=== park_gate_controller ===
## src/rtl/park_gate_controller.sv

```systemverilog
// Barrier-lane sequencer: arbitrates entry/exit, runs open/pass/close, pulses car_in/car_out once per passage.
// All outputs registered; request-to-gate 2 edges. PARK_GATE_TIMEOUT_EN enables PASSING abort after PASS_TIMEOUT cycles.
module park_gate_controller #(
  parameter int CAPACITY     = 12,
  parameter int OPEN_CYCLES  = 4,
  parameter int PASS_TIMEOUT = 16
) (
  input  logic       clk,
  input  logic       rst,
  input  logic       req_in,
  input  logic       req_out,
  input  logic       pass_done,
  input  logic [3:0] car_count,
  output logic       gate_open,
  output logic       dir_in,
  output logic       busy,
  output logic       car_in,
  output logic       car_out,
  output logic       reject,
  output logic       timeout
);

  localparam int TMAX = (OPEN_CYCLES > PASS_TIMEOUT) ? OPEN_CYCLES : PASS_TIMEOUT;
  localparam int TW   = $clog2(TMAX + 1);
  localparam logic [TW-1:0] OPEN_LOAD = TW'(OPEN_CYCLES - 1);
`ifdef PARK_GATE_TIMEOUT_EN
  localparam logic [TW-1:0] PASS_LOAD = TW'(PASS_TIMEOUT - 1);
`else
  localparam logic [TW-1:0] PASS_LOAD = '0;
`endif

  typedef enum logic [1:0] {IDLE, OPENING, PASSING, CLOSING} state_t;

  state_t        state, state_nxt;
  logic [TW-1:0] timer, timer_nxt;
  logic          pend_in, pend_in_nxt;
  logic          pend_out, pend_out_nxt;
  logic          last_dir, last_dir_nxt;
  logic          dir_nxt;
  logic          car_in_nxt, car_out_nxt, reject_nxt;
  logic          in_room;
`ifdef PARK_GATE_TIMEOUT_EN
  logic          timeout_nxt;
`endif

  assign in_room = ({1'b0, car_count} < 5'(CAPACITY));

  always_comb begin
    state_nxt    = state;
    timer_nxt    = timer;
    dir_nxt      = dir_in;
    last_dir_nxt = last_dir;
    car_in_nxt   = 1'b0;
    car_out_nxt  = 1'b0;
    reject_nxt   = 1'b0;
`ifdef PARK_GATE_TIMEOUT_EN
    timeout_nxt  = 1'b0;
`endif
    // A direction currently holding the lane does not re-arm its own pending flag.
    pend_in_nxt  = pend_in  | (req_in  & ~((state != IDLE) &  dir_in));
    pend_out_nxt = pend_out | (req_out & ~((state != IDLE) & ~dir_in));

    unique case (state)
      IDLE: begin
        if (pend_in && !in_room) begin
          reject_nxt  = 1'b1;
          pend_in_nxt = 1'b0;
        end else if (pend_in && (!pend_out || !last_dir)) begin
          state_nxt   = OPENING;
          timer_nxt   = OPEN_LOAD;
          dir_nxt     = 1'b1;
          pend_in_nxt = 1'b0;
        end else if (pend_out) begin
          state_nxt    = OPENING;
          timer_nxt    = OPEN_LOAD;
          dir_nxt      = 1'b0;
          pend_out_nxt = 1'b0;
        end
      end
      OPENING: begin
        if (timer == '0) begin
          state_nxt = PASSING;
          timer_nxt = PASS_LOAD;
        end else begin
          timer_nxt = timer - TW'(1);
        end
      end
      PASSING: begin
        if (pass_done) begin
          car_in_nxt   = dir_in;
          car_out_nxt  = ~dir_in;
          last_dir_nxt = dir_in;
          state_nxt    = CLOSING;
          timer_nxt    = OPEN_LOAD;
        end
`ifdef PARK_GATE_TIMEOUT_EN
        else if (timer == '0) begin
          timeout_nxt = 1'b1;
          state_nxt   = CLOSING;
          timer_nxt   = OPEN_LOAD;
        end else begin
          timer_nxt = timer - TW'(1);
        end
`endif
      end
      CLOSING: begin
        if (timer == '0) state_nxt = IDLE;
        else             timer_nxt = timer - TW'(1);
      end
      default: state_nxt = IDLE;
    endcase
  end

  always_ff @(posedge clk or negedge rst) begin
    if (!rst) begin
      state     <= IDLE;
      timer     <= '0;
      pend_in   <= 1'b0;
      pend_out  <= 1'b0;
      last_dir  <= 1'b0;
      dir_in    <= 1'b0;
      gate_open <= 1'b0;
      busy      <= 1'b0;
      car_in    <= 1'b0;
      car_out   <= 1'b0;
      reject    <= 1'b0;
    end else begin
      state     <= state_nxt;
      timer     <= timer_nxt;
      pend_in   <= pend_in_nxt;
      pend_out  <= pend_out_nxt;
      last_dir  <= last_dir_nxt;
      dir_in    <= dir_nxt;
      gate_open <= (state_nxt == OPENING) || (state_nxt == PASSING);
      busy      <= (state_nxt != IDLE);
      car_in    <= car_in_nxt;
      car_out   <= car_out_nxt;
      reject    <= reject_nxt;
    end
  end

`ifdef PARK_GATE_TIMEOUT_EN
  always_ff @(posedge clk or negedge rst) begin
    if (!rst) timeout <= 1'b0;
    else      timeout <= timeout_nxt;
  end
`else
  assign timeout = 1'b0;
`endif

endmodule

```

## config.mk

```make
export PLATFORM = sky130hd
export DESIGN_NAME = park_gate_controller
export DESIGN_NICKNAME = d
export VERILOG_FILES = /design/src/rtl/park_gate_controller.sv
export SDC_FILE = /design/constraint.sdc
export NUM_CORES = 1
export LEC_CHECK = 0
export CAP_MARGIN = 30
export CORE_MARGIN = 2
export CORE_UTILIZATION = 49
export DETAILED_ROUTE_END_ITERATION = 7
export PLACE_DENSITY = 0.76
export SLEW_MARGIN = 0
export SYNTH_ARGS = -nofsm -noshare
export SYNTH_HDL_FRONTEND = slang
export SYNTH_SLANG_ARGS = --single-unit
```

## constraint.sdc

```tcl
create_clock -name clk -period 2.4 [get_ports clk]
set_clock_uncertainty 0.15 [all_clocks]
set_input_delay 0.24 -clock clk [delete_from_list [all_inputs] [get_ports clk]]
set_output_delay 0.24 -clock clk [all_outputs]
set_load 0.05 [all_outputs]
```

park_gate_controller, clock wires, drivers and flops:
The bar under the picture is 10 um long.
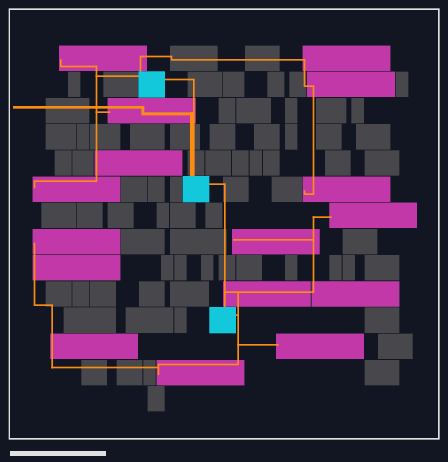
Key: clock-net drivers = cyan [count 3]; flip-flops = magenta [count 16]; clock wires = orange [length 201 um]
There are 4 routed clock nets. Position of the flops: widely spread.
Worst-Skew Late Latency: 0.28 ns
Clk pwr share: 14.5%
Power Clock: 0.177 mW

==> results.sh <==
# source this file to load flow results
export IMPL_cts_max_level=1
export IMPL_rows=14
export IMPL_hold_viol_final=0
export IMPL_r2r_slack_ns=0.53
export IMPL_pin_count=16
export IMPL_regArea_sq_um=400.4
export IMPL_crit_path_max_fanout=6
export IMPL_n_fill_cell=132
export IMPL_path_depth=1
export IMPL_critical_path_top_delay_family="buffers and inverters"
export IMPL_nClkBuffers=4
export IMPL_grt_use_total_pct=18.51
export IMPL_ys_async_sr_fraction_pct=100.0
export IMPL_synth_area_leader_cell="dfrtp_1"
export IMPL_synth_area_top_cells="dfrtp_1 (50%), o211ai_1 (3.7%), a21oi_1 (3.1%)"
export IMPL_layout_top_cell="dfrtp_1"
export IMPL_wl_met3_um=50
export IMPL_layout_setup_ws_ns=0.4554
export IMPL_largest_cell_class="registers"
export IMPL_lay_top_cells="dfrtp_1 (16), clkdlybuf4s50_1 (12), inv_1 (6)"
export IMPL_crit_required_ns=2.01
export IMPL_clockBufferDepth=2
export IMPL_min_period_over_period_pct=81.03
export IMPL_p_total_mw=1.221
export IMPL_nonClkBufAreaFrac_pct=13.18
export IMPL_status="complete, no violations"
export IMPL_yosysWarnings=0
export IMPL_top_layer_used="met4"
export IMPL_n_all_inverters=6
export IMPL_dp_hpwl_um=1083
export IMPL_p_comb_mw=0.558
export IMPL_wl_per_cell_um=13.89
export IMPL_first_pass_iters=4
export IMPL_final_cells=107

=== vjtag_readback ===
## src/rtl/vjtag_regs_pkg.sv

```systemverilog
// vjtag_regs: shared virtual JTAG IR command codes and read-path helpers
package vjtag_regs;

    localparam int VIR_W = 5;

    localparam logic [VIR_W-1:0] SET_TIME_CMD      = 5'h01;
    localparam logic [VIR_W-1:0] SET_ALARM_0_CMD   = 5'h02;
    localparam logic [VIR_W-1:0] SET_ALARM_1_CMD   = 5'h03;
    localparam logic [VIR_W-1:0] SET_ALARM_2_CMD   = 5'h04;
    localparam logic [VIR_W-1:0] SET_ALARM_3_CMD   = 5'h05;
    localparam logic [VIR_W-1:0] SET_ALARM_4_CMD   = 5'h06;
    localparam logic [VIR_W-1:0] SET_ALARM_5_CMD   = 5'h07;
    localparam logic [VIR_W-1:0] SET_ALARM_6_CMD   = 5'h08;
    localparam logic [VIR_W-1:0] UNSET_ALARM_0_CMD = 5'h09;
    localparam logic [VIR_W-1:0] UNSET_ALARM_1_CMD = 5'h0A;
    localparam logic [VIR_W-1:0] UNSET_ALARM_2_CMD = 5'h0B;
    localparam logic [VIR_W-1:0] UNSET_ALARM_3_CMD = 5'h0C;
    localparam logic [VIR_W-1:0] UNSET_ALARM_4_CMD = 5'h0D;
    localparam logic [VIR_W-1:0] UNSET_ALARM_5_CMD = 5'h0E;
    localparam logic [VIR_W-1:0] UNSET_ALARM_6_CMD = 5'h0F;

    // Read commands are contiguous so the source index is a plain offset
    localparam logic [VIR_W-1:0] GET_TIME_CMD      = 5'h10;
    localparam logic [VIR_W-1:0] GET_ALARM_0_CMD   = 5'h11;
    localparam logic [VIR_W-1:0] GET_ALARM_1_CMD   = 5'h12;
    localparam logic [VIR_W-1:0] GET_ALARM_2_CMD   = 5'h13;
    localparam logic [VIR_W-1:0] GET_ALARM_3_CMD   = 5'h14;
    localparam logic [VIR_W-1:0] GET_ALARM_4_CMD   = 5'h15;
    localparam logic [VIR_W-1:0] GET_ALARM_5_CMD   = 5'h16;
    localparam logic [VIR_W-1:0] GET_ALARM_6_CMD   = 5'h17;

    // Read DR: data, idx, timeout, valid
    localparam int RD_DR_LEN = 32 + 3 + 2;

    function automatic logic is_read_cmd(input logic [VIR_W-1:0] cmd);
        return cmd >= GET_TIME_CMD && cmd <= GET_ALARM_6_CMD;
    endfunction

    function automatic logic [2:0] cmd_to_idx(input logic [VIR_W-1:0] cmd);
        return 3'(cmd - GET_TIME_CMD);
    endfunction

endpackage

```

## src/rtl/vjtag_readback_toggle_sync.sv

```systemverilog
// toggle_sync: two-flop synchroniser for a toggle signal plus a one-cycle edge pulse
module toggle_sync (
    input  logic clk,
    input  logic rst_i,
    input  logic d,
    output logic pulse
);

    logic [2:0] sync;

    // Two metastability flops followed by a history flop for edge detection
    always_ff @(posedge clk or posedge rst_i) begin
        if (rst_i) sync <= 3'b000;
        else       sync <= {sync[1:0], d};
    end

    assign pulse = sync[1] ^ sync[2];

endmodule

```

## src/rtl/vjtag_readback.sv

```systemverilog
// vjtag_readback: JTAG-side snapshot request and serial readback of time/alarm values
module vjtag_readback
    import vjtag_regs::*;
#(
    parameter int IR_W    = 5,
    parameter int DATA_W  = 32,
    parameter int IDX_W   = 3,
    parameter int TIMEOUT = 1024
) (
    input  logic              jclk,
    input  logic              rst_i,
    input  logic              tdi_i,
    input  logic [IR_W-1:0]   ir_in_i,
    input  logic              cdr_i,
    input  logic              sdr_i,
    input  logic              uir_i,
    output logic              tdo_o,
    output logic              rd_active_o,
    output logic              req_tgl_o,
    output logic [IDX_W-1:0]  req_idx_o,
    input  logic              ack_tgl_i,
    input  logic [DATA_W-1:0] ack_data_i
);

    localparam int CNT_W = $clog2(TIMEOUT);
    localparam int SR_W  = DATA_W + IDX_W + 2;

    typedef enum logic [1:0] {IDLE, WAIT_ACK, READY} state_t;

    state_t            state, state_nxt;
    logic [CNT_W-1:0]  cnt;
    logic [SR_W-1:0]   shift_reg;
    logic [DATA_W-1:0] hold_data;
    logic              valid, timeout;
    logic              ack_edge, cnt_done, req_go, take_ack, take_to;
    logic              unused_tdi;

    assign unused_tdi  = tdi_i;
    assign rd_active_o = is_read_cmd(VIR_W'(ir_in_i));
    assign tdo_o       = shift_reg[0];
    assign cnt_done    = cnt == CNT_W'(TIMEOUT - 1);
    assign req_go      = uir_i && rd_active_o && state != WAIT_ACK;

    toggle_sync u_ack_sync (
        .clk   (jclk),
        .rst_i (rst_i),
        .d     (ack_tgl_i),
        .pulse (ack_edge)
    );

    // State register
    always_ff @(posedge jclk or posedge rst_i) begin
        if (rst_i) state <= IDLE;
        else       state <= state_nxt;
    end

    // New requests are only accepted outside WAIT_ACK; ack beats timeout
    always_comb begin
        state_nxt = state;
        if (req_go)                                         state_nxt = WAIT_ACK;
        else if (state == WAIT_ACK && (ack_edge || cnt_done)) state_nxt = READY;
    end

    // Completion actions decoded from the current state
    always_comb begin
        take_ack = state == WAIT_ACK && ack_edge;
        take_to  = state == WAIT_ACK && !ack_edge && cnt_done;
    end

    // Request handshake, snapshot capture and saturating timeout counter
    always_ff @(posedge jclk or posedge rst_i) begin
        if (rst_i) begin
            req_tgl_o <= 1'b0;
            req_idx_o <= '0;
            valid     <= 1'b0;
            timeout   <= 1'b0;
            hold_data <= '0;
            cnt       <= '0;
        end else begin
            if (req_go) begin
                req_tgl_o <= ~req_tgl_o;
                req_idx_o <= IDX_W'(cmd_to_idx(VIR_W'(ir_in_i)));
                valid     <= 1'b0;
                timeout   <= 1'b0;
                cnt       <= '0;
            end else if (take_ack) begin
                hold_data <= ack_data_i;
                valid     <= 1'b1;
            end else if (take_to) begin
                timeout   <= 1'b1;
            end
            if (state == WAIT_ACK && !cnt_done) cnt <= cnt + CNT_W'(1);
        end
    end

    // DR capture and LSB-first shift-out while a read command is selected
    always_ff @(posedge jclk or posedge rst_i) begin
        if (rst_i)                       shift_reg <= '0;
        else if (cdr_i && rd_active_o)   shift_reg <= {hold_data, req_idx_o, timeout, valid};
        else if (sdr_i && rd_active_o)   shift_reg <= {1'b0, shift_reg[SR_W-1:1]};
    end

endmodule

```

## config.mk

```make
export PLATFORM = sky130hd
export DESIGN_NAME = vjtag_readback
export DESIGN_NICKNAME = d
export VERILOG_FILES = /design/src/rtl/vjtag_regs_pkg.sv /design/src/rtl/vjtag_readback_toggle_sync.sv /design/src/rtl/vjtag_readback.sv
export SDC_FILE = /design/constraint.sdc
export NUM_CORES = 1
export LEC_CHECK = 0
export CORE_MARGIN = 2
export CORE_UTILIZATION = 49
export CTS_CLUSTER_SIZE = 25
export DETAILED_ROUTE_END_ITERATION = 8
export MAX_ROUTING_LAYER = met4
export PLACE_DENSITY_LB_ADDON = 0.12
export SYNTH_ARGS = -nofsm -noshare
export SYNTH_HDL_FRONTEND = slang
export SYNTH_SLANG_ARGS = --single-unit
```

## constraint.sdc

```tcl
create_clock -name jclk -period 3 [get_ports jclk]
set_clock_uncertainty 0.2 [all_clocks]
set_input_delay 0.6 -clock jclk [delete_from_list [all_inputs] [get_ports jclk]]
set_output_delay 0.6 -clock jclk [all_outputs]
set_load 0.005 [all_outputs]
```

==> results.sh <==
# source this file to load flow results
export IMPL_dpl_cell_area_sq_um=4444
export IMPL_met2_usage_pct=29.05
export IMPL_simple_gate_share_pct=8.675
export IMPL_first_pass_iters=4
export IMPL_hp_start="u_ack_sync.sync[0]$_DFF_PP0_"
export IMPL_cts_max_level=3
export IMPL_wl_met1_um=2932
export IMPL_finalMaxSlewViolations=0
export IMPL_logic_area_sq_um=1494
export IMPL_regArea_sq_um=2252
export IMPL_fp_utilization_pct=50.47
export IMPL_hold_viol_final=0
export IMPL_critical_path_top_delay_family="buffers and inverters"
export IMPL_status="complete, no violations"
export IMPL_synth_most_common_cell="dfrtp_1"
export IMPL_timing_critical_path_buf_inv=2
export IMPL_synth_edff_count=0
export IMPL_postRouteAntennaNets=0
export IMPL_crit_end="rd_active_o"
export IMPL_cp_end_kind="output pin"
export IMPL_synth_nets=356
export IMPL_n_fill_cell=655
export IMPL_grt_pass1_wl_um=11160
export IMPL_ys_flop_type="dfrtp_1"
export IMPL_p_total_mw=3.690
export IMPL_combPwrFrac_pct=25.1
vjtag_readback, clock wires, drivers and flops:
The bar under the picture is 20 um long.
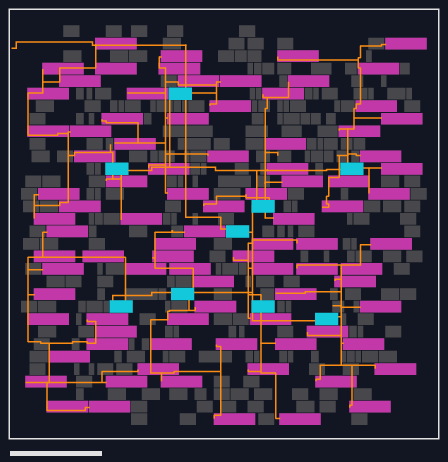
Key: clock-net drivers = cyan [count 9]; flip-flops = magenta [count 90]; clock wires = orange [length 1020 um]
There are 10 routed clock nets. Position of the flops: widely spread.
Power Clock: 0.821 mW
Clk pwr share: 22.2%
Worst-Skew Late Latency: 0.34 ns

vjtag_readback, clock routing:
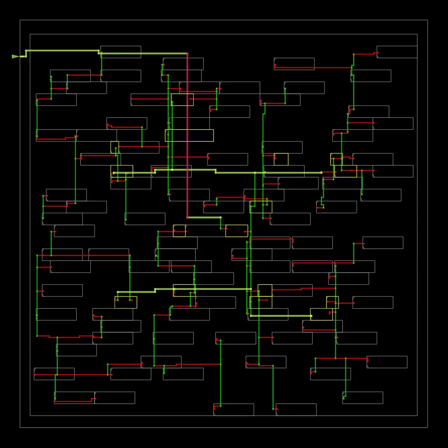
flip-flops: 90
CLK BUF: 9
CTS Buf Count: 9
clock sinks: 90


=== sap_core_p ===
sap_core_p, clock routing:
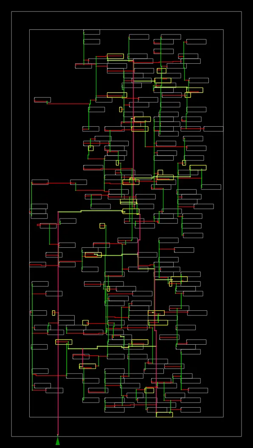
sap_core_p, wiring heat map:
The die is cut into 13 by 24 equal tiles; dark blue is low, red is high, scaled to the fullest tile. Values are wire area over tile area, all layers added.
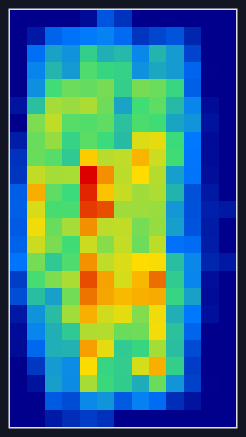
`src/rtl/sap_pkg.sv`:
```
//------------------------------------------------------------------------------
// Module      : sap_pkg
// Description : Shared definitions for the parametrised SAP-style core:
//               opcode values, T-state ring indices and the sequencer
//               state encoding.
// Revision    : 1.0 - initial release
//------------------------------------------------------------------------------
`default_nettype none

package sap_pkg;

  // Opcode values, compared against the top OPW bits of the instruction word
  localparam logic [3:0] OP_LDA = 4'h0;
  localparam logic [3:0] OP_ADD = 4'h1;
  localparam logic [3:0] OP_SUB = 4'h2;
  localparam logic [3:0] OP_STA = 4'h3;
  localparam logic [3:0] OP_LDI = 4'h4;
  localparam logic [3:0] OP_JMP = 4'h5;
  localparam logic [3:0] OP_JZ  = 4'h6;
  localparam logic [3:0] OP_JC  = 4'h7;
  localparam logic [3:0] OP_OUT = 4'hE;
  localparam logic [3:0] OP_HLT = 4'hF;

  // Bit positions of each T-state in the one-hot debug ring
  localparam int RING_W = 6;
  localparam int T1_IDX = 0;
  localparam int T2_IDX = 1;
  localparam int T3_IDX = 2;
  localparam int T4_IDX = 3;
  localparam int T5_IDX = 4;
  localparam int T6_IDX = 5;

  // Sequencer states: idle, the six ring T-states, and the sticky halt
  typedef enum logic [2:0] {
    ST_IDLE = 3'd0,
    ST_T1   = 3'd1,
    ST_T2   = 3'd2,
    ST_T3   = 3'd3,
    ST_T4   = 3'd4,
    ST_T5   = 3'd5,
    ST_T6   = 3'd6,
    ST_HALT = 3'd7
  } state_t;

endpackage : sap_pkg

`default_nettype wire

```
`src/rtl/sap_ram.sv`:
```
//------------------------------------------------------------------------------
// Module      : sap_ram
// Description : 2**AW x DW program/data memory. Synchronous write,
//               asynchronous (combinational) read. Contents are not reset.
// Revision    : 1.0 - initial release
//------------------------------------------------------------------------------
`default_nettype none

module sap_ram #(
  parameter int DW = 8,
  parameter int AW = 4
) (
  input  logic          clk,
  input  logic          i_we,
  input  logic [AW-1:0] i_waddr,
  input  logic [DW-1:0] i_wdata,
  input  logic [AW-1:0] i_raddr,
  output logic [DW-1:0] o_rdata
);

  logic [DW-1:0] r_mem [2**AW];

  // Single write port; the core muxes program loads and STA onto it
  always_ff @(posedge clk) begin
    if (i_we) begin
      r_mem[i_waddr] <= i_wdata;
    end
  end

  assign o_rdata = r_mem[i_raddr];

endmodule : sap_ram

`default_nettype wire

```
`src/rtl/sap_core_p.sv`:
```
//------------------------------------------------------------------------------
// Module      : sap_core_p
// Description : Parametrised SAP-style accumulator CPU. Six-state ring
//               sequencer per instruction (fetch in T1..T3, execute in
//               T4..T6), internal loadable RAM, Z/C flags, OUT register
//               and debug taps.
// Revision    : 1.0 - initial release
//------------------------------------------------------------------------------
`default_nettype none

module sap_core_p
  import sap_pkg::*;
#(
  parameter int DW  = 8,
  parameter int AW  = 4,
  parameter int OPW = 4
) (
  input  logic          clk,
  input  logic          clr,
  input  logic          run,
  input  logic          prog_we,
  input  logic [AW-1:0] prog_addr,
  input  logic [DW-1:0] prog_data,
  output logic [DW-1:0] out_data,
  output logic          out_valid,
  output logic          halted,
  output logic          busy,
  output logic [AW-1:0] pc,
  output logic [DW-1:0] acc,
  output logic [5:0]    ring,
  output logic          flag_z,
  output logic          flag_c
);

  // Architectural and sequencing registers
  state_t        r_state;
  logic [AW-1:0] r_pc;
  logic [AW-1:0] r_mar;
  logic [DW-1:0] r_ir;
  logic [DW-1:0] r_acc;
  logic [DW-1:0] r_tmp;
  logic [DW-1:0] r_out;
  logic          r_out_valid;
  logic          r_halted;
  logic          r_z;
  logic          r_c;

  // Sequencer and decode wires
  state_t              w_state_nxt;
  logic [RING_W-1:0]   w_ring;
  logic                w_busy;
  logic [OPW-1:0]      w_opcode;
  logic [AW-1:0]       w_operand;
  logic [DW-1:0]       w_operand_ext;
  logic                w_op_lda;
  logic                w_op_add;
  logic                w_op_sub;
  logic                w_op_sta;
  logic                w_op_ldi;
  logic                w_op_jmp;
  logic                w_op_jz;
  logic                w_op_jc;
  logic                w_op_out;
  logic                w_op_hlt;
  logic                w_mem_op;

  // ALU wires; the extra MSB carries the carry-out / borrow
  logic [DW:0]         w_sum;
  logic [DW:0]         w_diff;

  // RAM port wires
  logic                w_ram_we;
  logic [AW-1:0]       w_ram_waddr;
  logic [DW-1:0]       w_ram_wdata;
  logic [DW-1:0]       w_ram_rdata;

  //----------------------------------------------------------------------------
  // Instruction decode
  //----------------------------------------------------------------------------
  assign w_opcode      = r_ir[DW-1 -: OPW];
  assign w_operand     = r_ir[AW-1:0];
  assign w_operand_ext = {{(DW-AW){1'b0}}, w_operand};

  assign w_op_lda = (w_opcode == OPW'(OP_LDA));
  assign w_op_add = (w_opcode == OPW'(OP_ADD));
  assign w_op_sub = (w_opcode == OPW'(OP_SUB));
  assign w_op_sta = (w_opcode == OPW'(OP_STA));
  assign w_op_ldi = (w_opcode == OPW'(OP_LDI));
  assign w_op_jmp = (w_opcode == OPW'(OP_JMP));
  assign w_op_jz  = (w_opcode == OPW'(OP_JZ));
  assign w_op_jc  = (w_opcode == OPW'(OP_JC));
  assign w_op_out = (w_opcode == OPW'(OP_OUT));
  assign w_op_hlt = (w_opcode == OPW'(OP_HLT));

  // Instructions that address memory through MAR in T4
  assign w_mem_op = w_op_lda | w_op_add | w_op_sub | w_op_sta;

  //----------------------------------------------------------------------------
  // ALU: acc op tmp, zero-extended by one bit to expose carry/borrow
  //----------------------------------------------------------------------------
  assign w_sum  = {1'b0, r_acc} + {1'b0, r_tmp};
  assign w_diff = {1'b0, r_acc} - {1'b0, r_tmp};

  //----------------------------------------------------------------------------
  // Sequencer
  //----------------------------------------------------------------------------

  // State register; clr returns the core to idle asynchronously
  always_ff @(posedge clk or negedge clr) begin
    if (!clr) begin
      r_state <= ST_IDLE;
    end else begin
      r_state <= w_state_nxt;
    end
  end

  // Next-state, one-hot ring and busy decode
  always_comb begin
    w_state_nxt = r_state;
    w_ring      = '0;
    w_busy      = 1'b0;
    unique case (r_state)
      ST_IDLE: begin
        if (run && !r_halted) begin
          w_state_nxt = ST_T1;
        end
      end
      ST_T1: begin
        w_ring[T1_IDX] = 1'b1;
        w_state_nxt    = ST_T2;
      end
      ST_T2: begin
        w_ring[T2_IDX] = 1'b1;
        w_busy         = 1'b1;
        w_state_nxt    = ST_T3;
      end
      ST_T3: begin
        w_ring[T3_IDX] = 1'b1;
        w_busy         = 1'b1;
        w_state_nxt    = ST_T4;
      end
      ST_T4: begin
        w_ring[T4_IDX] = 1'b1;
        w_busy         = 1'b1;
        w_state_nxt    = w_op_hlt ? ST_HALT : ST_T5;
      end
      ST_T5: begin
        w_ring[T5_IDX] = 1'b1;
        w_busy         = 1'b1;
        w_state_nxt    = ST_T6;
      end
      ST_T6: begin
        // run is only looked at on the instruction boundary, so a run
        // drop mid-instruction lets the instruction finish
        w_ring[T6_IDX] = 1'b1;
        w_busy         = 1'b1;
        w_state_nxt    = run ? ST_T1 : ST_IDLE;
      end
      ST_HALT: begin
        // Only clr leaves halt
        w_state_nxt = ST_HALT;
      end
      default: begin
        w_state_nxt = ST_IDLE;
      end
    endcase
  end

  //----------------------------------------------------------------------------
  // RAM write arbitration
  //----------------------------------------------------------------------------

  // STA owns the port in T5; the program port is honoured only while the
  // core is idle or halted, when no instruction can be using the RAM
  always_comb begin
    w_ram_we    = 1'b0;
    w_ram_waddr = r_mar;
    w_ram_wdata = r_acc;
    if ((r_state == ST_T5) && w_op_sta) begin
      w_ram_we = 1'b1;
    end else if (prog_we && ((r_state == ST_IDLE) || (r_state == ST_HALT))) begin
      w_ram_we    = 1'b1;
      w_ram_waddr = prog_addr;
      w_ram_wdata = prog_data;
    end
  end

  sap_ram #(
    .DW (DW),
    .AW (AW)
  ) u_ram (
    .clk     (clk),
    .i_we    (w_ram_we),
    .i_waddr (w_ram_waddr),
    .i_wdata (w_ram_wdata),
    .i_raddr (r_mar),
    .o_rdata (w_ram_rdata)
  );

  //----------------------------------------------------------------------------
  // Datapath
  //----------------------------------------------------------------------------

  // Fetch (T1..T3) and execute (T4..T6) register transfers
  always_ff @(posedge clk or negedge clr) begin
    if (!clr) begin
      r_pc        <= '0;
      r_mar       <= '0;
      r_ir        <= '0;
      r_acc       <= '0;
      r_tmp       <= '0;
      r_out       <= '0;
      r_out_valid <= 1'b0;
      r_halted    <= 1'b0;
      r_z         <= 1'b0;
      r_c         <= 1'b0;
    end else begin
      // out_valid is a single-cycle pulse accompanying each OUT update
      r_out_valid <= 1'b0;
      unique case (r_state)
        ST_T1: begin
          r_mar <= r_pc;
        end
        ST_T2: begin
          r_pc <= r_pc + AW'(1);
        end
        ST_T3: begin
          r_ir <= w_ram_rdata;
        end
        ST_T4: begin
          if (w_mem_op) begin
            r_mar <= w_operand;
          end
          if (w_op_ldi) begin
            r_acc <= w_operand_ext;
          end
          if (w_op_jmp || (w_op_jz && r_z) || (w_op_jc && r_c)) begin
            r_pc <= w_operand;
          end
          if (w_op_out) begin
            r_out       <= r_acc;
            r_out_valid <= 1'b1;
          end
          if (w_op_hlt) begin
            r_halted <= 1'b1;
          end
        end
        ST_T5: begin
          if (w_op_lda) begin
            r_acc <= w_ram_rdata;
          end
          if (w_op_add || w_op_sub) begin
            r_tmp <= w_ram_rdata;
          end
        end
        ST_T6: begin
          // Flags change only here, and only for ADD/SUB
          if (w_op_add) begin
            r_acc <= w_sum[DW-1:0];
            r_c   <= w_sum[DW];
            r_z   <= (w_sum[DW-1:0] == '0);
          end else if (w_op_sub) begin
            r_acc <= w_diff[DW-1:0];
            r_c   <= w_diff[DW];
            r_z   <= (w_diff[DW-1:0] == '0);
          end
        end
        default: begin
        end
      endcase
    end
  end

  //----------------------------------------------------------------------------
  // Outputs
  //----------------------------------------------------------------------------
  assign out_data  = r_out;
  assign out_valid = r_out_valid;
  assign halted    = r_halted;
  assign busy      = w_busy;
  assign pc        = r_pc;
  assign acc       = r_acc;
  assign ring      = w_ring;
  assign flag_z    = r_z;
  assign flag_c    = r_c;

endmodule : sap_core_p

`default_nettype wire

```
`config.mk`:
```
export PLATFORM = sky130hd
export DESIGN_NAME = sap_core_p
export DESIGN_NICKNAME = d
export VERILOG_FILES = /design/src/rtl/sap_pkg.sv /design/src/rtl/sap_ram.sv /design/src/rtl/sap_core_p.sv
export SDC_FILE = /design/constraint.sdc
export NUM_CORES = 1
export LEC_CHECK = 0
export ABC_AREA = 1
export CELL_PAD_IN_SITES_DETAIL_PLACEMENT = 2
export CELL_PAD_IN_SITES_GLOBAL_PLACEMENT = 2
export CORE_ASPECT_RATIO = 2
export CORE_MARGIN = 10
export CORE_UTILIZATION = 35
export CTS_CLUSTER_DIAMETER = 50
export CTS_CLUSTER_SIZE = 12
export DETAILED_ROUTE_END_ITERATION = 10
export PLACE_DENSITY_LB_ADDON = 0.3
export SLEW_MARGIN = 20
export SYNTH_ARGS = -nofsm -noshare
export SYNTH_HDL_FRONTEND = slang
export SYNTH_SLANG_ARGS = --single-unit
```
`constraint.sdc`:
```
create_clock -name clk -period 2 [get_ports clk]
set_input_delay 0.3 -clock clk [delete_from_list [all_inputs] [get_ports clk]]
set_output_delay 0.3 -clock clk [all_outputs]
set_load 0.01 [all_outputs]
```
==> results.sh <==
# source this file to load flow results
export IMPL_status="complete, but fails checks"
export IMPL_violations="setup timing"
export IMPL_mux_area_share_pct=0
export IMPL_p_clk_share_pct=44.8
export IMPL_setup_viol=161
export IMPL_yosys_top_cells_count="nand2_1 (170), nor2_1 (148), edfxtp_1 (128)"
export IMPL_grt_overflow_total=0
export IMPL_nClkBuffers=23
export IMPL_drive_gt1_share_pct=27.62
export IMPL_cts_tree="done"
export IMPL_synthTopLogicFamily="simple AND/OR/NAND/NOR gates"
export IMPL_max_freq_mhz=440.5
export IMPL_slowest_stage="dfrtp_1"
export IMPL_yosysWarnings=0
export IMPL_postRouteAntennaNets=0
export IMPL_cts_max_level=4
export IMPL_pg_seq_mw=3.93
export IMPL_drv_cap=0
export IMPL_worstSetupPathType="reg2reg"
export IMPL_slew_headroom_pct=70.50
export IMPL_r2r_start="r_state[1]$_DFFE_PN0P_"
export IMPL_n_all_inverters=76
export IMPL_rr_endpoint="u_ram.r_mem[2][1]$_DFFE_PP_"
export IMPL_top_layer_used="met4"
export IMPL_die_w_um=129.3
export IMPL_crit_start="r_state[1]$_DFFE_PN0P_"
export IMPL_cp_cell_sequence="nor2_2 > inv_2 > o21ai_4 > buf_6 > nand2_8 > buf_6 > o21ai_4 > nand2_4 > nor2_2 > buf_6"
export IMPL_ys_area_sq_um=8367
export IMPL_area_growth_pct=36.10
export IMPL_cp_end_kind="register"
export IMPL_portBuffers=46
export IMPL_p_switching_mw=1.818
export IMPL_ys_cells=873
export IMPL_layout_setup_ws_ns=-0.2701
export IMPL_vias_per_cell=5.692
export IMPL_pwr_share_seq_pct=50.5
export IMPL_placed_cells=1298
export IMPL_logic_gates=589
export IMPL_largest_reg_flops=128
export IMPL_dp_hpwl_um=25840
export IMPL_synth_most_common_cell="nand2_1"
About 'clock routing' of sap_core_p:
flip-flops: 175
clock sinks: 175
Clock Skew: 0.02274 ns
Worst-Skew Late Latency: 0.46 ns

About 'wiring heat map' of sap_core_p:
The fullest tile reaches 0.58. The densest ninth of the die: center. 18% of the tiles are nearly empty. 36% of the tiles are over half the peak.
routed len/inst: 29.12 um
Vias: 7673


=== fast_axis_shell ===
==> src/rtl/fast_axis_shell.sv <==
// ---------------------------------------------------------------------------
// fast_axis_shell
// AXI4-Stream wrapper for valid-only pixel cores (FAST and successors).
// The slave side tracks the frame position from the configured size plus
// TUSER/TLAST and strobes each pixel into the core one cycle after it is
// accepted. A tag FIFO carries {sof,eol} alongside the core's latency. Core
// results are joined with their tags into a first-word-fall-through result
// FIFO that drives the master side. Credit counting (results buffered plus
// pixels still inside the core) gates s_tready, so the result FIFO can never
// overflow and backpressure reaches all the way upstream.
//
// Ports
//   clk, rst                 single clock, synchronous active-high reset
//   cfg_width, cfg_height    frame size, sampled on each accepted SOF beat
//   s_tdata/tvalid/tuser/tlast/tready   input stream (tuser=SOF, tlast=EOL)
//   core_data_en, core_data  registered pixel strobe to the core
//   core_valid, core_result  core result strobe, one per pixel, in order
//   m_tdata/tvalid/tuser/tlast/tready   output stream
//   err_sof                  pulse: beat without SOF outside a frame, or SOF mid-frame
//   err_eol                  pulse: TLAST disagrees with the x counter
// ---------------------------------------------------------------------------
module fast_axis_shell #(
   parameter int DATA_W     = 8,
   parameter int FIFO_DEPTH = 64,
   parameter int DIM_W      = 11
) (
   input  logic              clk,
   input  logic              rst,
   input  logic [DIM_W-1:0]  cfg_width,
   input  logic [DIM_W-1:0]  cfg_height,
   input  logic [DATA_W-1:0] s_tdata,
   input  logic              s_tvalid,
   input  logic              s_tuser,
   input  logic              s_tlast,
   output logic              s_tready,
   output logic              core_data_en,
   output logic [DATA_W-1:0] core_data,
   input  logic              core_valid,
   input  logic [DATA_W-1:0] core_result,
   output logic [DATA_W-1:0] m_tdata,
   output logic              m_tvalid,
   output logic              m_tuser,
   output logic              m_tlast,
   input  logic              m_tready,
   output logic              err_sof,
   output logic              err_eol
);

   localparam int          AW      = $clog2(FIFO_DEPTH);
   localparam int          CW      = AW + 1;
   localparam logic [CW:0] DEPTH_L = (CW+1)'(FIFO_DEPTH);

   typedef enum logic {WAIT_SOF = 1'b0, IN_FRAME = 1'b1} state_t;

   state_t            r_state, w_state_next;
   logic [DIM_W-1:0]  r_x, r_y, r_w, r_h;
   logic [DIM_W-1:0]  w_x_next, w_y_next, w_cfg_w, w_cfg_h;
   logic [DIM_W-1:0]  w_cur_x, w_cur_y, w_cur_w, w_cur_h;
   logic              w_accept, w_fwd, w_start, w_err_sof, w_err_eol;
   logic              w_tag_sof, w_tag_eol, w_last_beat;

   logic              r_core_en;
   logic [DATA_W-1:0] r_core_data;
   logic              r_err_sof, r_err_eol;

   logic [1:0]        r_tag_mem [FIFO_DEPTH];
   logic [AW-1:0]     r_tag_wp, r_tag_rp;
   logic [1:0]        w_tag_head;

   logic [DATA_W+1:0] r_res_mem [FIFO_DEPTH];
   logic [AW-1:0]     r_res_wp, r_res_rp;
   logic [CW-1:0]     r_res_cnt, r_inflight;
   logic [DATA_W+1:0] w_res_head;
   logic              w_pop;
   logic [CW:0]       w_occupancy;

   // Every accepted pixel owns one slot until its result leaves the shell.
   assign w_occupancy = {1'b0, r_res_cnt} + {1'b0, r_inflight};
   assign s_tready    = w_occupancy < DEPTH_L;
   assign w_accept    = s_tvalid & s_tready;

   // A zero dimension would make the frame unterminated; treat it as 1.
   assign w_cfg_w = (cfg_width  == '0) ? DIM_W'(1) : cfg_width;
   assign w_cfg_h = (cfg_height == '0) ? DIM_W'(1) : cfg_height;

   always_comb begin
      w_state_next = r_state;
      w_fwd        = 1'b0;
      w_start      = 1'b0;
      w_err_sof    = 1'b0;
      w_err_eol    = 1'b0;
      case (r_state)
         WAIT_SOF: begin
            if (w_accept) begin
               if (s_tuser) begin
                  w_start = 1'b1;
                  w_fwd   = 1'b1;
               end else begin
                  w_err_sof = 1'b1;
               end
            end
         end
         IN_FRAME: begin
            if (w_accept) begin
               w_fwd = 1'b1;
               // SOF inside a frame restarts the frame at this beat; it is
               // only an error when it arrives away from (0,0).
               if (s_tuser) begin
                  w_start   = 1'b1;
                  w_err_sof = (r_x != '0) || (r_y != '0);
               end
            end
         end
         default: w_state_next = WAIT_SOF;
      endcase

      // Position and size that apply to the beat being accepted now.
      w_cur_x     = w_start ? '0 : r_x;
      w_cur_y     = w_start ? '0 : r_y;
      w_cur_w     = w_start ? w_cfg_w : r_w;
      w_cur_h     = w_start ? w_cfg_h : r_h;
      w_tag_sof   = (w_cur_x == '0) && (w_cur_y == '0);
      w_tag_eol   = (w_cur_x == w_cur_w - DIM_W'(1));
      w_last_beat = w_tag_eol && (w_cur_y == w_cur_h - DIM_W'(1));

      w_x_next = r_x;
      w_y_next = r_y;
      if (w_fwd) begin
         // Counters stay authoritative; TLAST is only checked.
         w_err_eol = (s_tlast != w_tag_eol);
         if (w_tag_eol) begin
            w_x_next = '0;
            w_y_next = w_last_beat ? '0 : w_cur_y + DIM_W'(1);
         end else begin
            w_x_next = w_cur_x + DIM_W'(1);
            w_y_next = w_cur_y;
         end
         w_state_next = w_last_beat ? WAIT_SOF : IN_FRAME;
      end
   end

   always_ff @(posedge clk) begin
      if (rst) begin
         r_state     <= WAIT_SOF;
         r_x         <= '0;
         r_y         <= '0;
         r_w         <= DIM_W'(1);
         r_h         <= DIM_W'(1);
         r_core_en   <= 1'b0;
         r_core_data <= '0;
         r_err_sof   <= 1'b0;
         r_err_eol   <= 1'b0;
      end else begin
         r_state   <= w_state_next;
         r_x       <= w_x_next;
         r_y       <= w_y_next;
         if (w_start) begin
            r_w <= w_cfg_w;
            r_h <= w_cfg_h;
         end
         r_core_en <= w_fwd;
         if (w_fwd) begin
            r_core_data <= s_tdata;
         end
         r_err_sof <= w_err_sof;
         r_err_eol <= w_err_eol;
      end
   end

   // Storage has no reset: pointers and counts define what is valid.
   // Reads are asynchronous so the FIFO head is visible without a read stage.
   always_ff @(posedge clk) begin
      if (w_fwd) begin
         r_tag_mem[r_tag_wp] <= {w_tag_sof, w_tag_eol};
      end
      if (core_valid) begin
         r_res_mem[r_res_wp] <= {w_tag_head, core_result};
      end
   end

   assign w_tag_head = r_tag_mem[r_tag_rp];
   assign w_res_head = r_res_mem[r_res_rp];
   assign w_pop      = m_tvalid & m_tready;

   always_ff @(posedge clk) begin
      if (rst) begin
         r_tag_wp   <= '0;
         r_tag_rp   <= '0;
         r_res_wp   <= '0;
         r_res_rp   <= '0;
         r_res_cnt  <= '0;
         r_inflight <= '0;
      end else begin
         if (w_fwd) begin
            r_tag_wp <= r_tag_wp + AW'(1);
         end
         if (core_valid) begin
            r_tag_rp <= r_tag_rp + AW'(1);
            r_res_wp <= r_res_wp + AW'(1);
         end
         if (w_pop) begin
            r_res_rp <= r_res_rp + AW'(1);
         end
         case ({w_fwd, core_valid})
            2'b10:   r_inflight <= r_inflight + CW'(1);
            2'b01:   r_inflight <= r_inflight - CW'(1);
            default: r_inflight <= r_inflight;
         endcase
         case ({core_valid, w_pop})
            2'b10:   r_res_cnt <= r_res_cnt + CW'(1);
            2'b01:   r_res_cnt <= r_res_cnt - CW'(1);
            default: r_res_cnt <= r_res_cnt;
         endcase
      end
   end

   assign core_data_en = r_core_en;
   assign core_data    = r_core_data;
   assign err_sof      = r_err_sof;
   assign err_eol      = r_err_eol;
   assign m_tvalid     = (r_res_cnt != '0);
   // Gate the head with valid so an empty FIFO presents all-zero outputs.
   assign m_tdata      = m_tvalid ? w_res_head[DATA_W-1:0] : '0;
   assign m_tuser      = m_tvalid & w_res_head[DATA_W+1];
   assign m_tlast      = m_tvalid & w_res_head[DATA_W];

endmodule
==> config.mk <==
export PLATFORM = sky130hd
export DESIGN_NAME = fast_axis_shell
export DESIGN_NICKNAME = d
export VERILOG_FILES = /design/src/rtl/fast_axis_shell.sv
export SDC_FILE = /design/constraint.sdc
export NUM_CORES = 1
export LEC_CHECK = 0
export CAP_MARGIN = 30
export CELL_PAD_IN_SITES_DETAIL_PLACEMENT = 0
export CELL_PAD_IN_SITES_GLOBAL_PLACEMENT = 1
export CORE_UTILIZATION = 55
export CTS_BUF_LIST = sky130_fd_sc_hd__clkbuf_8
export DETAILED_ROUTE_END_ITERATION = 12
export PLACE_DENSITY = 0.91
export SYNTH_ARGS = -nofsm -noshare
export SYNTH_HDL_FRONTEND = slang
export SYNTH_SLANG_ARGS = --single-unit
==> constraint.sdc <==
create_clock -name clk -period 12.2 [get_ports clk]
set_input_delay 1.83 -clock clk [delete_from_list [all_inputs] [get_ports clk]]
set_output_delay 1.83 -clock clk [all_outputs]
set_load 0.02 [all_outputs]
fast_axis_shell, placement by cell class:
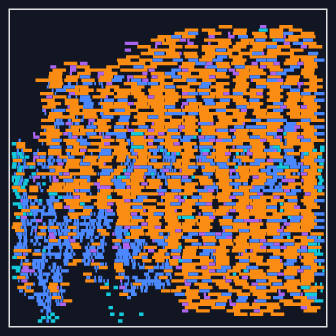
Key: registers = orange [cells 874, share of their area 64%]; remaining buffers and delay cells = cyan [cells 116, share of their area 3.1%]; remaining logic cells = blue [cells 1018, share of their area 26%]; clock drivers and dummy loads = purple [cells 241, share of their area 6.6%]
final core occ: 62.46%
flop share of the area: 62.69%
Post-Layout Inst Area: 40190 sq um

==> results.sh <==
# source this file to load flow results
export IMPL_max_freq_mhz=149.3
export IMPL_min_path_cells=2
export IMPL_fp_utilization_pct=55.60
export IMPL_worstHoldEndpoint="core_data[6]$_SDFFE_PP0P_"
export IMPL_p_total_mw=7.409
export IMPL_drc=0
export IMPL_crit_path_max_fanout=45
export IMPL_status="complete, no violations"
export IMPL_setup_viol=0
export IMPL_wl_um=77800
export IMPL_cts_resized=0
export IMPL_antenna_found_initial=2
export IMPL_synth_top_area_share_pct=64.46
export IMPL_mux_area_share_pct=16.18
export IMPL_nonClkBufAreaFrac_pct=2.979
export IMPL_min_period_over_period_pct=54.91
export IMPL_final_cells=3104
export IMPL_nets=2222
export IMPL_logic_area_sq_um=10050
export IMPL_n_all_inverters=25
export IMPL_synthTopLogicFamily="multiplexers"
export IMPL_netSwitchingFraction_pct=28.16
fast_axis_shell, clock routing:
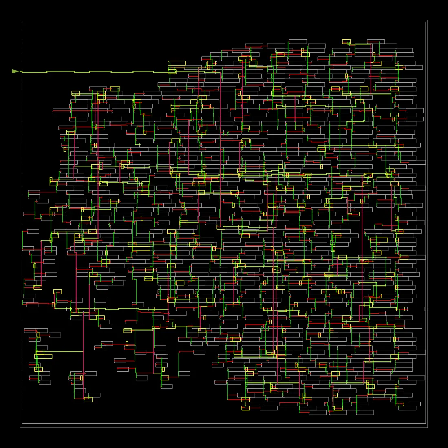
CLK BUF: 146
Power Clock: 2.34 mW
Worst-Skew Late Latency: 0.80 ns
CTS Buf Count: 137


=== base_aroute_demux ===
<file path="src/rtl/base_aroute_pkg.sv">
// Shared types and helpers for the base_aroute_demux packet router.
package base_aroute_pkg;

  typedef enum logic [1:0] {
    IDLE = 2'd0,
    LOCK = 2'd1,
    DROP = 2'd2
  } state_t;

  // Index bits needed to address n ways, never less than 1.
  function automatic int clog2_min1(input int n);
    for (int r = 1; r < 31; r++) begin
      if ((1 << r) >= n) return r;
    end
    return 31;
  endfunction

endpackage

</file>
<file path="src/rtl/base_aburp_latch.sv">
// Two-entry skid buffer: ready comes only from registered occupancy, output from the head entry.
module base_aburp_latch #(
  parameter int width = 1
) (
  input  logic             clk,
  input  logic             reset,
  input  logic             i_v,
  output logic             i_r,
  input  logic [width-1:0] i_d,
  output logic             o_v,
  input  logic             o_r,
  output logic [width-1:0] o_d
);

  logic [width-1:0] mem_reg [0:1];
  logic             wr_ptr_reg;
  logic             rd_ptr_reg;
  logic [1:0]       count_reg;
  logic             push;
  logic             pop;

  assign i_r  = (count_reg != 2'd2);
  assign o_v  = (count_reg != 2'd0);
  assign o_d  = mem_reg[rd_ptr_reg];
  assign push = i_v & i_r;
  assign pop  = o_v & o_r;

  always_ff @(posedge clk or negedge reset) begin
    if (!reset) begin
      wr_ptr_reg <= 1'b0;
      rd_ptr_reg <= 1'b0;
      count_reg  <= 2'd0;
    end else begin
      if (push) wr_ptr_reg <= ~wr_ptr_reg;
      if (pop)  rd_ptr_reg <= ~rd_ptr_reg;
      count_reg <= count_reg + 2'(push) - 2'(pop);
    end
  end

  // Payload storage needs no reset; occupancy alone decides validity.
  always_ff @(posedge clk) begin
    if (push) mem_reg[wr_ptr_reg] <= i_d;
  end

endmodule

</file>
<file path="src/rtl/base_aroute_demux.sv">
// Packet demultiplexer: routes whole packets to one of `ways` skid-buffered outputs.
// Optional out-of-range detection/drop enabled by macro BASE_AROUTE_DEMUX_CHECK_EN.
module base_aroute_demux
  import base_aroute_pkg::*;
#(
  parameter int width     = 1,
  parameter int ways      = 2,
  parameter int dst_width = 1
) (
  input  logic                   clk,
  input  logic                   reset,
  output logic                   i_r,
  input  logic                   i_v,
  input  logic                   i_h,
  input  logic [dst_width-1:0]   i_dst,
  input  logic [width-1:0]       i_d,
  input  logic [0:ways-1]        o_r,
  output logic [0:ways-1]        o_v,
  output logic [0:ways-1]        o_h,
  output logic [0:(ways*width)-1] o_d,
  output logic                   o_err
);

`ifdef BASE_AROUTE_DEMUX_CHECK_EN
  localparam bit check_en = 1'b1;
`else
  localparam bit check_en = 1'b0;
`endif

  localparam int                   sel_width = clog2_min1(ways);
  localparam logic [dst_width-1:0] last_way  = dst_width'(ways - 1);

  if (ways < 1 || ways > 64 || dst_width < sel_width) begin : g_bad_cfg
    $error("base_aroute_demux: illegal ways/dst_width combination");
  end

  state_t                 state_reg, state_next;
  logic [sel_width-1:0]   dst_reg, dst_next;
  logic                   err_reg, err_next;
  logic [sel_width-1:0]   sel;
  logic                   discard;
  logic                   sel_ready;
  logic                   out_of_range;
  logic                   accept;
  logic [0:ways-1]        buf_iv;
  logic [0:ways-1]        buf_ir;

  // A single way has nothing to choose, so i_dst is never out of range.
  assign out_of_range = (ways > 1) && (i_dst > last_way);
  assign accept       = i_v & i_r;
  assign o_err        = check_en & err_reg;

  always_ff @(posedge clk or negedge reset) begin
    if (!reset) begin
      state_reg <= IDLE;
      dst_reg   <= '0;
      err_reg   <= 1'b0;
    end else begin
      state_reg <= state_next;
      dst_reg   <= dst_next;
      err_reg   <= err_next;
    end
  end

  always_comb begin
    sel        = '0;
    discard    = 1'b0;
    sel_ready  = 1'b0;
    state_next = state_reg;
    dst_next   = dst_reg;
    err_next   = err_reg;

    case (state_reg)
      LOCK:    sel = dst_reg;
      DROP:    discard = 1'b1;
      default: begin
        if (ways > 1) sel = out_of_range ? sel_width'(ways - 1) : i_dst[sel_width-1:0];
        discard = check_en & out_of_range;
      end
    endcase

    for (int k = 0; k < ways; k++) begin
      if (sel == sel_width'(k)) sel_ready = buf_ir[k];
    end
    i_r = reset & (discard | sel_ready);

    if (accept) begin
      if (!i_h) begin
        state_next = IDLE;
      end else if (state_reg == IDLE) begin
        state_next = discard ? DROP : LOCK;
        dst_next   = sel;
      end
      if (state_reg == IDLE && discard) err_next = 1'b1;
    end
  end

  for (genvar gi = 0; gi < ways; gi++) begin : g_way
    logic [width:0] buf_d;

    assign buf_iv[gi] = i_v & ~discard & (sel == sel_width'(gi));

    base_aburp_latch #(.width(width + 1)) u_buf (
      .clk   (clk),
      .reset (reset),
      .i_v   (buf_iv[gi]),
      .i_r   (buf_ir[gi]),
      .i_d   ({i_h, i_d}),
      .o_v   (o_v[gi]),
      .o_r   (o_r[gi]),
      .o_d   (buf_d)
    );

    assign o_h[gi]                = buf_d[width];
    assign o_d[gi*width +: width] = buf_d[width-1:0];
  end

endmodule

</file>
<file path="config.mk">
export PLATFORM = sky130hd
export DESIGN_NAME = base_aroute_demux
export DESIGN_NICKNAME = d
export VERILOG_FILES = /design/src/rtl/base_aroute_pkg.sv /design/src/rtl/base_aburp_latch.sv /design/src/rtl/base_aroute_demux.sv
export SDC_FILE = /design/constraint.sdc
export NUM_CORES = 1
export LEC_CHECK = 0
export CELL_PAD_IN_SITES_DETAIL_PLACEMENT = 0
export CELL_PAD_IN_SITES_GLOBAL_PLACEMENT = 2
export CORE_ASPECT_RATIO = 1.1
export CORE_UTILIZATION = 31
export DETAILED_ROUTE_END_ITERATION = 12
export PLACE_DENSITY_LB_ADDON = 0.1
export SKIP_CTS_REPAIR_TIMING = 1
export SLEW_MARGIN = 20
export SYNTH_ARGS = -nofsm -noshare
export SYNTH_HDL_FRONTEND = slang
export SYNTH_HIERARCHICAL = 1
export SYNTH_SLANG_ARGS = --single-unit
</file>
<file path="constraint.sdc">
create_clock -name clk -period 2.25 [get_ports clk]
set_input_delay 0.225 -clock clk [delete_from_list [all_inputs] [get_ports clk]]
set_output_delay 0.225 -clock clk [all_outputs]
set_load 0.02 [all_outputs]
</file>
base_aroute_demux, placement by cell class:
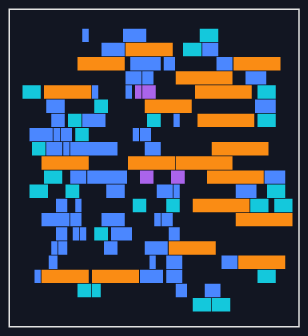
Key: remaining logic cells = blue [cells 58, share of their area 39%]; clock drivers and dummy loads = purple [cells 4, share of their area 2.1%]; registers = orange [cells 19, share of their area 42%]; remaining buffers and delay cells = cyan [cells 24, share of their area 17%]
Post-Layout Inst Area: 1275 sq um
flop share of the area: 40.43%
Core ar.: 2878 sq um

base_aroute_demux, clock wires, drivers and flops:
The bar under the picture is 20 um long.
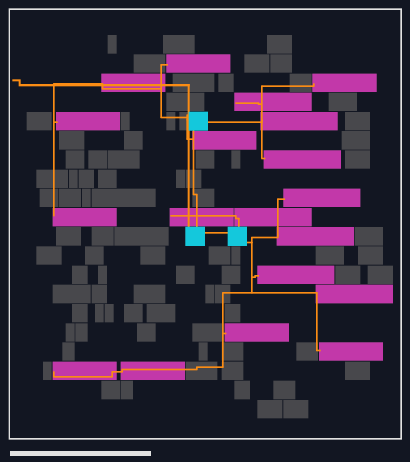
Key: clock-net drivers = cyan [count 3]; clock wires = orange [length 244 um]; flip-flops = magenta [count 19]
Position of the flops: widely spread.
Clk pwr share: 9.9%
Power Clock: 0.168 mW
Clock Skew: 0.002067 ns

==> results.sh <==
# source this file to load flow results
export IMPL_clockBufferDepth=2
export IMPL_netlist_area_sq_um=968.4
export IMPL_worstSetupPathType="reg2reg"
export IMPL_gp_congestion=0.6969
export IMPL_top_layer_used="met4"
export IMPL_reg2regPathDepth=10
export IMPL_path_depth=10
export IMPL_vias=635
export IMPL_ys_flop_type="dfrtp_1"
export IMPL_design_seq_count=19
export IMPL_ys_seq_share_pct=53.23
export IMPL_synth_edff_count=8
export IMPL_p_switching_mw=0.6121
export IMPL_r2r_slack_ns=0.1
export IMPL_met2_usage_pct=18.76
export IMPL_logic_gates=54
export IMPL_setup_tns_ns=0
export IMPL_lay_top_cells="clkdlybuf4s50_1 (13), dfrtp_1 (11), buf_4 (10), edfxtp_1 (8)"
export IMPL_status="complete, no violations"
base_aroute_demux, where the registers sit:
Other sequential cells in the stronger gray, the rest of the logic in the fainter gray.
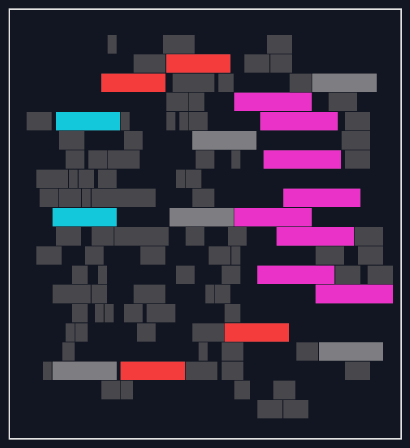
Key: g_way.u_buf/count_reg = red [flops 4]; g_way.u_buf/mem_reg = magenta [flops 8, where middle right]; state_reg = cyan [flops 2]
Reg area: 515.5 sq um
final core occ: 44.30%
P_seq: 0.593 mW


=== ultrasonic_dist_filter ===
==> src/rtl/ultrasonic_pkg.sv <==
// Shared definitions for the HC-SR04 distance path.
//   filt_state_t      : filter FSM encoding (PRIME / RUN)
//   ONE_MS_CYC        : clk_50M cycles per millisecond
//   DIST_W            : width of a distance word in mm
//   DEF_*_MM          : default clamp / near / far thresholds
//   clamp_mm()        : saturate a raw reading to an upper bound
package ultrasonic_pkg;

  typedef enum logic {
    ST_PRIME = 1'b0,  // no valid history: next hit fills the whole window
    ST_RUN   = 1'b1   // window holds real samples: running-sum update
  } filt_state_t;

  localparam int          ONE_MS_CYC  = 50_000;
  localparam int          DIST_W      = 16;
  localparam logic [15:0] DEF_MAX_MM  = 16'd4000;
  localparam logic [15:0] DEF_NEAR_MM = 16'd70;
  localparam logic [15:0] DEF_FAR_MM  = 16'd90;

  function automatic logic [15:0] clamp_mm(input logic [15:0] d,
                                           input logic [15:0] max_mm);
    return (d > max_mm) ? max_mm : d;
  endfunction

endpackage

==> src/rtl/dist_ring_buf.sv <==
// Sample window for the moving average: 2**LOG2_DEPTH x DATA_W registers.
//   clk       in   clock
//   i_clr     in   synchronous clear of every entry
//   i_prime   in   write i_data into every entry (start of a new history)
//   i_wr_en   in   write i_data into entry i_wr_ptr
//   i_wr_ptr  in   write pointer; also the read address
//   i_data    in   sample to store
//   o_oldest  out  entry at i_wr_ptr, i.e. the sample about to be replaced
module dist_ring_buf
  import ultrasonic_pkg::*;
#(
  parameter int LOG2_DEPTH = 2,
  parameter int DATA_W     = DIST_W
) (
  input  logic                  clk,
  input  logic                  i_clr,
  input  logic                  i_prime,
  input  logic                  i_wr_en,
  input  logic [LOG2_DEPTH-1:0] i_wr_ptr,
  input  logic [DATA_W-1:0]     i_data,
  output logic [DATA_W-1:0]     o_oldest
);

  localparam int DEPTH = 1 << LOG2_DEPTH;

  logic [DATA_W-1:0] r_mem [DEPTH];

  always_ff @(posedge clk) begin
    if (i_clr) begin
      for (int i = 0; i < DEPTH; i++) r_mem[i] <= '0;
    end else if (i_prime) begin
      for (int i = 0; i < DEPTH; i++) r_mem[i] <= i_data;
    end else if (i_wr_en) begin
      r_mem[i_wr_ptr] <= i_data;
    end
  end

  // The pointer always addresses the oldest sample, so the read is combinational
  // and lines up with the write of the replacement in the same cycle.
  assign o_oldest = r_mem[i_wr_ptr];

endmodule

==> src/rtl/ultrasonic_dist_filter.sv <==
// Moving-average filter, hysteretic near flag and sensor watchdog for the
// HC-SR04 measurement stage.
//   clk_50M     in   50 MHz clock
//   reset       in   synchronous, active-high
//   dist_in     in   raw distance in mm
//   dist_valid  in   1-cycle strobe qualifying dist_in
//   avg_mm      out  filtered distance in mm
//   avg_valid   out  1-cycle strobe: avg_mm updated
//   obj_near    out  debounced object-present flag
//   fault       out  sensor fault (timeout or repeated zero echoes)
//   dbg_state   out  current filter FSM state
//
// Handshake: dist_valid is a single-cycle strobe with no back-pressure; the
// sample is consumed on the edge where dist_valid=1. avg_valid is likewise a
// single-cycle strobe that the consumer must take on that edge. Strobes never
// arrive on consecutive cycles, so one pending-average flag is enough.
module ultrasonic_dist_filter
  import ultrasonic_pkg::*;
#(
  parameter int          LOG2_DEPTH  = 2,
  parameter logic [15:0] MAX_MM      = DEF_MAX_MM,
  parameter logic [15:0] NEAR_MM     = DEF_NEAR_MM,
  parameter logic [15:0] FAR_MM      = DEF_FAR_MM,
  parameter int          CONFIRM     = 3,
  parameter int          MISS_LIMIT  = 4,
  parameter int          TIMEOUT_CYC = 1_500_000
) (
  input  logic        clk_50M,
  input  logic        reset,
  input  logic [15:0] dist_in,
  input  logic        dist_valid,
  output logic [15:0] avg_mm,
  output logic        avg_valid,
  output logic        obj_near,
  output logic        fault,
  output filt_state_t dbg_state
);

  localparam int SUM_W  = DIST_W + LOG2_DEPTH;
  localparam int CNT_W  = $clog2(CONFIRM + 1);
  localparam int MISS_W = $clog2(MISS_LIMIT + 1);
  localparam int WD_W   = $clog2(TIMEOUT_CYC);

  localparam logic [CNT_W-1:0]      CONF_MAX  = CNT_W'(CONFIRM);
  localparam logic [CNT_W-1:0]      CNT_ONE   = CNT_W'(1);
  localparam logic [MISS_W-1:0]     MISS_MAX  = MISS_W'(MISS_LIMIT);
  localparam logic [MISS_W-1:0]     MISS_ONE  = MISS_W'(1);
  localparam logic [WD_W-1:0]       WD_TERM   = WD_W'(TIMEOUT_CYC - 1);
  localparam logic [WD_W-1:0]       WD_PRE    = WD_W'(TIMEOUT_CYC - 2);
  localparam logic [WD_W-1:0]       WD_ONE    = WD_W'(1);
  localparam logic [LOG2_DEPTH-1:0] PTR_ONE   = LOG2_DEPTH'(1);

  // ---------------------------------------------------------------------------
  // Registers
  // ---------------------------------------------------------------------------
  filt_state_t           r_state;
  logic [SUM_W-1:0]      r_sum;
  logic [LOG2_DEPTH-1:0] r_wr_ptr;
  logic                  r_avg_pend;
  logic [15:0]           r_avg_mm;
  logic                  r_avg_valid;
  logic [CNT_W-1:0]      r_near_cnt;
  logic [CNT_W-1:0]      r_far_cnt;
  logic                  r_obj_near;
  logic [MISS_W-1:0]     r_miss_cnt;
  logic [WD_W-1:0]       r_wd_cnt;
  logic                  r_fault;

  // ---------------------------------------------------------------------------
  // Input qualification
  // ---------------------------------------------------------------------------
  logic              w_hit;
  logic              w_miss;
  logic [15:0]       w_d;
  logic [15:0]       w_oldest;
  logic [MISS_W-1:0] w_miss_nxt;
  logic              w_miss_evt;
  logic              w_wd_evt;
  logic              w_fault_evt;

  assign w_hit  = dist_valid && (dist_in != 16'd0);
  assign w_miss = dist_valid && (dist_in == 16'd0);
  assign w_d    = clamp_mm(dist_in, MAX_MM);

  assign w_miss_nxt = (r_miss_cnt == MISS_MAX) ? r_miss_cnt : r_miss_cnt + MISS_ONE;
  assign w_miss_evt = w_miss && (w_miss_nxt == MISS_MAX);

  // The count reaches its terminal value on this edge unless a strobe arrives,
  // which restarts it instead; a strobe therefore always beats expiry.
  assign w_wd_evt = !dist_valid && (r_wd_cnt == WD_PRE);

  // Both fault sources require either no strobe or a miss, so a fault event
  // can never coincide with a hit.
  assign w_fault_evt = w_miss_evt || w_wd_evt;

  // ---------------------------------------------------------------------------
  // FSM
  // ---------------------------------------------------------------------------
  filt_state_t w_state_nxt;
  logic        w_do_prime;
  logic        w_do_upd;

  always_ff @(posedge clk_50M) begin
    if (reset) r_state <= ST_PRIME;
    else       r_state <= w_state_nxt;
  end

  always_comb begin
    w_state_nxt = r_state;
    w_do_prime  = 1'b0;
    w_do_upd    = 1'b0;
    if (w_fault_evt) begin
      w_state_nxt = ST_PRIME;
    end else begin
      case (r_state)
        ST_PRIME: begin
          if (w_hit) begin
            w_do_prime  = 1'b1;
            w_state_nxt = ST_RUN;
          end
        end
        ST_RUN: begin
          if (w_hit) w_do_upd = 1'b1;
        end
        default: w_state_nxt = ST_PRIME;
      endcase
    end
  end

  // ---------------------------------------------------------------------------
  // Sample window and running sum
  // ---------------------------------------------------------------------------
  dist_ring_buf #(
    .LOG2_DEPTH (LOG2_DEPTH),
    .DATA_W     (DIST_W)
  ) u_ring (
    .clk      (clk_50M),
    .i_clr    (reset),
    .i_prime  (w_do_prime),
    .i_wr_en  (w_do_upd),
    .i_wr_ptr (r_wr_ptr),
    .i_data   (w_d),
    .o_oldest (w_oldest)
  );

  // The clamp keeps every entry <= MAX_MM, so the window total always fits
  // in SUM_W bits, and the oldest entry is part of the sum, so the
  // subtraction never underflows.
  always_ff @(posedge clk_50M) begin
    if (reset) begin
      r_sum    <= '0;
      r_wr_ptr <= '0;
    end else if (w_do_prime) begin
      r_sum    <= SUM_W'(w_d) << LOG2_DEPTH;
      r_wr_ptr <= '0;
    end else if (w_do_upd) begin
      r_sum    <= r_sum + SUM_W'(w_d) - SUM_W'(w_oldest);
      r_wr_ptr <= r_wr_ptr + PTR_ONE;
    end
  end

  // Average is registered one edge after the sum settles.
  always_ff @(posedge clk_50M) begin
    if (reset) begin
      r_avg_pend  <= 1'b0;
      r_avg_valid <= 1'b0;
      r_avg_mm    <= '0;
    end else begin
      r_avg_pend  <= w_do_prime || w_do_upd;
      r_avg_valid <= r_avg_pend;
      if (r_avg_pend) r_avg_mm <= r_sum[SUM_W-1:LOG2_DEPTH];
    end
  end

  // ---------------------------------------------------------------------------
  // Hysteresis / debounce on each new average
  // ---------------------------------------------------------------------------
  logic [CNT_W-1:0] w_near_nxt;
  logic [CNT_W-1:0] w_far_nxt;
  logic             w_obj_nxt;

  always_comb begin
    w_near_nxt = r_near_cnt;
    w_far_nxt  = r_far_cnt;
    w_obj_nxt  = r_obj_near;
    if (r_avg_valid) begin
      if (r_avg_mm < NEAR_MM) begin
        w_far_nxt  = '0;
        w_near_nxt = (r_near_cnt == CONF_MAX) ? r_near_cnt : r_near_cnt + CNT_ONE;
        if (w_near_nxt == CONF_MAX) w_obj_nxt = 1'b1;
      end else if (r_avg_mm >= FAR_MM) begin
        w_near_nxt = '0;
        w_far_nxt  = (r_far_cnt == CONF_MAX) ? r_far_cnt : r_far_cnt + CNT_ONE;
        if (w_far_nxt == CONF_MAX) w_obj_nxt = 1'b0;
      end else begin
        // Dead band between the thresholds: hold the flag, restart both runs.
        w_near_nxt = '0;
        w_far_nxt  = '0;
      end
    end
  end

  always_ff @(posedge clk_50M) begin
    if (reset || w_fault_evt) begin
      r_near_cnt <= '0;
      r_far_cnt  <= '0;
      r_obj_near <= 1'b0;
    end else begin
      r_near_cnt <= w_near_nxt;
      r_far_cnt  <= w_far_nxt;
      r_obj_near <= w_obj_nxt;
    end
  end

  // ---------------------------------------------------------------------------
  // Miss counter, watchdog and fault flag
  // ---------------------------------------------------------------------------
  always_ff @(posedge clk_50M) begin
    if (reset)       r_miss_cnt <= '0;
    else if (w_hit)  r_miss_cnt <= '0;
    else if (w_miss) r_miss_cnt <= w_miss_nxt;
  end

  // Holds at the terminal value so a dead sensor raises fault only once.
  always_ff @(posedge clk_50M) begin
    if (reset)                 r_wd_cnt <= '0;
    else if (dist_valid)       r_wd_cnt <= '0;
    else if (r_wd_cnt != WD_TERM) r_wd_cnt <= r_wd_cnt + WD_ONE;
  end

  // Only a hit in PRIME clears fault; that same hit re-primes the window.
  always_ff @(posedge clk_50M) begin
    if (reset)            r_fault <= 1'b0;
    else if (w_fault_evt) r_fault <= 1'b1;
    else if (w_do_prime)  r_fault <= 1'b0;
  end

  // ---------------------------------------------------------------------------
  // Outputs
  // ---------------------------------------------------------------------------
  assign avg_mm    = r_avg_mm;
  assign avg_valid = r_avg_valid;
  assign obj_near  = r_obj_near;
  assign fault     = r_fault;
  assign dbg_state = r_state;

endmodule

==> config.mk <==
export PLATFORM = sky130hd
export DESIGN_NAME = ultrasonic_dist_filter
export DESIGN_NICKNAME = d
export VERILOG_FILES = /design/src/rtl/ultrasonic_pkg.sv /design/src/rtl/dist_ring_buf.sv /design/src/rtl/ultrasonic_dist_filter.sv
export SDC_FILE = /design/constraint.sdc
export NUM_CORES = 1
export LEC_CHECK = 0
export CAP_MARGIN = 20
export CORE_MARGIN = 2
export CORE_UTILIZATION = 47
export CTS_CLUSTER_SIZE = 24
export DETAILED_ROUTE_END_ITERATION = 8
export DONT_BUFFER_PORTS = 1
export GPL_ROUTABILITY_DRIVEN = 1
export SLEW_MARGIN = 10
export SYNTH_ARGS = -nofsm -noshare
export SYNTH_HDL_FRONTEND = slang
export SYNTH_SLANG_ARGS = --single-unit
==> constraint.sdc <==
create_clock -name clk_50M -period 11.3 [get_ports clk_50M]
set_clock_uncertainty 0.2 [all_clocks]
set_input_delay 3.39 -clock clk_50M [delete_from_list [all_inputs] [get_ports clk_50M]]
set_output_delay 3.39 -clock clk_50M [all_outputs]
set_load 0.005 [all_outputs]
==> results.sh <==
# source this file to load flow results
export IMPL_status="complete, no violations"
export IMPL_p_switching_mw=0.3419
export IMPL_synth_area_top_cells="edfxtp_1 (28%), dfxtp_1 (20%), nor2_1 (6.6%)"
export IMPL_chip_area_sq_um=15850
export IMPL_grt_use_met1_pct=28.41
export IMPL_gp_congestion=0.8342
export IMPL_pg_seq_mw=0.557
export IMPL_synth_top_area_share_pct=27.51
export IMPL_syn_inst=682
export IMPL_area_growth_pct=11.34
export IMPL_crit_path_max_fanout=6
export IMPL_min_period_over_period_pct=64.62
export IMPL_comb_area_share_pct=43.05
export IMPL_lay_top_cells="nor2_1 (122), dfxtp_1 (71), edfxtp_1 (64), inv_1 (57), nand2_1 (48)"
export IMPL_holdBufCountCts=0
export IMPL_fp_utilization_pct=48.06
export IMPL_pwr_share_seq_pct=40.8
export IMPL_cts_tree="done"
export IMPL_critical_path_top_delay_family="AND-OR/OR-AND gates"
export IMPL_nets=756
export IMPL_dpl_cell_area_sq_um=7158
export IMPL_grt_pass1_wl_um=24580
export IMPL_cp_cell_sequence="nor4_1 > a31oi_1 > a21oi_1 > nand2_1 > inv_1 > fa_1 > fa_1 > a21o_1 > a21o_1 > a21boi_2 > nor2_1 > a221o_1 > a31oi_1 > nor4b_1 > or3_1"
export IMPL_insertion_delay_ns=0.42
export IMPL_power_density_nw_per_um2=175.4
export IMPL_largestRegisters="u_ring.r_mem x64, r_wd_cnt x21, r_sum x18"
export IMPL_regArea_sq_um=3343
export IMPL_die_w_um=125.9
export IMPL_tightest_slew_ns=0.9151
ultrasonic_dist_filter, wiring heat map:
The die is cut into 25 by 25 equal tiles; dark blue is low, red is high, scaled to the fullest tile. Values are wire area over tile area, all layers added.
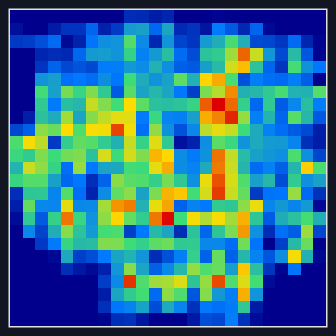
The emptiest ninth of the die: lower left. 26% of the tiles are over half the peak. The fullest tile reaches 0.46.
drt total wl: 15070 um
Vias: 4878
routed len/inst: 16.93 um

ultrasonic_dist_filter, placement by cell class:
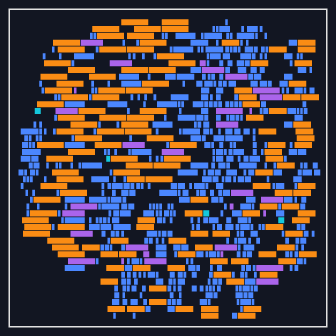
Key: remaining buffers and delay cells = cyan [cells 4, share of their area 0.36%]; remaining logic cells = blue [cells 537, share of their area 47%]; clock drivers and dummy loads = purple [cells 30, share of their area 8.1%]; registers = orange [cells 135, share of their area 44%]
# rows: 44
final core occ: 53.51%
Core ar.: 14530 sq um
flop share of the area: 42.99%
Post-Layout Inst Area: 7777 sq um


=== wb_regfile ===
### config.mk
export PLATFORM = sky130hd
export DESIGN_NAME = wb_regfile
export DESIGN_NICKNAME = d
export VERILOG_FILES = /design/src/rtl/wb_regfile_pkg.sv /design/src/rtl/wb_regfile_sb_counter.sv /design/src/rtl/wb_regfile.sv
export SDC_FILE = /design/constraint.sdc
export NUM_CORES = 2
export LEC_CHECK = 0
export CORE_UTILIZATION = 30
export CTS_CLUSTER_SIZE = 30
export DETAILED_ROUTE_END_ITERATION = 10
export PLACE_DENSITY_LB_ADDON = 0.12
export SETUP_SLACK_MARGIN = 0.02
export SLEW_MARGIN = 25
export SYNTH_ARGS = -nofsm -noshare
export SYNTH_HDL_FRONTEND = slang
export SYNTH_HIERARCHICAL = 1
export SYNTH_SLANG_ARGS = --single-unit
### constraint.sdc
create_clock -name clk -period 8.5 [get_ports clk]
set_input_delay 0.85 -clock clk [delete_from_list [all_inputs] [get_ports clk]]
set_output_delay 0.85 -clock clk [all_outputs]
set_load 0.02 [all_outputs]
### src/rtl/wb_regfile_pkg.sv
// Widths and constants shared by the pipeline stages that touch the
// integer register file.
package wb_regfile_pkg;
   localparam int               REG_ADDR_W = 5;
   localparam int               XLEN       = 32;
   localparam logic [4:0]       REG_ZERO   = 5'd0;
   localparam logic [XLEN-1:0]  ZERO_WORD  = 32'h0;
endpackage

### src/rtl/wb_regfile_sb_counter.sv
// Saturating pending-writer counter for one architectural register.
// dec_a is the writeback decrement, dec_b the squash decrement.
module sb_counter #(
   parameter int CNT_W = 2
) (
   input  logic             clk,
   input  logic             rst,
   input  logic             inc_i,
   input  logic             dec_a_i,
   input  logic             dec_b_i,
   output logic [CNT_W-1:0] count_o,
   output logic             ovf_o,
   output logic             unf_o
);
   localparam int SW = CNT_W + 2;

   logic [CNT_W-1:0] count_q, count_d;
   logic [SW-1:0]    up_w, ndec_w, net_w, max_w;

   assign max_w  = {2'b00, {CNT_W{1'b1}}};
   assign up_w   = {2'b00, count_q} + {{(SW-1){1'b0}}, inc_i};
   assign ndec_w = {{(SW-1){1'b0}}, dec_a_i} + {{(SW-1){1'b0}}, dec_b_i};
   assign net_w  = up_w - ndec_w;

   // A lone writeback with nothing pending is an ordinary write that never
   // used the scoreboard; only a squash or a second decrement is an error.
   always_comb begin
      count_d = net_w[CNT_W-1:0];
      ovf_o   = 1'b0;
      unf_o   = 1'b0;
      if (ndec_w > up_w) begin
         count_d = '0;
         unf_o   = dec_b_i;
      end else if (net_w > max_w) begin
         count_d = max_w[CNT_W-1:0];
         ovf_o   = 1'b1;
      end
   end

   always_ff @(posedge clk) begin
      if (rst) count_q <= '0;
      else     count_q <= count_d;
   end

   assign count_o = count_q;
endmodule

### src/rtl/wb_regfile.sv
// Integer register file x0..x31 with writeback bypass and a per-register
// pending-writer scoreboard used by ID for RAW stalls.
module wb_regfile
   import wb_regfile_pkg::*;
#(
   parameter int CNT_W = 2
) (
   input  logic        clk,
   input  logic        rst,
   input  logic [31:0] wb_reg_wdata_i,
   input  logic [4:0]  wb_reg_waddr_i,
   input  logic        wb_reg_we_i,
   input  logic        id_issue_i,
   input  logic [4:0]  id_rd_i,
   input  logic        id_rd_we_i,
   input  logic        kill_i,
   input  logic [4:0]  kill_rd_i,
   input  logic [4:0]  id_rs1_raddr_i,
   input  logic [4:0]  id_rs2_raddr_i,
   output logic [31:0] regs_rs1_rdata_o,
   output logic [31:0] regs_rs2_rdata_o,
   output logic        regs_rs1_busy_o,
   output logic        regs_rs2_busy_o,
   output logic        sb_err_o
);
   logic [XLEN-1:0]  regs_q [1:31];
   logic [CNT_W-1:0] cnt_w  [32];
   logic [31:0]      ovf_w, unf_w;
   logic             wb_hit_w;
   logic             err_q, err_d;
   logic [1:0]       ndec1_w, ndec2_w;

   assign wb_hit_w = wb_reg_we_i && (wb_reg_waddr_i != REG_ZERO);

   always_ff @(posedge clk) begin
      if (rst) begin
         for (int r = 1; r < 32; r++) regs_q[r] <= ZERO_WORD;
      end else if (wb_hit_w) begin
         regs_q[wb_reg_waddr_i] <= wb_reg_wdata_i;
      end
   end

   assign regs_rs1_rdata_o = (id_rs1_raddr_i == REG_ZERO) ? ZERO_WORD :
                             (wb_hit_w && wb_reg_waddr_i == id_rs1_raddr_i) ? wb_reg_wdata_i :
                             regs_q[id_rs1_raddr_i];
   assign regs_rs2_rdata_o = (id_rs2_raddr_i == REG_ZERO) ? ZERO_WORD :
                             (wb_hit_w && wb_reg_waddr_i == id_rs2_raddr_i) ? wb_reg_wdata_i :
                             regs_q[id_rs2_raddr_i];

   assign cnt_w[0] = '0;
   assign ovf_w[0] = 1'b0;
   assign unf_w[0] = 1'b0;

   for (genvar r = 1; r < 32; r++) begin : g_sb
      sb_counter #(.CNT_W(CNT_W)) u_cnt (
         .clk     (clk),
         .rst     (rst),
         .inc_i   (id_issue_i && id_rd_we_i && (id_rd_i == 5'(r))),
         .dec_a_i (wb_reg_we_i && (wb_reg_waddr_i == 5'(r))),
         .dec_b_i (kill_i && (kill_rd_i == 5'(r))),
         .count_o (cnt_w[r]),
         .ovf_o   (ovf_w[r]),
         .unf_o   (unf_w[r])
      );
   end

   // Busy looks at the count net of this cycle's retirements only, so a
   // writer leaving WB now is already covered by the bypass.
   assign ndec1_w = {1'b0, wb_reg_we_i && (wb_reg_waddr_i == id_rs1_raddr_i)}
                  + {1'b0, kill_i && (kill_rd_i == id_rs1_raddr_i)};
   assign ndec2_w = {1'b0, wb_reg_we_i && (wb_reg_waddr_i == id_rs2_raddr_i)}
                  + {1'b0, kill_i && (kill_rd_i == id_rs2_raddr_i)};

   assign regs_rs1_busy_o = (id_rs1_raddr_i != REG_ZERO) &&
                            ({2'b00, cnt_w[id_rs1_raddr_i]} > {{CNT_W{1'b0}}, ndec1_w});
   assign regs_rs2_busy_o = (id_rs2_raddr_i != REG_ZERO) &&
                            ({2'b00, cnt_w[id_rs2_raddr_i]} > {{CNT_W{1'b0}}, ndec2_w});

   assign err_d = err_q | (|ovf_w) | (|unf_w);

   always_ff @(posedge clk) begin
      if (rst) err_q <= 1'b0;
      else     err_q <= err_d;
   end

   assign sb_err_o = err_q;
endmodule

==> results.sh <==
# source this file to load flow results
export IMPL_grt_pass1_vias=46320
export IMPL_pwr_share_seq_pct=40.2
export IMPL_irDropWorstVdd_uv=114.7
export IMPL_crit_required_ns=7.65
export IMPL_n_fill_cell=21490
export IMPL_grt_use_total_pct=23.65
export IMPL_dp_hpwl_um=154900
export IMPL_p_comb_mw=3.98
export IMPL_simple_gate_share_pct=15.30
export IMPL_postRouteAntennaNets=0
export IMPL_p_int_mw=11.42
export IMPL_wl_um=267700
export IMPL_antenna_found_initial=31
export IMPL_maxPowerGroup="sequential cells"
export IMPL_netlist_area_sq_um=66910
export IMPL_cp_end_kind="output pin"
export IMPL_rows=172
export IMPL_wl_met1_um=113000
export IMPL_cts_sinks=1087
export IMPL_combPwrFrac_pct=24.3
export IMPL_worstSetupPathType="in2out"
export IMPL_status="complete, no violations"
wb_regfile, clock wires, drivers and flops:
The bar under the picture is 100 um long.
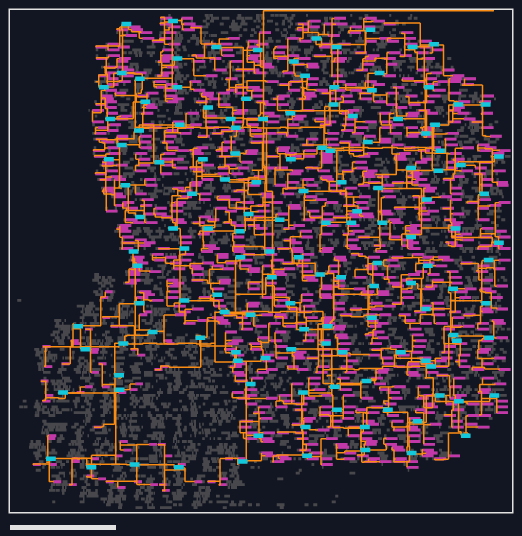
Key: clock-net drivers = cyan [count 141]; clock wires = orange [length 17600 um]; flip-flops = magenta [count 1087]
There are 142 routed clock nets. Position of the flops: widely spread.
Worst-Skew Late Latency: 0.81 ns
Clock Skew: 0.01732 ns
Clk pwr share: 35.5%
Power Clock: 5.83 mW


=== id_ex_operand_stage_flat ===
--- src/rtl/id_ex_operand_stage_if.sv ---
// Bundle between the decode stage, the later pipeline stages and the ID/EX
// operand register. The master drives the decode, forwarding and pipeline
// control signals; the slave (id_ex_operand_stage) drives the EX-side outputs.
interface id_ex_operand_stage_if #(
    parameter int DATA_W     = 16,
    parameter int REG_ADDR_W = 3,
    parameter int OP_W       = 4
);
    logic                  stall;
    logic                  flush;
    logic                  id_valid;
    logic [OP_W-1:0]       id_op;
    logic [REG_ADDR_W-1:0] id_rs;
    logic [REG_ADDR_W-1:0] id_rt;
    logic [REG_ADDR_W-1:0] id_rd;
    logic                  id_reg_write;
    logic                  id_use_imm;
    logic [DATA_W-1:0]     id_rs_data;
    logic [DATA_W-1:0]     id_rt_data;
    logic [DATA_W-1:0]     id_imm;
    logic [REG_ADDR_W-1:0] exm_rd;
    logic                  exm_reg_write;
    logic [DATA_W-1:0]     exm_result;
    logic [REG_ADDR_W-1:0] mwb_rd;
    logic                  mwb_reg_write;
    logic [DATA_W-1:0]     mwb_result;
    logic                  ex_valid;
    logic [OP_W-1:0]       ex_op;
    logic [DATA_W-1:0]     ex_a;
    logic [DATA_W-1:0]     ex_b;
    logic [REG_ADDR_W-1:0] ex_rd;
    logic                  ex_reg_write;

    modport master (
        output stall, flush,
        output id_valid, id_op, id_rs, id_rt, id_rd, id_reg_write, id_use_imm,
        output id_rs_data, id_rt_data, id_imm,
        output exm_rd, exm_reg_write, exm_result,
        output mwb_rd, mwb_reg_write, mwb_result,
        input  ex_valid, ex_op, ex_a, ex_b, ex_rd, ex_reg_write
    );

    modport slave (
        input  stall, flush,
        input  id_valid, id_op, id_rs, id_rt, id_rd, id_reg_write, id_use_imm,
        input  id_rs_data, id_rt_data, id_imm,
        input  exm_rd, exm_reg_write, exm_result,
        input  mwb_rd, mwb_reg_write, mwb_result,
        output ex_valid, ex_op, ex_a, ex_b, ex_rd, ex_reg_write
    );
endinterface

--- src/rtl/id_ex_operand_stage.sv ---
// ID/EX pipeline register feeding the 16-bit ALU. Latches the decoded
// instruction, supplies ALU operands and resolves RAW hazards by forwarding
// from EX/MEM (highest priority) and MEM/WB. Supports stall and flush.
// Optional feature macro: ID_EX_FWD_EN. When undefined, operands come straight
// from the latched register-file values and stall holds them unchanged.
module id_ex_operand_stage #(
    parameter int DATA_W     = 16,
    parameter int REG_ADDR_W = 3,
    parameter int OP_W       = 4
) (
    input  logic                 clk,
    input  logic                 rst,
    id_ex_operand_stage_if.slave bus
);

    logic                  valid_q;
    logic [OP_W-1:0]       op_q;
    logic [REG_ADDR_W-1:0] rs_q;
    logic [REG_ADDR_W-1:0] rt_q;
    logic [REG_ADDR_W-1:0] rd_q;
    logic                  reg_write_q;
    logic                  use_imm_q;
    logic [DATA_W-1:0]     a_raw_q;
    logic [DATA_W-1:0]     b_raw_q;
    logic [DATA_W-1:0]     imm_q;

    logic [DATA_W-1:0]     a_fwd;
    logic [DATA_W-1:0]     b_fwd;

    // Pipeline register: rst > flush > stall > load.
    always_ff @(posedge clk) begin
        if (rst || bus.flush) begin
            valid_q     <= 1'b0;
            op_q        <= '0;
            rs_q        <= '0;
            rt_q        <= '0;
            rd_q        <= '0;
            reg_write_q <= 1'b0;
            use_imm_q   <= 1'b0;
            a_raw_q     <= '0;
            b_raw_q     <= '0;
            imm_q       <= '0;
        end else if (bus.stall) begin
`ifdef ID_EX_FWD_EN
            // Capture forwarded values so a producer retiring mid-stall is kept.
            a_raw_q <= bus.ex_a;
            b_raw_q <= bus.ex_b;
`endif
        end else begin
            valid_q     <= bus.id_valid;
            op_q        <= bus.id_op;
            rs_q        <= bus.id_rs;
            rt_q        <= bus.id_rt;
            rd_q        <= bus.id_rd;
            reg_write_q <= bus.id_reg_write & bus.id_valid;
            use_imm_q   <= bus.id_use_imm;
            a_raw_q     <= bus.id_rs_data;
            b_raw_q     <= bus.id_rt_data;
            imm_q       <= bus.id_imm;
        end
    end

`ifdef ID_EX_FWD_EN
    // Forwarding mux: EX/MEM beats MEM/WB, r0 never forwarded.
    always_comb begin
        a_fwd = a_raw_q;
        if (rs_q != '0 && bus.exm_reg_write && bus.exm_rd == rs_q)
            a_fwd = bus.exm_result;
        else if (rs_q != '0 && bus.mwb_reg_write && bus.mwb_rd == rs_q)
            a_fwd = bus.mwb_result;

        b_fwd = b_raw_q;
        if (rt_q != '0 && bus.exm_reg_write && bus.exm_rd == rt_q)
            b_fwd = bus.exm_result;
        else if (rt_q != '0 && bus.mwb_reg_write && bus.mwb_rd == rt_q)
            b_fwd = bus.mwb_result;
    end
`else
    // No forwarding: the hazard unit inserts NOPs instead.
    always_comb begin
        a_fwd = a_raw_q;
        b_fwd = b_raw_q;
    end

    logic unused_fwd;
    assign unused_fwd = ^{rs_q, rt_q, bus.exm_rd, bus.exm_reg_write, bus.exm_result,
                          bus.mwb_rd, bus.mwb_reg_write, bus.mwb_result};
`endif

    // Output path to the ALU; write enable is qualified by valid.
    always_comb begin
        bus.ex_valid     = valid_q;
        bus.ex_op        = op_q;
        bus.ex_rd        = rd_q;
        bus.ex_reg_write = reg_write_q & valid_q;
        bus.ex_a         = a_fwd;
        bus.ex_b         = use_imm_q ? imm_q : b_fwd;
    end

endmodule

--- src/flat_wrapper.sv ---
// flat-port wrapper written by rule: the top's interface ports become plain ports
module id_ex_operand_stage_flat 
#(
    parameter int DATA_W     = 16,
    parameter int REG_ADDR_W = 3,
    parameter int OP_W       = 4
)
  (clk, rst, bus_stall, bus_flush, bus_id_valid, bus_id_op, bus_id_rs, bus_id_rt, bus_id_rd, bus_id_reg_write, bus_id_use_imm, bus_id_rs_data, bus_id_rt_data, bus_id_imm, bus_exm_rd, bus_exm_reg_write, bus_exm_result, bus_mwb_rd, bus_mwb_reg_write, bus_mwb_result, bus_ex_valid, bus_ex_op, bus_ex_a, bus_ex_b, bus_ex_rd, bus_ex_reg_write);
  id_ex_operand_stage_if #(.DATA_W(DATA_W), .REG_ADDR_W(REG_ADDR_W), .OP_W(OP_W)) bus_i ();
  input  logic clk;
  input  logic rst;
  input wire logic [$bits(bus_i.stall)-1:0] bus_stall;
  input wire logic [$bits(bus_i.flush)-1:0] bus_flush;
  input wire logic [$bits(bus_i.id_valid)-1:0] bus_id_valid;
  input wire logic [$bits(bus_i.id_op)-1:0] bus_id_op;
  input wire logic [$bits(bus_i.id_rs)-1:0] bus_id_rs;
  input wire logic [$bits(bus_i.id_rt)-1:0] bus_id_rt;
  input wire logic [$bits(bus_i.id_rd)-1:0] bus_id_rd;
  input wire logic [$bits(bus_i.id_reg_write)-1:0] bus_id_reg_write;
  input wire logic [$bits(bus_i.id_use_imm)-1:0] bus_id_use_imm;
  input wire logic [$bits(bus_i.id_rs_data)-1:0] bus_id_rs_data;
  input wire logic [$bits(bus_i.id_rt_data)-1:0] bus_id_rt_data;
  input wire logic [$bits(bus_i.id_imm)-1:0] bus_id_imm;
  input wire logic [$bits(bus_i.exm_rd)-1:0] bus_exm_rd;
  input wire logic [$bits(bus_i.exm_reg_write)-1:0] bus_exm_reg_write;
  input wire logic [$bits(bus_i.exm_result)-1:0] bus_exm_result;
  input wire logic [$bits(bus_i.mwb_rd)-1:0] bus_mwb_rd;
  input wire logic [$bits(bus_i.mwb_reg_write)-1:0] bus_mwb_reg_write;
  input wire logic [$bits(bus_i.mwb_result)-1:0] bus_mwb_result;
  output wire logic [$bits(bus_i.ex_valid)-1:0] bus_ex_valid;
  output wire logic [$bits(bus_i.ex_op)-1:0] bus_ex_op;
  output wire logic [$bits(bus_i.ex_a)-1:0] bus_ex_a;
  output wire logic [$bits(bus_i.ex_b)-1:0] bus_ex_b;
  output wire logic [$bits(bus_i.ex_rd)-1:0] bus_ex_rd;
  output wire logic [$bits(bus_i.ex_reg_write)-1:0] bus_ex_reg_write;
  assign bus_i.stall = bus_stall;
  assign bus_i.flush = bus_flush;
  assign bus_i.id_valid = bus_id_valid;
  assign bus_i.id_op = bus_id_op;
  assign bus_i.id_rs = bus_id_rs;
  assign bus_i.id_rt = bus_id_rt;
  assign bus_i.id_rd = bus_id_rd;
  assign bus_i.id_reg_write = bus_id_reg_write;
  assign bus_i.id_use_imm = bus_id_use_imm;
  assign bus_i.id_rs_data = bus_id_rs_data;
  assign bus_i.id_rt_data = bus_id_rt_data;
  assign bus_i.id_imm = bus_id_imm;
  assign bus_i.exm_rd = bus_exm_rd;
  assign bus_i.exm_reg_write = bus_exm_reg_write;
  assign bus_i.exm_result = bus_exm_result;
  assign bus_i.mwb_rd = bus_mwb_rd;
  assign bus_i.mwb_reg_write = bus_mwb_reg_write;
  assign bus_i.mwb_result = bus_mwb_result;
  assign bus_ex_valid = bus_i.ex_valid;
  assign bus_ex_op = bus_i.ex_op;
  assign bus_ex_a = bus_i.ex_a;
  assign bus_ex_b = bus_i.ex_b;
  assign bus_ex_rd = bus_i.ex_rd;
  assign bus_ex_reg_write = bus_i.ex_reg_write;
  id_ex_operand_stage #(.DATA_W(DATA_W), .REG_ADDR_W(REG_ADDR_W), .OP_W(OP_W)) u_core (.clk(clk), .rst(rst), .bus(bus_i));
endmodule
--- config.mk ---
export PLATFORM = sky130hd
export DESIGN_NAME = id_ex_operand_stage_flat
export DESIGN_NICKNAME = d
export VERILOG_FILES = /design/src/rtl/id_ex_operand_stage_if.sv /design/src/rtl/id_ex_operand_stage.sv /design/src/flat_wrapper.sv
export SDC_FILE = /design/constraint.sdc
export NUM_CORES = 1
export LEC_CHECK = 0
export ABC_CLOCK_PERIOD_IN_PS = 2350
export CAP_MARGIN = 20
export CORE_ASPECT_RATIO = 0.75
export CORE_MARGIN = 2
export CORE_UTILIZATION = 40
export CTS_BUF_LIST = sky130_fd_sc_hd__clkbuf_8
export DETAILED_ROUTE_END_ITERATION = 10
export HOLD_SLACK_MARGIN = 0.1
export MAX_ROUTING_LAYER = met4
export PLACE_DENSITY = 0.88
export SETUP_SLACK_MARGIN = 0.4
export SLEW_MARGIN = 20
export SYNTH_ARGS = -nofsm -noshare
export SYNTH_HDL_FRONTEND = slang
export SYNTH_SLANG_ARGS = --single-unit
--- constraint.sdc ---
create_clock -name clk -period 2.35 [get_ports clk]
set_input_delay 0.235 -clock clk [delete_from_list [all_inputs] [get_ports clk]]
set_output_delay 0.235 -clock clk [all_outputs]
set_load 0.05 [all_outputs]
==> results.sh <==
# source this file to load flow results
export IMPL_final_cells=389
export IMPL_p_switching_mw=0.5805
export IMPL_layout_setup_ws_ns=0.4985
export IMPL_chip_area_sq_um=6279
export IMPL_status="complete, no violations"
export IMPL_path_depth=2
export IMPL_finalMaxSlewViolations=0
export IMPL_timing_critical_path_buf_inv=1
export IMPL_vias=1785
export IMPL_simple_gate_share_pct=10.51
export IMPL_hold_class="in2reg"
export IMPL_wl_met1_um=2193
export IMPL_drc=0
export IMPL_ys_async_sr_fraction_pct=0
export IMPL_drive_gt1_share_pct=17.20
export IMPL_slew_headroom_pct=66.29
export IMPL_placed_cells=373
export IMPL_worstSetupPathType="reg2out"
export IMPL_grt_use_total_pct=17.85
id_ex_operand_stage_flat, placement by cell class:
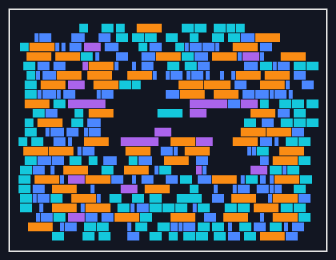
Key: remaining logic cells = blue [cells 135, share of their area 29%]; clock drivers and dummy loads = purple [cells 16, share of their area 7.3%]; registers = orange [cells 58, share of their area 34%]; remaining buffers and delay cells = cyan [cells 105, share of their area 30%]
# rows: 23
Core ar.: 5410 sq um
final core occ: 65.19%


=== eject_merger ===
eject_merger, met4 routing:
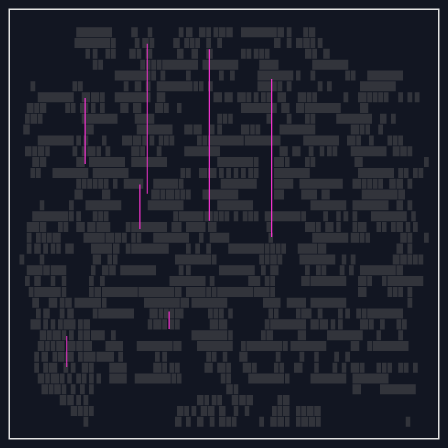
eject_merger, clock routing:
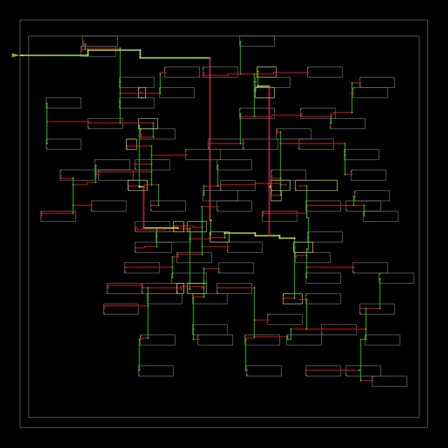
eject_merger, placement by cell class:
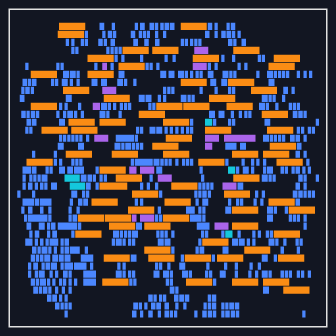
## src/rtl/eject_merger_pkg.sv

```systemverilog
// ---------------------------------------------------------------------------
// eject_merger_pkg
// Purpose : Shared definitions for the NoC eject merger and its neighbours
//           (injector, benches): flit-type encoding, type-field placement
//           and the merger FSM state type.
// Ports   : none (package).
// ---------------------------------------------------------------------------
package eject_merger_pkg;

    // Flit type lives in the two most significant bits of every flit.
    typedef enum logic [1:0] {
        FlitBody   = 2'b00,
        FlitHead   = 2'b01,
        FlitTail   = 2'b10,
        FlitSingle = 2'b11
    } flit_type_e;

    localparam int unsigned FlitTypeW = 2;

    // Bit positions of the type field for a flit of width dw.
    function automatic int unsigned flit_type_msb(input int unsigned dw);
        return dw - 1;
    endfunction

    function automatic int unsigned flit_type_lsb(input int unsigned dw);
        return dw - FlitTypeW;
    endfunction

    typedef enum logic {
        StIdle   = 1'b0,
        StLocked = 1'b1
    } merger_state_e;

endpackage

```

## src/rtl/merger_fifo2.sv

```systemverilog
// ---------------------------------------------------------------------------
// merger_fifo2
// Purpose : Two-entry registered FIFO. The head entry is driven straight
//           from storage, so a word pushed at edge N is visible after edge N.
// Ports   : clk, rstn (async active-low)
//           i_push / i_data : write strobe and word
//           i_pop           : read strobe (ignored when empty)
//           o_data / o_valid: head word and non-empty flag
//           o_full          : both entries occupied
// ---------------------------------------------------------------------------
module merger_fifo2 #(
    parameter int unsigned W = 8
) (
    input  logic         clk,
    input  logic         rstn,
    input  logic         i_push,
    input  logic [W-1:0] i_data,
    input  logic         i_pop,
    output logic [W-1:0] o_data,
    output logic         o_valid,
    output logic         o_full
);

    logic [W-1:0] r_mem [0:1];
    logic         r_wptr;
    logic         r_rptr;
    logic [1:0]   r_count;

    logic         w_push;
    logic         w_pop;
    logic [1:0]   w_count_d;

    always_comb begin
        w_push    = i_push && (r_count != 2'd2);
        w_pop     = i_pop && (r_count != 2'd0);
        // Push and pop together leave the occupancy unchanged.
        w_count_d = r_count;
        if (w_push && !w_pop) begin
            w_count_d = r_count + 2'd1;
        end else if (w_pop && !w_push) begin
            w_count_d = r_count - 2'd1;
        end
    end

    always_ff @(posedge clk or negedge rstn) begin
        if (!rstn) begin
            r_mem[0] <= '0;
            r_mem[1] <= '0;
            r_wptr   <= 1'b0;
            r_rptr   <= 1'b0;
            r_count  <= 2'd0;
        end else begin
            if (w_push) begin
                r_mem[r_wptr] <= i_data;
                r_wptr        <= ~r_wptr;
            end
            if (w_pop) begin
                r_rptr <= ~r_rptr;
            end
            r_count <= w_count_d;
        end
    end

    always_comb begin
        o_data  = r_mem[r_rptr];
        o_valid = (r_count != 2'd0);
        o_full  = (r_count == 2'd2);
    end

endmodule

```

## src/rtl/eject_merger.sv

```systemverilog
// ---------------------------------------------------------------------------
// eject_merger
// Purpose : Merges EPN NoC eject ports into one flit stream. Ports are served
//           round-robin; once a head flit is taken the chosen port is locked
//           until its tail passes, so packets never interleave. Accepted
//           flits and their source index go through a 2-entry FIFO.
// Ports   : clk, rstn (async active-low)
//           data_i[EPN][DW], valid_i[EPN], ready_o[EPN] : eject-port side
//           data_o[DW], valid_o, ready_i, src_o         : merged stream
//           stall_err_o : sticky watchdog error
// Config  : define EJECT_MERGER_WATCHDOG_EN to build the locked-stall
//           watchdog; otherwise stall_err_o is tied low.
// ---------------------------------------------------------------------------
module eject_merger
    import eject_merger_pkg::*;
#(
    parameter int unsigned EPN      = 3,
    parameter int unsigned DW       = 32,
    parameter int unsigned WD_LIMIT = 10000
) (
    input  logic                          clk,
    input  logic                          rstn,
    input  logic [EPN-1:0][DW-1:0]        data_i,
    input  logic [EPN-1:0]                valid_i,
    output logic [EPN-1:0]                ready_o,
    output logic [DW-1:0]                 data_o,
    output logic                          valid_o,
    input  logic                          ready_i,
    output logic [((EPN > 1) ? $clog2(EPN) : 1)-1:0] src_o,
    output logic                          stall_err_o
);

    localparam int unsigned SW      = (EPN > 1) ? $clog2(EPN) : 1;
    localparam int unsigned TypeMsb = flit_type_msb(DW);
    localparam int unsigned TypeLsb = flit_type_lsb(DW);

    merger_state_e r_state, w_state_d;
    logic [SW-1:0] r_ptr, w_ptr_d;
    logic [SW-1:0] r_grant, w_grant_d;

    logic [SW-1:0] w_sel;
    logic          w_sel_vld;
    logic          w_fifo_full;
    logic          w_acc;
    logic [SW-1:0] w_acc_idx;
    logic [DW-1:0] w_acc_data;
    flit_type_e    w_acc_type;
    logic          w_pop;

    // Round-robin pick: first valid port strictly after r_ptr, wrapping.
    always_comb begin
        w_sel     = '0;
        w_sel_vld = 1'b0;
        for (int unsigned i = 1; i <= EPN; i++) begin
            int unsigned idx;
            idx = (int'(r_ptr) + i) % EPN;
            if (!w_sel_vld && valid_i[idx]) begin
                w_sel     = SW'(idx);
                w_sel_vld = 1'b1;
            end
        end
    end

    // State register.
    always_ff @(posedge clk or negedge rstn) begin
        if (!rstn) begin
            r_state <= StIdle;
            r_ptr   <= SW'(EPN - 1);
            r_grant <= '0;
        end else begin
            r_state <= w_state_d;
            r_ptr   <= w_ptr_d;
            r_grant <= w_grant_d;
        end
    end

    // Output logic: ready depends only on state, valid_i and FIFO occupancy.
    always_comb begin
        ready_o = '0;
        unique case (r_state)
            StIdle: begin
                if (w_sel_vld && !w_fifo_full) begin
                    ready_o[w_sel] = 1'b1;
                end
            end
            StLocked: begin
                if (!w_fifo_full) begin
                    ready_o[r_grant] = 1'b1;
                end
            end
            default: ;
        endcase
    end

    always_comb begin
        w_acc      = |(ready_o & valid_i);
        w_acc_idx  = (r_state == StIdle) ? w_sel : r_grant;
        w_acc_data = data_i[w_acc_idx];
        w_acc_type = flit_type_e'(w_acc_data[TypeMsb:TypeLsb]);
    end

    // Next-state logic.
    always_comb begin
        w_state_d = r_state;
        w_ptr_d   = r_ptr;
        w_grant_d = r_grant;
        unique case (r_state)
            StIdle: begin
                if (w_acc) begin
                    if (w_acc_type == FlitHead) begin
                        w_state_d = StLocked;
                        w_grant_d = w_sel;
                    end else begin
                        w_ptr_d = w_sel;
                    end
                end
            end
            StLocked: begin
                if (w_acc && (w_acc_type == FlitTail)) begin
                    w_state_d = StIdle;
                    w_ptr_d   = r_grant;
                end
            end
            default: w_state_d = StIdle;
        endcase
    end

    assign w_pop = valid_o && ready_i;

    merger_fifo2 #(
        .W (SW + DW)
    ) u_fifo (
        .clk     (clk),
        .rstn    (rstn),
        .i_push  (w_acc),
        .i_data  ({w_acc_idx, w_acc_data}),
        .i_pop   (w_pop),
        .o_data  ({src_o, data_o}),
        .o_valid (valid_o),
        .o_full  (w_fifo_full)
    );

`ifdef EJECT_MERGER_WATCHDOG_EN
    localparam int unsigned WdW = $clog2(WD_LIMIT + 1);

    logic [WdW-1:0] r_wd_cnt, w_wd_cnt_d;
    logic           r_stall_err, w_stall_err_d;

    // Counts locked cycles where the granted port has nothing to offer;
    // saturates at the limit so the error flag stays meaningful.
    always_comb begin
        w_wd_cnt_d = r_wd_cnt;
        if (w_acc) begin
            w_wd_cnt_d = '0;
        end else if ((r_state == StLocked) && !valid_i[r_grant]
                     && (r_wd_cnt != WdW'(WD_LIMIT))) begin
            w_wd_cnt_d = r_wd_cnt + WdW'(1);
        end
        w_stall_err_d = r_stall_err || (w_wd_cnt_d == WdW'(WD_LIMIT));
    end

    always_ff @(posedge clk or negedge rstn) begin
        if (!rstn) begin
            r_wd_cnt    <= '0;
            r_stall_err <= 1'b0;
        end else begin
            r_wd_cnt    <= w_wd_cnt_d;
            r_stall_err <= w_stall_err_d;
        end
    end

    assign stall_err_o = r_stall_err;
`else
    assign stall_err_o = 1'b0;
`endif

endmodule

```

## config.mk

```make
export PLATFORM = sky130hd
export DESIGN_NAME = eject_merger
export DESIGN_NICKNAME = d
export VERILOG_FILES = /design/src/rtl/eject_merger_pkg.sv /design/src/rtl/merger_fifo2.sv /design/src/rtl/eject_merger.sv
export SDC_FILE = /design/constraint.sdc
export NUM_CORES = 1
export LEC_CHECK = 0
export ABC_AREA = 1
export CAP_MARGIN = 10
export CORE_MARGIN = 2
export CORE_UTILIZATION = 45
export DETAILED_ROUTE_END_ITERATION = 8
export DONT_BUFFER_PORTS = 1
export GPL_ROUTABILITY_DRIVEN = 0
export SLEW_MARGIN = 40
export SYNTH_ARGS = -nofsm -noshare
export SYNTH_HDL_FRONTEND = slang
export SYNTH_HIERARCHICAL = 1
export SYNTH_SLANG_ARGS = --single-unit
```

## constraint.sdc

```tcl
create_clock -name clk -period 6 [get_ports clk]
set_clock_uncertainty 0.05 [all_clocks]
set_input_delay 1.2 -clock clk [delete_from_list [all_inputs] [get_ports clk]]
set_output_delay 1.2 -clock clk [all_outputs]
set_load 0.005 [all_outputs]
```

==> results.sh <==
# source this file to load flow results
export IMPL_clk_share_pct=3.993
export IMPL_status="complete, no violations"
export IMPL_die_w_um=107.6
export IMPL_pg_seq_mw=0.912
export IMPL_slew_headroom_pct=48.23
export IMPL_drt_iter0_markers=280
export IMPL_holdWs_ns=0.4249
export IMPL_grt_use_total_pct=23.17
export IMPL_chip_area_sq_um=11570
export IMPL_largest_cell_class="multi-input combinational cells"
export IMPL_post_cts_buffers=0
export IMPL_synthTopLogicFamily="simple AND/OR/NAND/NOR gates"
export IMPL_drc=0
export IMPL_cts_resized=0
export IMPL_final_cells=815
export IMPL_clkTransAtPathRegs_ns=0.08
export IMPL_aoi_share_pct=8.707
export IMPL_synth_area_top_cells="dfrtp_1 (39%), nand2_1 (25%), nand4_1 (9.3%)"
export IMPL_min_period_over_period_pct=57.98
export IMPL_regMostFlops="u_fifo/r_mem"
export IMPL_p_switching_mw=1.880
export IMPL_portBuffers=0
export IMPL_ys_sh_xor_pct=0.1814
export IMPL_top_layer_used="met4"
export IMPL_n_fill_cell=1082
export IMPL_max_freq_mhz=287.5
export IMPL_rsz0062_at_grt="false"
export IMPL_p_leak_nw=2.635
export IMPL_cts_max_level=3
export IMPL_n_all_inverters=32
export IMPL_drv_cap=0
export IMPL_combPwrFrac_pct=62.3
export IMPL_drive_gt1_share_pct=6.775
export IMPL_postRouteAntennaNets=0
About 'met4 routing' of eject_merger:
The layer holds 1.2% of the routed length. The layer carries 158 um of wire. The longest straight run is 42.8 um. The wires run mostly vertical. 6 nets have wire on it.
drt total wl: 13190 um
Vias: 4548

About 'clock routing' of eject_merger:
Power Clock: 0.397 mW
CTS Buf Count: 9
clock sinks: 77
Worst-Skew Late Latency: 0.34 ns
CLK BUF: 10

About 'placement by cell class' of eject_merger:
Key: remaining logic cells = blue [cells 581, share of their area 55%]; clock drivers and dummy loads = purple [cells 16, share of their area 4.1%]; registers = orange [cells 77, share of their area 40%]; remaining buffers and delay cells = cyan [cells 5, share of their area 1.1%]
Post-Layout Inst Area: 5014 sq um
Core ar.: 10370 sq um
final core occ: 48.35%
# rows: 37


=== sel_encode_sb ===
sel_encode_sb, met4 routing:
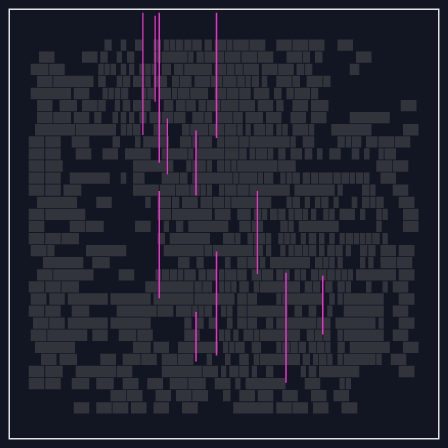
sel_encode_sb, wiring heat map:
The die is cut into 19 by 19 equal tiles; dark blue is low, red is high, scaled to the fullest tile. Values are wire area over tile area, all layers added.
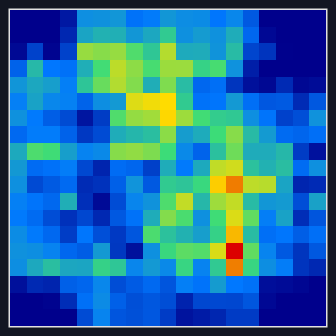
`config.mk`:
```
export PLATFORM = sky130hd
export DESIGN_NAME = sel_encode_sb
export DESIGN_NICKNAME = d
export VERILOG_FILES = /design/src/rtl/sel_encode_sb.sv
export SDC_FILE = /design/constraint.sdc
export NUM_CORES = 1
export LEC_CHECK = 0
export ABC_AREA = 1
export CAP_MARGIN = 0
export CORE_MARGIN = 4
export CORE_UTILIZATION = 40
export CTS_BUF_LIST = sky130_fd_sc_hd__clkbuf_16
export DETAILED_ROUTE_END_ITERATION = 12
export PLACE_DENSITY = 0.88
export RECOVER_POWER = 50
export SLEW_MARGIN = 20
export SYNTH_ARGS = -nofsm -noshare
export SYNTH_HDL_FRONTEND = slang
export SYNTH_SLANG_ARGS = --single-unit
```
`constraint.sdc`:
```
create_clock -name clk -period 2.02 [get_ports clk]
set_input_delay 0.202 -clock clk [delete_from_list [all_inputs] [get_ports clk]]
set_output_delay 0.202 -clock clk [all_outputs]
set_load 0.01 [all_outputs]
```
`src/rtl/sel_encode_sb.sv`:
```
// Select-and-encode stage: owns the instruction register, decodes the Gra/Grb/Grc field into one-hot
// register enables, and keeps a write scoreboard. Optional macro R0_ZERO_EN makes R0 a constant-zero base.
module sel_encode_sb #(
  parameter int IW     = 32,
  parameter int NREG   = 16,
  parameter int RIDX_W = 4,
  parameter int OPC_W  = 5,
  parameter int RA_LSB = 23,
  parameter int RB_LSB = 19,
  parameter int RC_LSB = 15,
  parameter int IMM_W  = 19
) (
  input  logic              clk,
  input  logic              rst_n,
  input  logic              ir_load,
  input  logic [IW-1:0]     ir_d,
  input  logic              gra,
  input  logic              grb,
  input  logic              grc,
  input  logic              rin,
  input  logic              rout,
  input  logic              ba_out,
  input  logic              issue,
  input  logic              wb_valid,
  input  logic [RIDX_W-1:0] wb_idx,
  output logic [IW-1:0]     ir_q,
  output logic [OPC_W-1:0]  opcode,
  output logic [IW-1:0]     c_sext,
  output logic [NREG-1:0]   reg_in,
  output logic [NREG-1:0]   reg_out,
  output logic              sel_err,
  output logic              hazard,
  output logic [NREG-1:0]   pending
);

  localparam logic [NREG-1:0] ONE = {{(NREG-1){1'b0}}, 1'b1};

  logic [RIDX_W-1:0] ra, rb, rc, sel;
  logic              any_sel, rd_en;
  logic [NREG-1:0]   sel_hot, set_vec, clr_vec;
  logic              pend_rb, pend_rc;

  assign ra = ir_q[RA_LSB +: RIDX_W];
  assign rb = ir_q[RB_LSB +: RIDX_W];
  assign rc = ir_q[RC_LSB +: RIDX_W];

  assign opcode = ir_q[IW-1 -: OPC_W];
  assign c_sext = {{(IW-IMM_W){ir_q[IMM_W-1]}}, ir_q[IMM_W-1:0]};

  // Priority select: Gra beats Grb beats Grc even when several strobes collide.
  always_comb begin
    sel = ra;
    if (gra)      sel = ra;
    else if (grb) sel = rb;
    else if (grc) sel = rc;
  end

  assign any_sel = gra | grb | grc;
  assign sel_err = (gra & grb) | (gra & grc) | (grb & grc);
  assign sel_hot = any_sel ? (ONE << sel) : '0;

`ifdef R0_ZERO_EN
  // A base-address read of R0 yields zero on the bus, so R0 is not enabled for it.
  assign rd_en   = rout | (ba_out & (sel != '0));
  assign pend_rb = pending[rb] & (rb != '0);
  assign pend_rc = pending[rc] & (rc != '0);
  assign set_vec = (issue && !hazard && (ra != '0)) ? (ONE << ra) : '0;
`else
  assign rd_en   = rout | ba_out;
  assign pend_rb = pending[rb];
  assign pend_rc = pending[rc];
  assign set_vec = (issue && !hazard) ? (ONE << ra) : '0;
`endif

  assign reg_in  = sel_hot & {NREG{rin}};
  assign reg_out = sel_hot & {NREG{rd_en}};
  assign hazard  = pend_rb | pend_rc;
  assign clr_vec = wb_valid ? (ONE << wb_idx) : '0;

  always_ff @(posedge clk or negedge rst_n) begin
    if (!rst_n) begin
      ir_q <= '0;
    end else if (ir_load) begin
      ir_q <= ir_d;
    end
  end

  // Set is applied after clear so an issue and a writeback to the same register leave it pending.
  always_ff @(posedge clk or negedge rst_n) begin
    if (!rst_n) begin
      pending <= '0;
    end else begin
      pending <= (pending & ~clr_vec) | set_vec;
    end
  end

endmodule

```
==> results.sh <==
# source this file to load flow results
export IMPL_layout_top_cell="clkdlybuf4s50_1"
export IMPL_hp_start="ir_d[22]"
export IMPL_p_total_mw=3.817
export IMPL_crit_required_ns=1.82
export IMPL_ys_seq_share_pct=38.51
export IMPL_setup_tns_ns=0
export IMPL_p_clk_share_pct=25.0
export IMPL_post_route_util_pct=68.00
export IMPL_holdBufCountCts=1
export IMPL_yosysWarnings=0
export IMPL_powerClk_mw=0.956
export IMPL_largest_cell_class="buffers"
export IMPL_regMostFlops="ir_q"
export IMPL_cp_end_kind="output pin"
export IMPL_yosysUniqueCellTypes=24
export IMPL_syn_inst=414
export IMPL_first_pass_iters=5
export IMPL_wl_met2_um=5393
export IMPL_status="complete, no violations"
export IMPL_arrival_ns=1.77
export IMPL_sh_seq_area_pct=23.84
## Picture notes: 'met4 routing' of sel_encode_sb
The layer carries 248 um of wire. 12 nets have wire on it. The wires run mostly vertical. The longest straight run is 33.4 um. The layer holds 2.3% of the routed length.
drt total wl: 10720 um
Vias: 3470

## Picture notes: 'wiring heat map' of sel_encode_sb
The mean over all tiles is 0.19. 16% of the tiles are over half the peak. 12% of the tiles are nearly empty.
GRT Total Usage: 22.58%
routed len/inst: 15.84 um


=== mem_port_scheduler_flat ===
<file path="src/rtl/mem_port_scheduler_if.sv">
// Bundle of requester-side handshake signals and memory-side port buses
// that connect the scheduler to its clients and to the 2R1W memory.
interface mem_port_scheduler_if #(
    parameter int NREQ  = 4,
    parameter int ADDRW = 4,
    parameter int WIDTH = 8
);
    logic [NREQ-1:0]       req_valid;
    logic [NREQ-1:0]       req_write;
    logic [NREQ*ADDRW-1:0] req_addr;
    logic [NREQ*WIDTH-1:0] req_wdata;
    logic [NREQ-1:0]       req_ready;
    logic [NREQ-1:0]       rsp_valid;
    logic [NREQ*WIDTH-1:0] rsp_rdata;
    logic [1:0]            mem_rd_ens;
    logic [2*ADDRW-1:0]    mem_rd_addrs;
    logic [2*WIDTH-1:0]    mem_rd_datas;
    logic                  mem_wr_en;
    logic                  mem_wr_mask;
    logic [ADDRW-1:0]      mem_wr_addr;
    logic [WIDTH-1:0]      mem_wr_data;

    // Parent side: the clients plus the memory instance.
    modport master (
        output req_valid, req_write, req_addr, req_wdata, mem_rd_datas,
        input  req_ready, rsp_valid, rsp_rdata,
        input  mem_rd_ens, mem_rd_addrs, mem_wr_en, mem_wr_mask, mem_wr_addr, mem_wr_data
    );

    // Scheduler side.
    modport slave (
        input  req_valid, req_write, req_addr, req_wdata, mem_rd_datas,
        output req_ready, rsp_valid, rsp_rdata,
        output mem_rd_ens, mem_rd_addrs, mem_wr_en, mem_wr_mask, mem_wr_addr, mem_wr_data
    );
endinterface

</file>
<file path="src/rtl/mem_port_scheduler.sv">
// Round-robin scheduler sharing one 2R1W combinational-read memory among
// NREQ requesters: up to two reads and one write granted per cycle, read
// data returned to the requester one cycle after acceptance.
module mem_port_scheduler #(
    parameter int NREQ  = 4,
    parameter int ADDRW = 4,
    parameter int WIDTH = 8
) (
    input logic                clock,
    input logic                reset,
    mem_port_scheduler_if.slave bus
);
    localparam int PW = (NREQ > 1) ? $clog2(NREQ) : 1;

    logic [PW-1:0]         wr_ptr;
    logic [PW-1:0]         rd_ptr;
    logic [PW-1:0]         wr_scan;
    logic [PW-1:0]         rd_scan;
    logic [PW-1:0]         wr_idx;
    logic [PW-1:0]         rd_idx0;
    logic [PW-1:0]         rd_idx1;
    logic                  wr_hit;
    logic                  rd_hit0;
    logic                  rd_hit1;
    logic [NREQ-1:0]       act_wr;
    logic [NREQ-1:0]       act_rd;
    logic [NREQ-1:0]       wr_gnt;
    logic [NREQ-1:0]       rd_gnt0;
    logic [NREQ-1:0]       rd_gnt1;
    logic [NREQ-1:0]       rsp_valid_q;
    logic [NREQ*WIDTH-1:0] rsp_rdata_q;

    // Cyclic increment; NREQ need not be a power of two.
    function automatic logic [PW-1:0] next_idx(input logic [PW-1:0] v);
        if (int'(v) >= NREQ - 1) begin
            return '0;
        end
        return v + PW'(1);
    endfunction

    // Requests are masked during reset so nothing can be granted or accepted.
    assign act_wr = reset ? '0 : (bus.req_valid & bus.req_write);
    assign act_rd = reset ? '0 : (bus.req_valid & ~bus.req_write);

    // Write arbiter: first active write found scanning cyclically from wr_ptr.
    always_comb begin
        wr_hit  = 1'b0;
        wr_idx  = '0;
        wr_scan = wr_ptr;
        for (int k = 0; k < NREQ; k++) begin
            if (!wr_hit && act_wr[wr_scan]) begin
                wr_hit = 1'b1;
                wr_idx = wr_scan;
            end
            wr_scan = next_idx(wr_scan);
        end
    end

    // Read arbiter: first two active reads from rd_ptr go to ports 0 and 1.
    always_comb begin
        rd_hit0 = 1'b0;
        rd_hit1 = 1'b0;
        rd_idx0 = '0;
        rd_idx1 = '0;
        rd_scan = rd_ptr;
        for (int k = 0; k < NREQ; k++) begin
            if (act_rd[rd_scan]) begin
                if (!rd_hit0) begin
                    rd_hit0 = 1'b1;
                    rd_idx0 = rd_scan;
                end else if (!rd_hit1) begin
                    rd_hit1 = 1'b1;
                    rd_idx1 = rd_scan;
                end
            end
            rd_scan = next_idx(rd_scan);
        end
    end

    // One-hot grant vectors per port; a requester holds one request, so
    // the three vectors never overlap.
    always_comb begin
        wr_gnt  = '0;
        rd_gnt0 = '0;
        rd_gnt1 = '0;
        if (wr_hit) begin
            wr_gnt[wr_idx] = 1'b1;
        end
        if (rd_hit0) begin
            rd_gnt0[rd_idx0] = 1'b1;
        end
        if (rd_hit1) begin
            rd_gnt1[rd_idx1] = 1'b1;
        end
    end

    assign bus.req_ready = wr_gnt | rd_gnt0 | rd_gnt1;

    // Memory port drive; idle ports present zero address and data.
    always_comb begin
        bus.mem_rd_ens   = {rd_hit1, rd_hit0};
        bus.mem_rd_addrs = '0;
        bus.mem_wr_en    = wr_hit;
        bus.mem_wr_mask  = wr_hit;
        bus.mem_wr_addr  = '0;
        bus.mem_wr_data  = '0;
        if (rd_hit0) begin
            bus.mem_rd_addrs[0 +: ADDRW] = bus.req_addr[rd_idx0*ADDRW +: ADDRW];
        end
        if (rd_hit1) begin
            bus.mem_rd_addrs[ADDRW +: ADDRW] = bus.req_addr[rd_idx1*ADDRW +: ADDRW];
        end
        if (wr_hit) begin
            bus.mem_wr_addr = bus.req_addr[wr_idx*ADDRW +: ADDRW];
            bus.mem_wr_data = bus.req_wdata[wr_idx*WIDTH +: WIDTH];
        end
    end

    // Pointers move just past the last requester granted in each class.
    always_ff @(posedge clock) begin
        if (reset) begin
            wr_ptr <= '0;
            rd_ptr <= '0;
        end else begin
            if (wr_hit) begin
                wr_ptr <= next_idx(wr_idx);
            end
            if (rd_hit1) begin
                rd_ptr <= next_idx(rd_idx1);
            end else if (rd_hit0) begin
                rd_ptr <= next_idx(rd_idx0);
            end
        end
    end

    // Capture read data at the end of the accept cycle; the slice holds
    // until that requester's next response.
    always_ff @(posedge clock) begin
        if (reset) begin
            rsp_valid_q <= '0;
            rsp_rdata_q <= '0;
        end else begin
            for (int i = 0; i < NREQ; i++) begin
                rsp_valid_q[i] <= rd_gnt0[i] | rd_gnt1[i];
                if (rd_gnt0[i]) begin
                    rsp_rdata_q[i*WIDTH +: WIDTH] <= bus.mem_rd_datas[0 +: WIDTH];
                end else if (rd_gnt1[i]) begin
                    rsp_rdata_q[i*WIDTH +: WIDTH] <= bus.mem_rd_datas[WIDTH +: WIDTH];
                end
            end
        end
    end

    // Responses are suppressed while reset is high, so a read accepted in
    // the cycle before reset never reaches its requester.
    assign bus.rsp_valid = reset ? '0 : rsp_valid_q;
    assign bus.rsp_rdata = reset ? '0 : rsp_rdata_q;

endmodule

</file>
<file path="src/flat_wrapper.sv">
// flat-port wrapper written by rule: the top's interface ports become plain ports
module mem_port_scheduler_flat 
#(
    parameter int NREQ  = 4,
    parameter int ADDRW = 4,
    parameter int WIDTH = 8
)
  (clock, reset, bus_req_valid, bus_req_write, bus_req_addr, bus_req_wdata, bus_mem_rd_datas, bus_req_ready, bus_rsp_valid, bus_rsp_rdata, bus_mem_rd_ens, bus_mem_rd_addrs, bus_mem_wr_en, bus_mem_wr_mask, bus_mem_wr_addr, bus_mem_wr_data);
  mem_port_scheduler_if #(.NREQ(NREQ), .ADDRW(ADDRW), .WIDTH(WIDTH)) bus_i ();
  input logic clock;
  input logic reset;
  input wire logic [$bits(bus_i.req_valid)-1:0] bus_req_valid;
  input wire logic [$bits(bus_i.req_write)-1:0] bus_req_write;
  input wire logic [$bits(bus_i.req_addr)-1:0] bus_req_addr;
  input wire logic [$bits(bus_i.req_wdata)-1:0] bus_req_wdata;
  input wire logic [$bits(bus_i.mem_rd_datas)-1:0] bus_mem_rd_datas;
  output wire logic [$bits(bus_i.req_ready)-1:0] bus_req_ready;
  output wire logic [$bits(bus_i.rsp_valid)-1:0] bus_rsp_valid;
  output wire logic [$bits(bus_i.rsp_rdata)-1:0] bus_rsp_rdata;
  output wire logic [$bits(bus_i.mem_rd_ens)-1:0] bus_mem_rd_ens;
  output wire logic [$bits(bus_i.mem_rd_addrs)-1:0] bus_mem_rd_addrs;
  output wire logic [$bits(bus_i.mem_wr_en)-1:0] bus_mem_wr_en;
  output wire logic [$bits(bus_i.mem_wr_mask)-1:0] bus_mem_wr_mask;
  output wire logic [$bits(bus_i.mem_wr_addr)-1:0] bus_mem_wr_addr;
  output wire logic [$bits(bus_i.mem_wr_data)-1:0] bus_mem_wr_data;
  assign bus_i.req_valid = bus_req_valid;
  assign bus_i.req_write = bus_req_write;
  assign bus_i.req_addr = bus_req_addr;
  assign bus_i.req_wdata = bus_req_wdata;
  assign bus_i.mem_rd_datas = bus_mem_rd_datas;
  assign bus_req_ready = bus_i.req_ready;
  assign bus_rsp_valid = bus_i.rsp_valid;
  assign bus_rsp_rdata = bus_i.rsp_rdata;
  assign bus_mem_rd_ens = bus_i.mem_rd_ens;
  assign bus_mem_rd_addrs = bus_i.mem_rd_addrs;
  assign bus_mem_wr_en = bus_i.mem_wr_en;
  assign bus_mem_wr_mask = bus_i.mem_wr_mask;
  assign bus_mem_wr_addr = bus_i.mem_wr_addr;
  assign bus_mem_wr_data = bus_i.mem_wr_data;
  mem_port_scheduler #(.NREQ(NREQ), .ADDRW(ADDRW), .WIDTH(WIDTH)) u_core (.clock(clock), .reset(reset), .bus(bus_i));
endmodule
</file>
<file path="config.mk">
export PLATFORM = sky130hd
export DESIGN_NAME = mem_port_scheduler_flat
export DESIGN_NICKNAME = d
export VERILOG_FILES = /design/src/rtl/mem_port_scheduler_if.sv /design/src/rtl/mem_port_scheduler.sv /design/src/flat_wrapper.sv
export SDC_FILE = /design/constraint.sdc
export NUM_CORES = 1
export LEC_CHECK = 0
export ABC_AREA = 1
export CAP_MARGIN = 25
export CORE_MARGIN = 4
export CORE_UTILIZATION = 42
export CTS_CLUSTER_DIAMETER = 100
export DETAILED_ROUTE_END_ITERATION = 10
export GPL_ROUTABILITY_DRIVEN = 0
export HOLD_SLACK_MARGIN = 0.15
export PLACE_DENSITY = 0.8
export SLEW_MARGIN = 20
export SYNTH_ARGS = -nofsm -noshare
export SYNTH_HDL_FRONTEND = slang
export SYNTH_SLANG_ARGS = --single-unit
</file>
<file path="constraint.sdc">
create_clock -name clock -period 3.2 [get_ports clock]
set_clock_uncertainty 0.1 [all_clocks]
set_input_delay 0.64 -clock clock [delete_from_list [all_inputs] [get_ports clock]]
set_output_delay 0.64 -clock clock [all_outputs]
set_load 0.03 [all_outputs]
</file>
mem_port_scheduler_flat, clock wires, drivers and flops:
The bar under the picture is 20 um long.
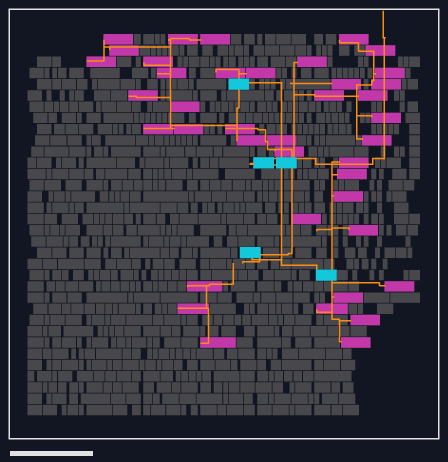
Key: clock-net drivers = cyan [count 5]; clock wires = orange [length 559 um]; flip-flops = magenta [count 40]
There are 6 routed clock nets.
Worst-Skew Late Latency: 0.30 ns

==> results.sh <==
# source this file to load flow results
export IMPL_status="complete, but fails checks"
export IMPL_grt_use_total_pct=28.60
export IMPL_violations="setup timing"
export IMPL_avgSynthCellArea_sq_um=5.481
export IMPL_first_pass_iters=7
export IMPL_dp_slack_ns=-0.5280
export IMPL_aoi_share_pct=9.736
export IMPL_regMostFlops="u_core.rsp_rdata_q"
export IMPL_nClkBuffers=5
export IMPL_arrival_ns=3.12
export IMPL_portBuffers=137
export IMPL_wl_met2_um=10410
export IMPL_die_w_um=103.7
export IMPL_fp_utilization_pct=43.63
export IMPL_layout_setup_ws_ns=-0.6622
export IMPL_ys_flop_type="dfxtp_1"
export IMPL_start_kind="primary input"
export IMPL_setup_viol=37
export IMPL_grt_pass1_vias=5443
export IMPL_max_freq_mhz=258.9
export IMPL_n_fill_cell=424
export IMPL_ys_seq_share_pct=20.84
export IMPL_cp_cell_sequence="clkdlybuf4s15_2 > nand3_4 > nand2_2 > nand3_4 > nand2_4 > nand2_4 > nand2_2 > nor2_4 > nand2_4 > nand2_8 > buf_12 > buf_16 > nand2_4 > nand3_2 > nand2_1 > nor2_1 > buf_4"
export IMPL_tightest_slew_ns=0.5582
export IMPL_synth_edff_count=0
export IMPL_top_layer_used="met4"
export IMPL_vias=6369
export IMPL_postRouteAntennaNets=0
export IMPL_synth_area_leader_cell="nand2_1"


==> layout pictures side by side <==
Where the registers sit.
Other sequential cells in the stronger gray, the rest of the logic in the fainter gray.
picture 1
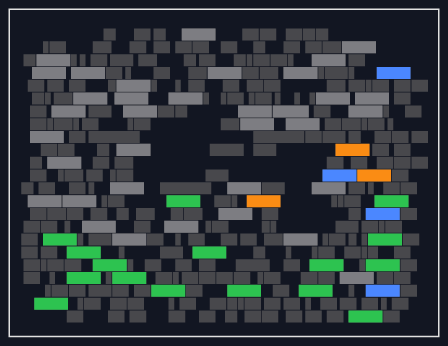
picture 2
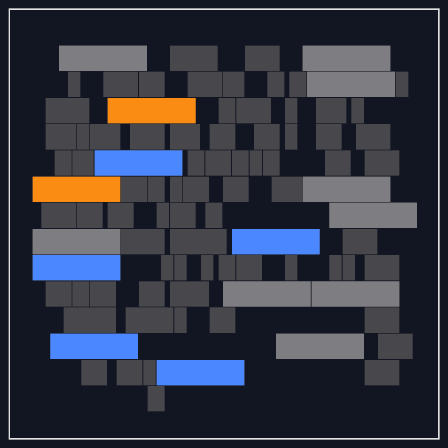
picture 3
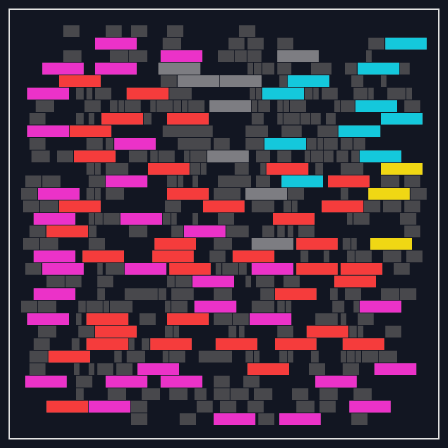
- vjtag_readback = picture 3
- id_ex_operand_stage_flat = picture 1
- park_gate_controller = picture 2


==> screenshots <==
Clock wires, drivers and flops.
(a)
The bar under the picture is 20 um long.
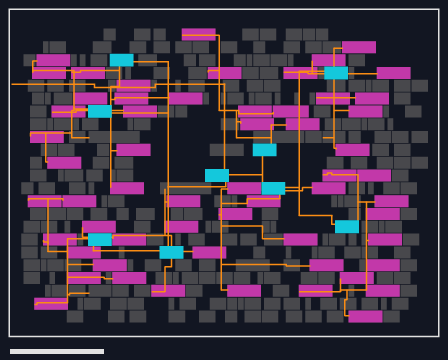
(b)
The bar under the picture is 20 um long.
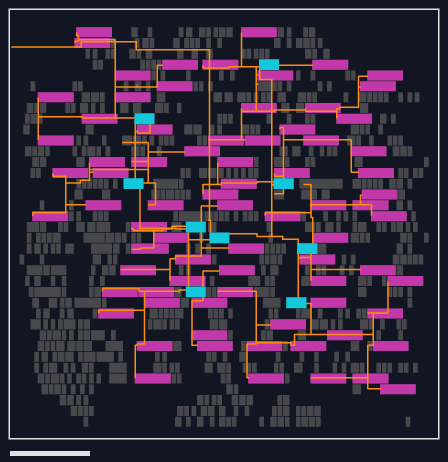
(c)
The bar under the picture is 50 um long.
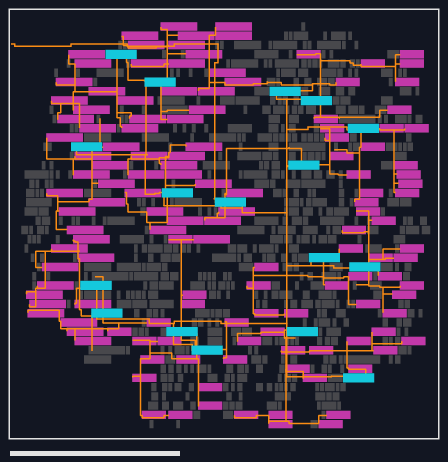
(d)
The bar under the picture is 50 um long.
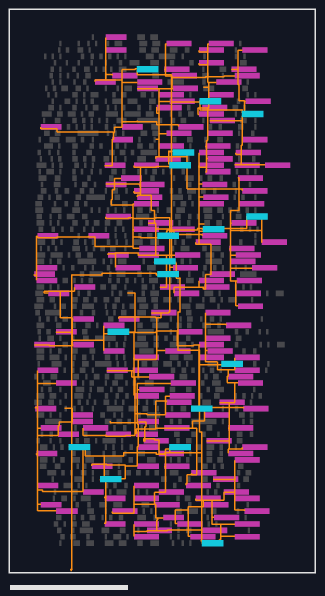
(e)
The bar under the picture is 20 um long.
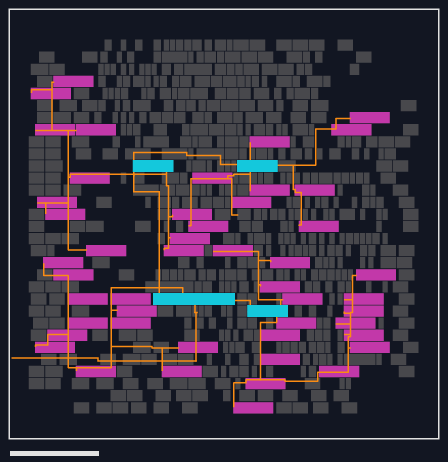
(f)
The bar under the picture is 100 um long.
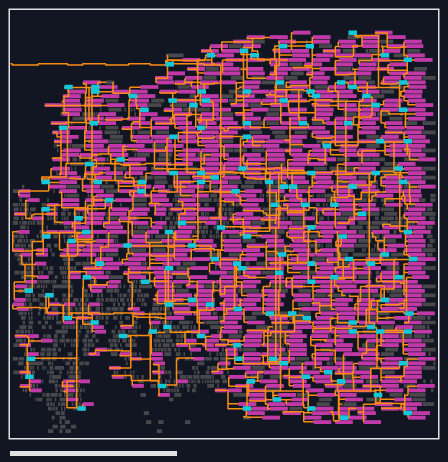
fast_axis_shell is (f).
ultrasonic_dist_filter is (c).
sap_core_p is (d).
eject_merger is (b).
sel_encode_sb is (e).
id_ex_operand_stage_flat is (a).

Power is estimated from default activity; no workload was simulated.
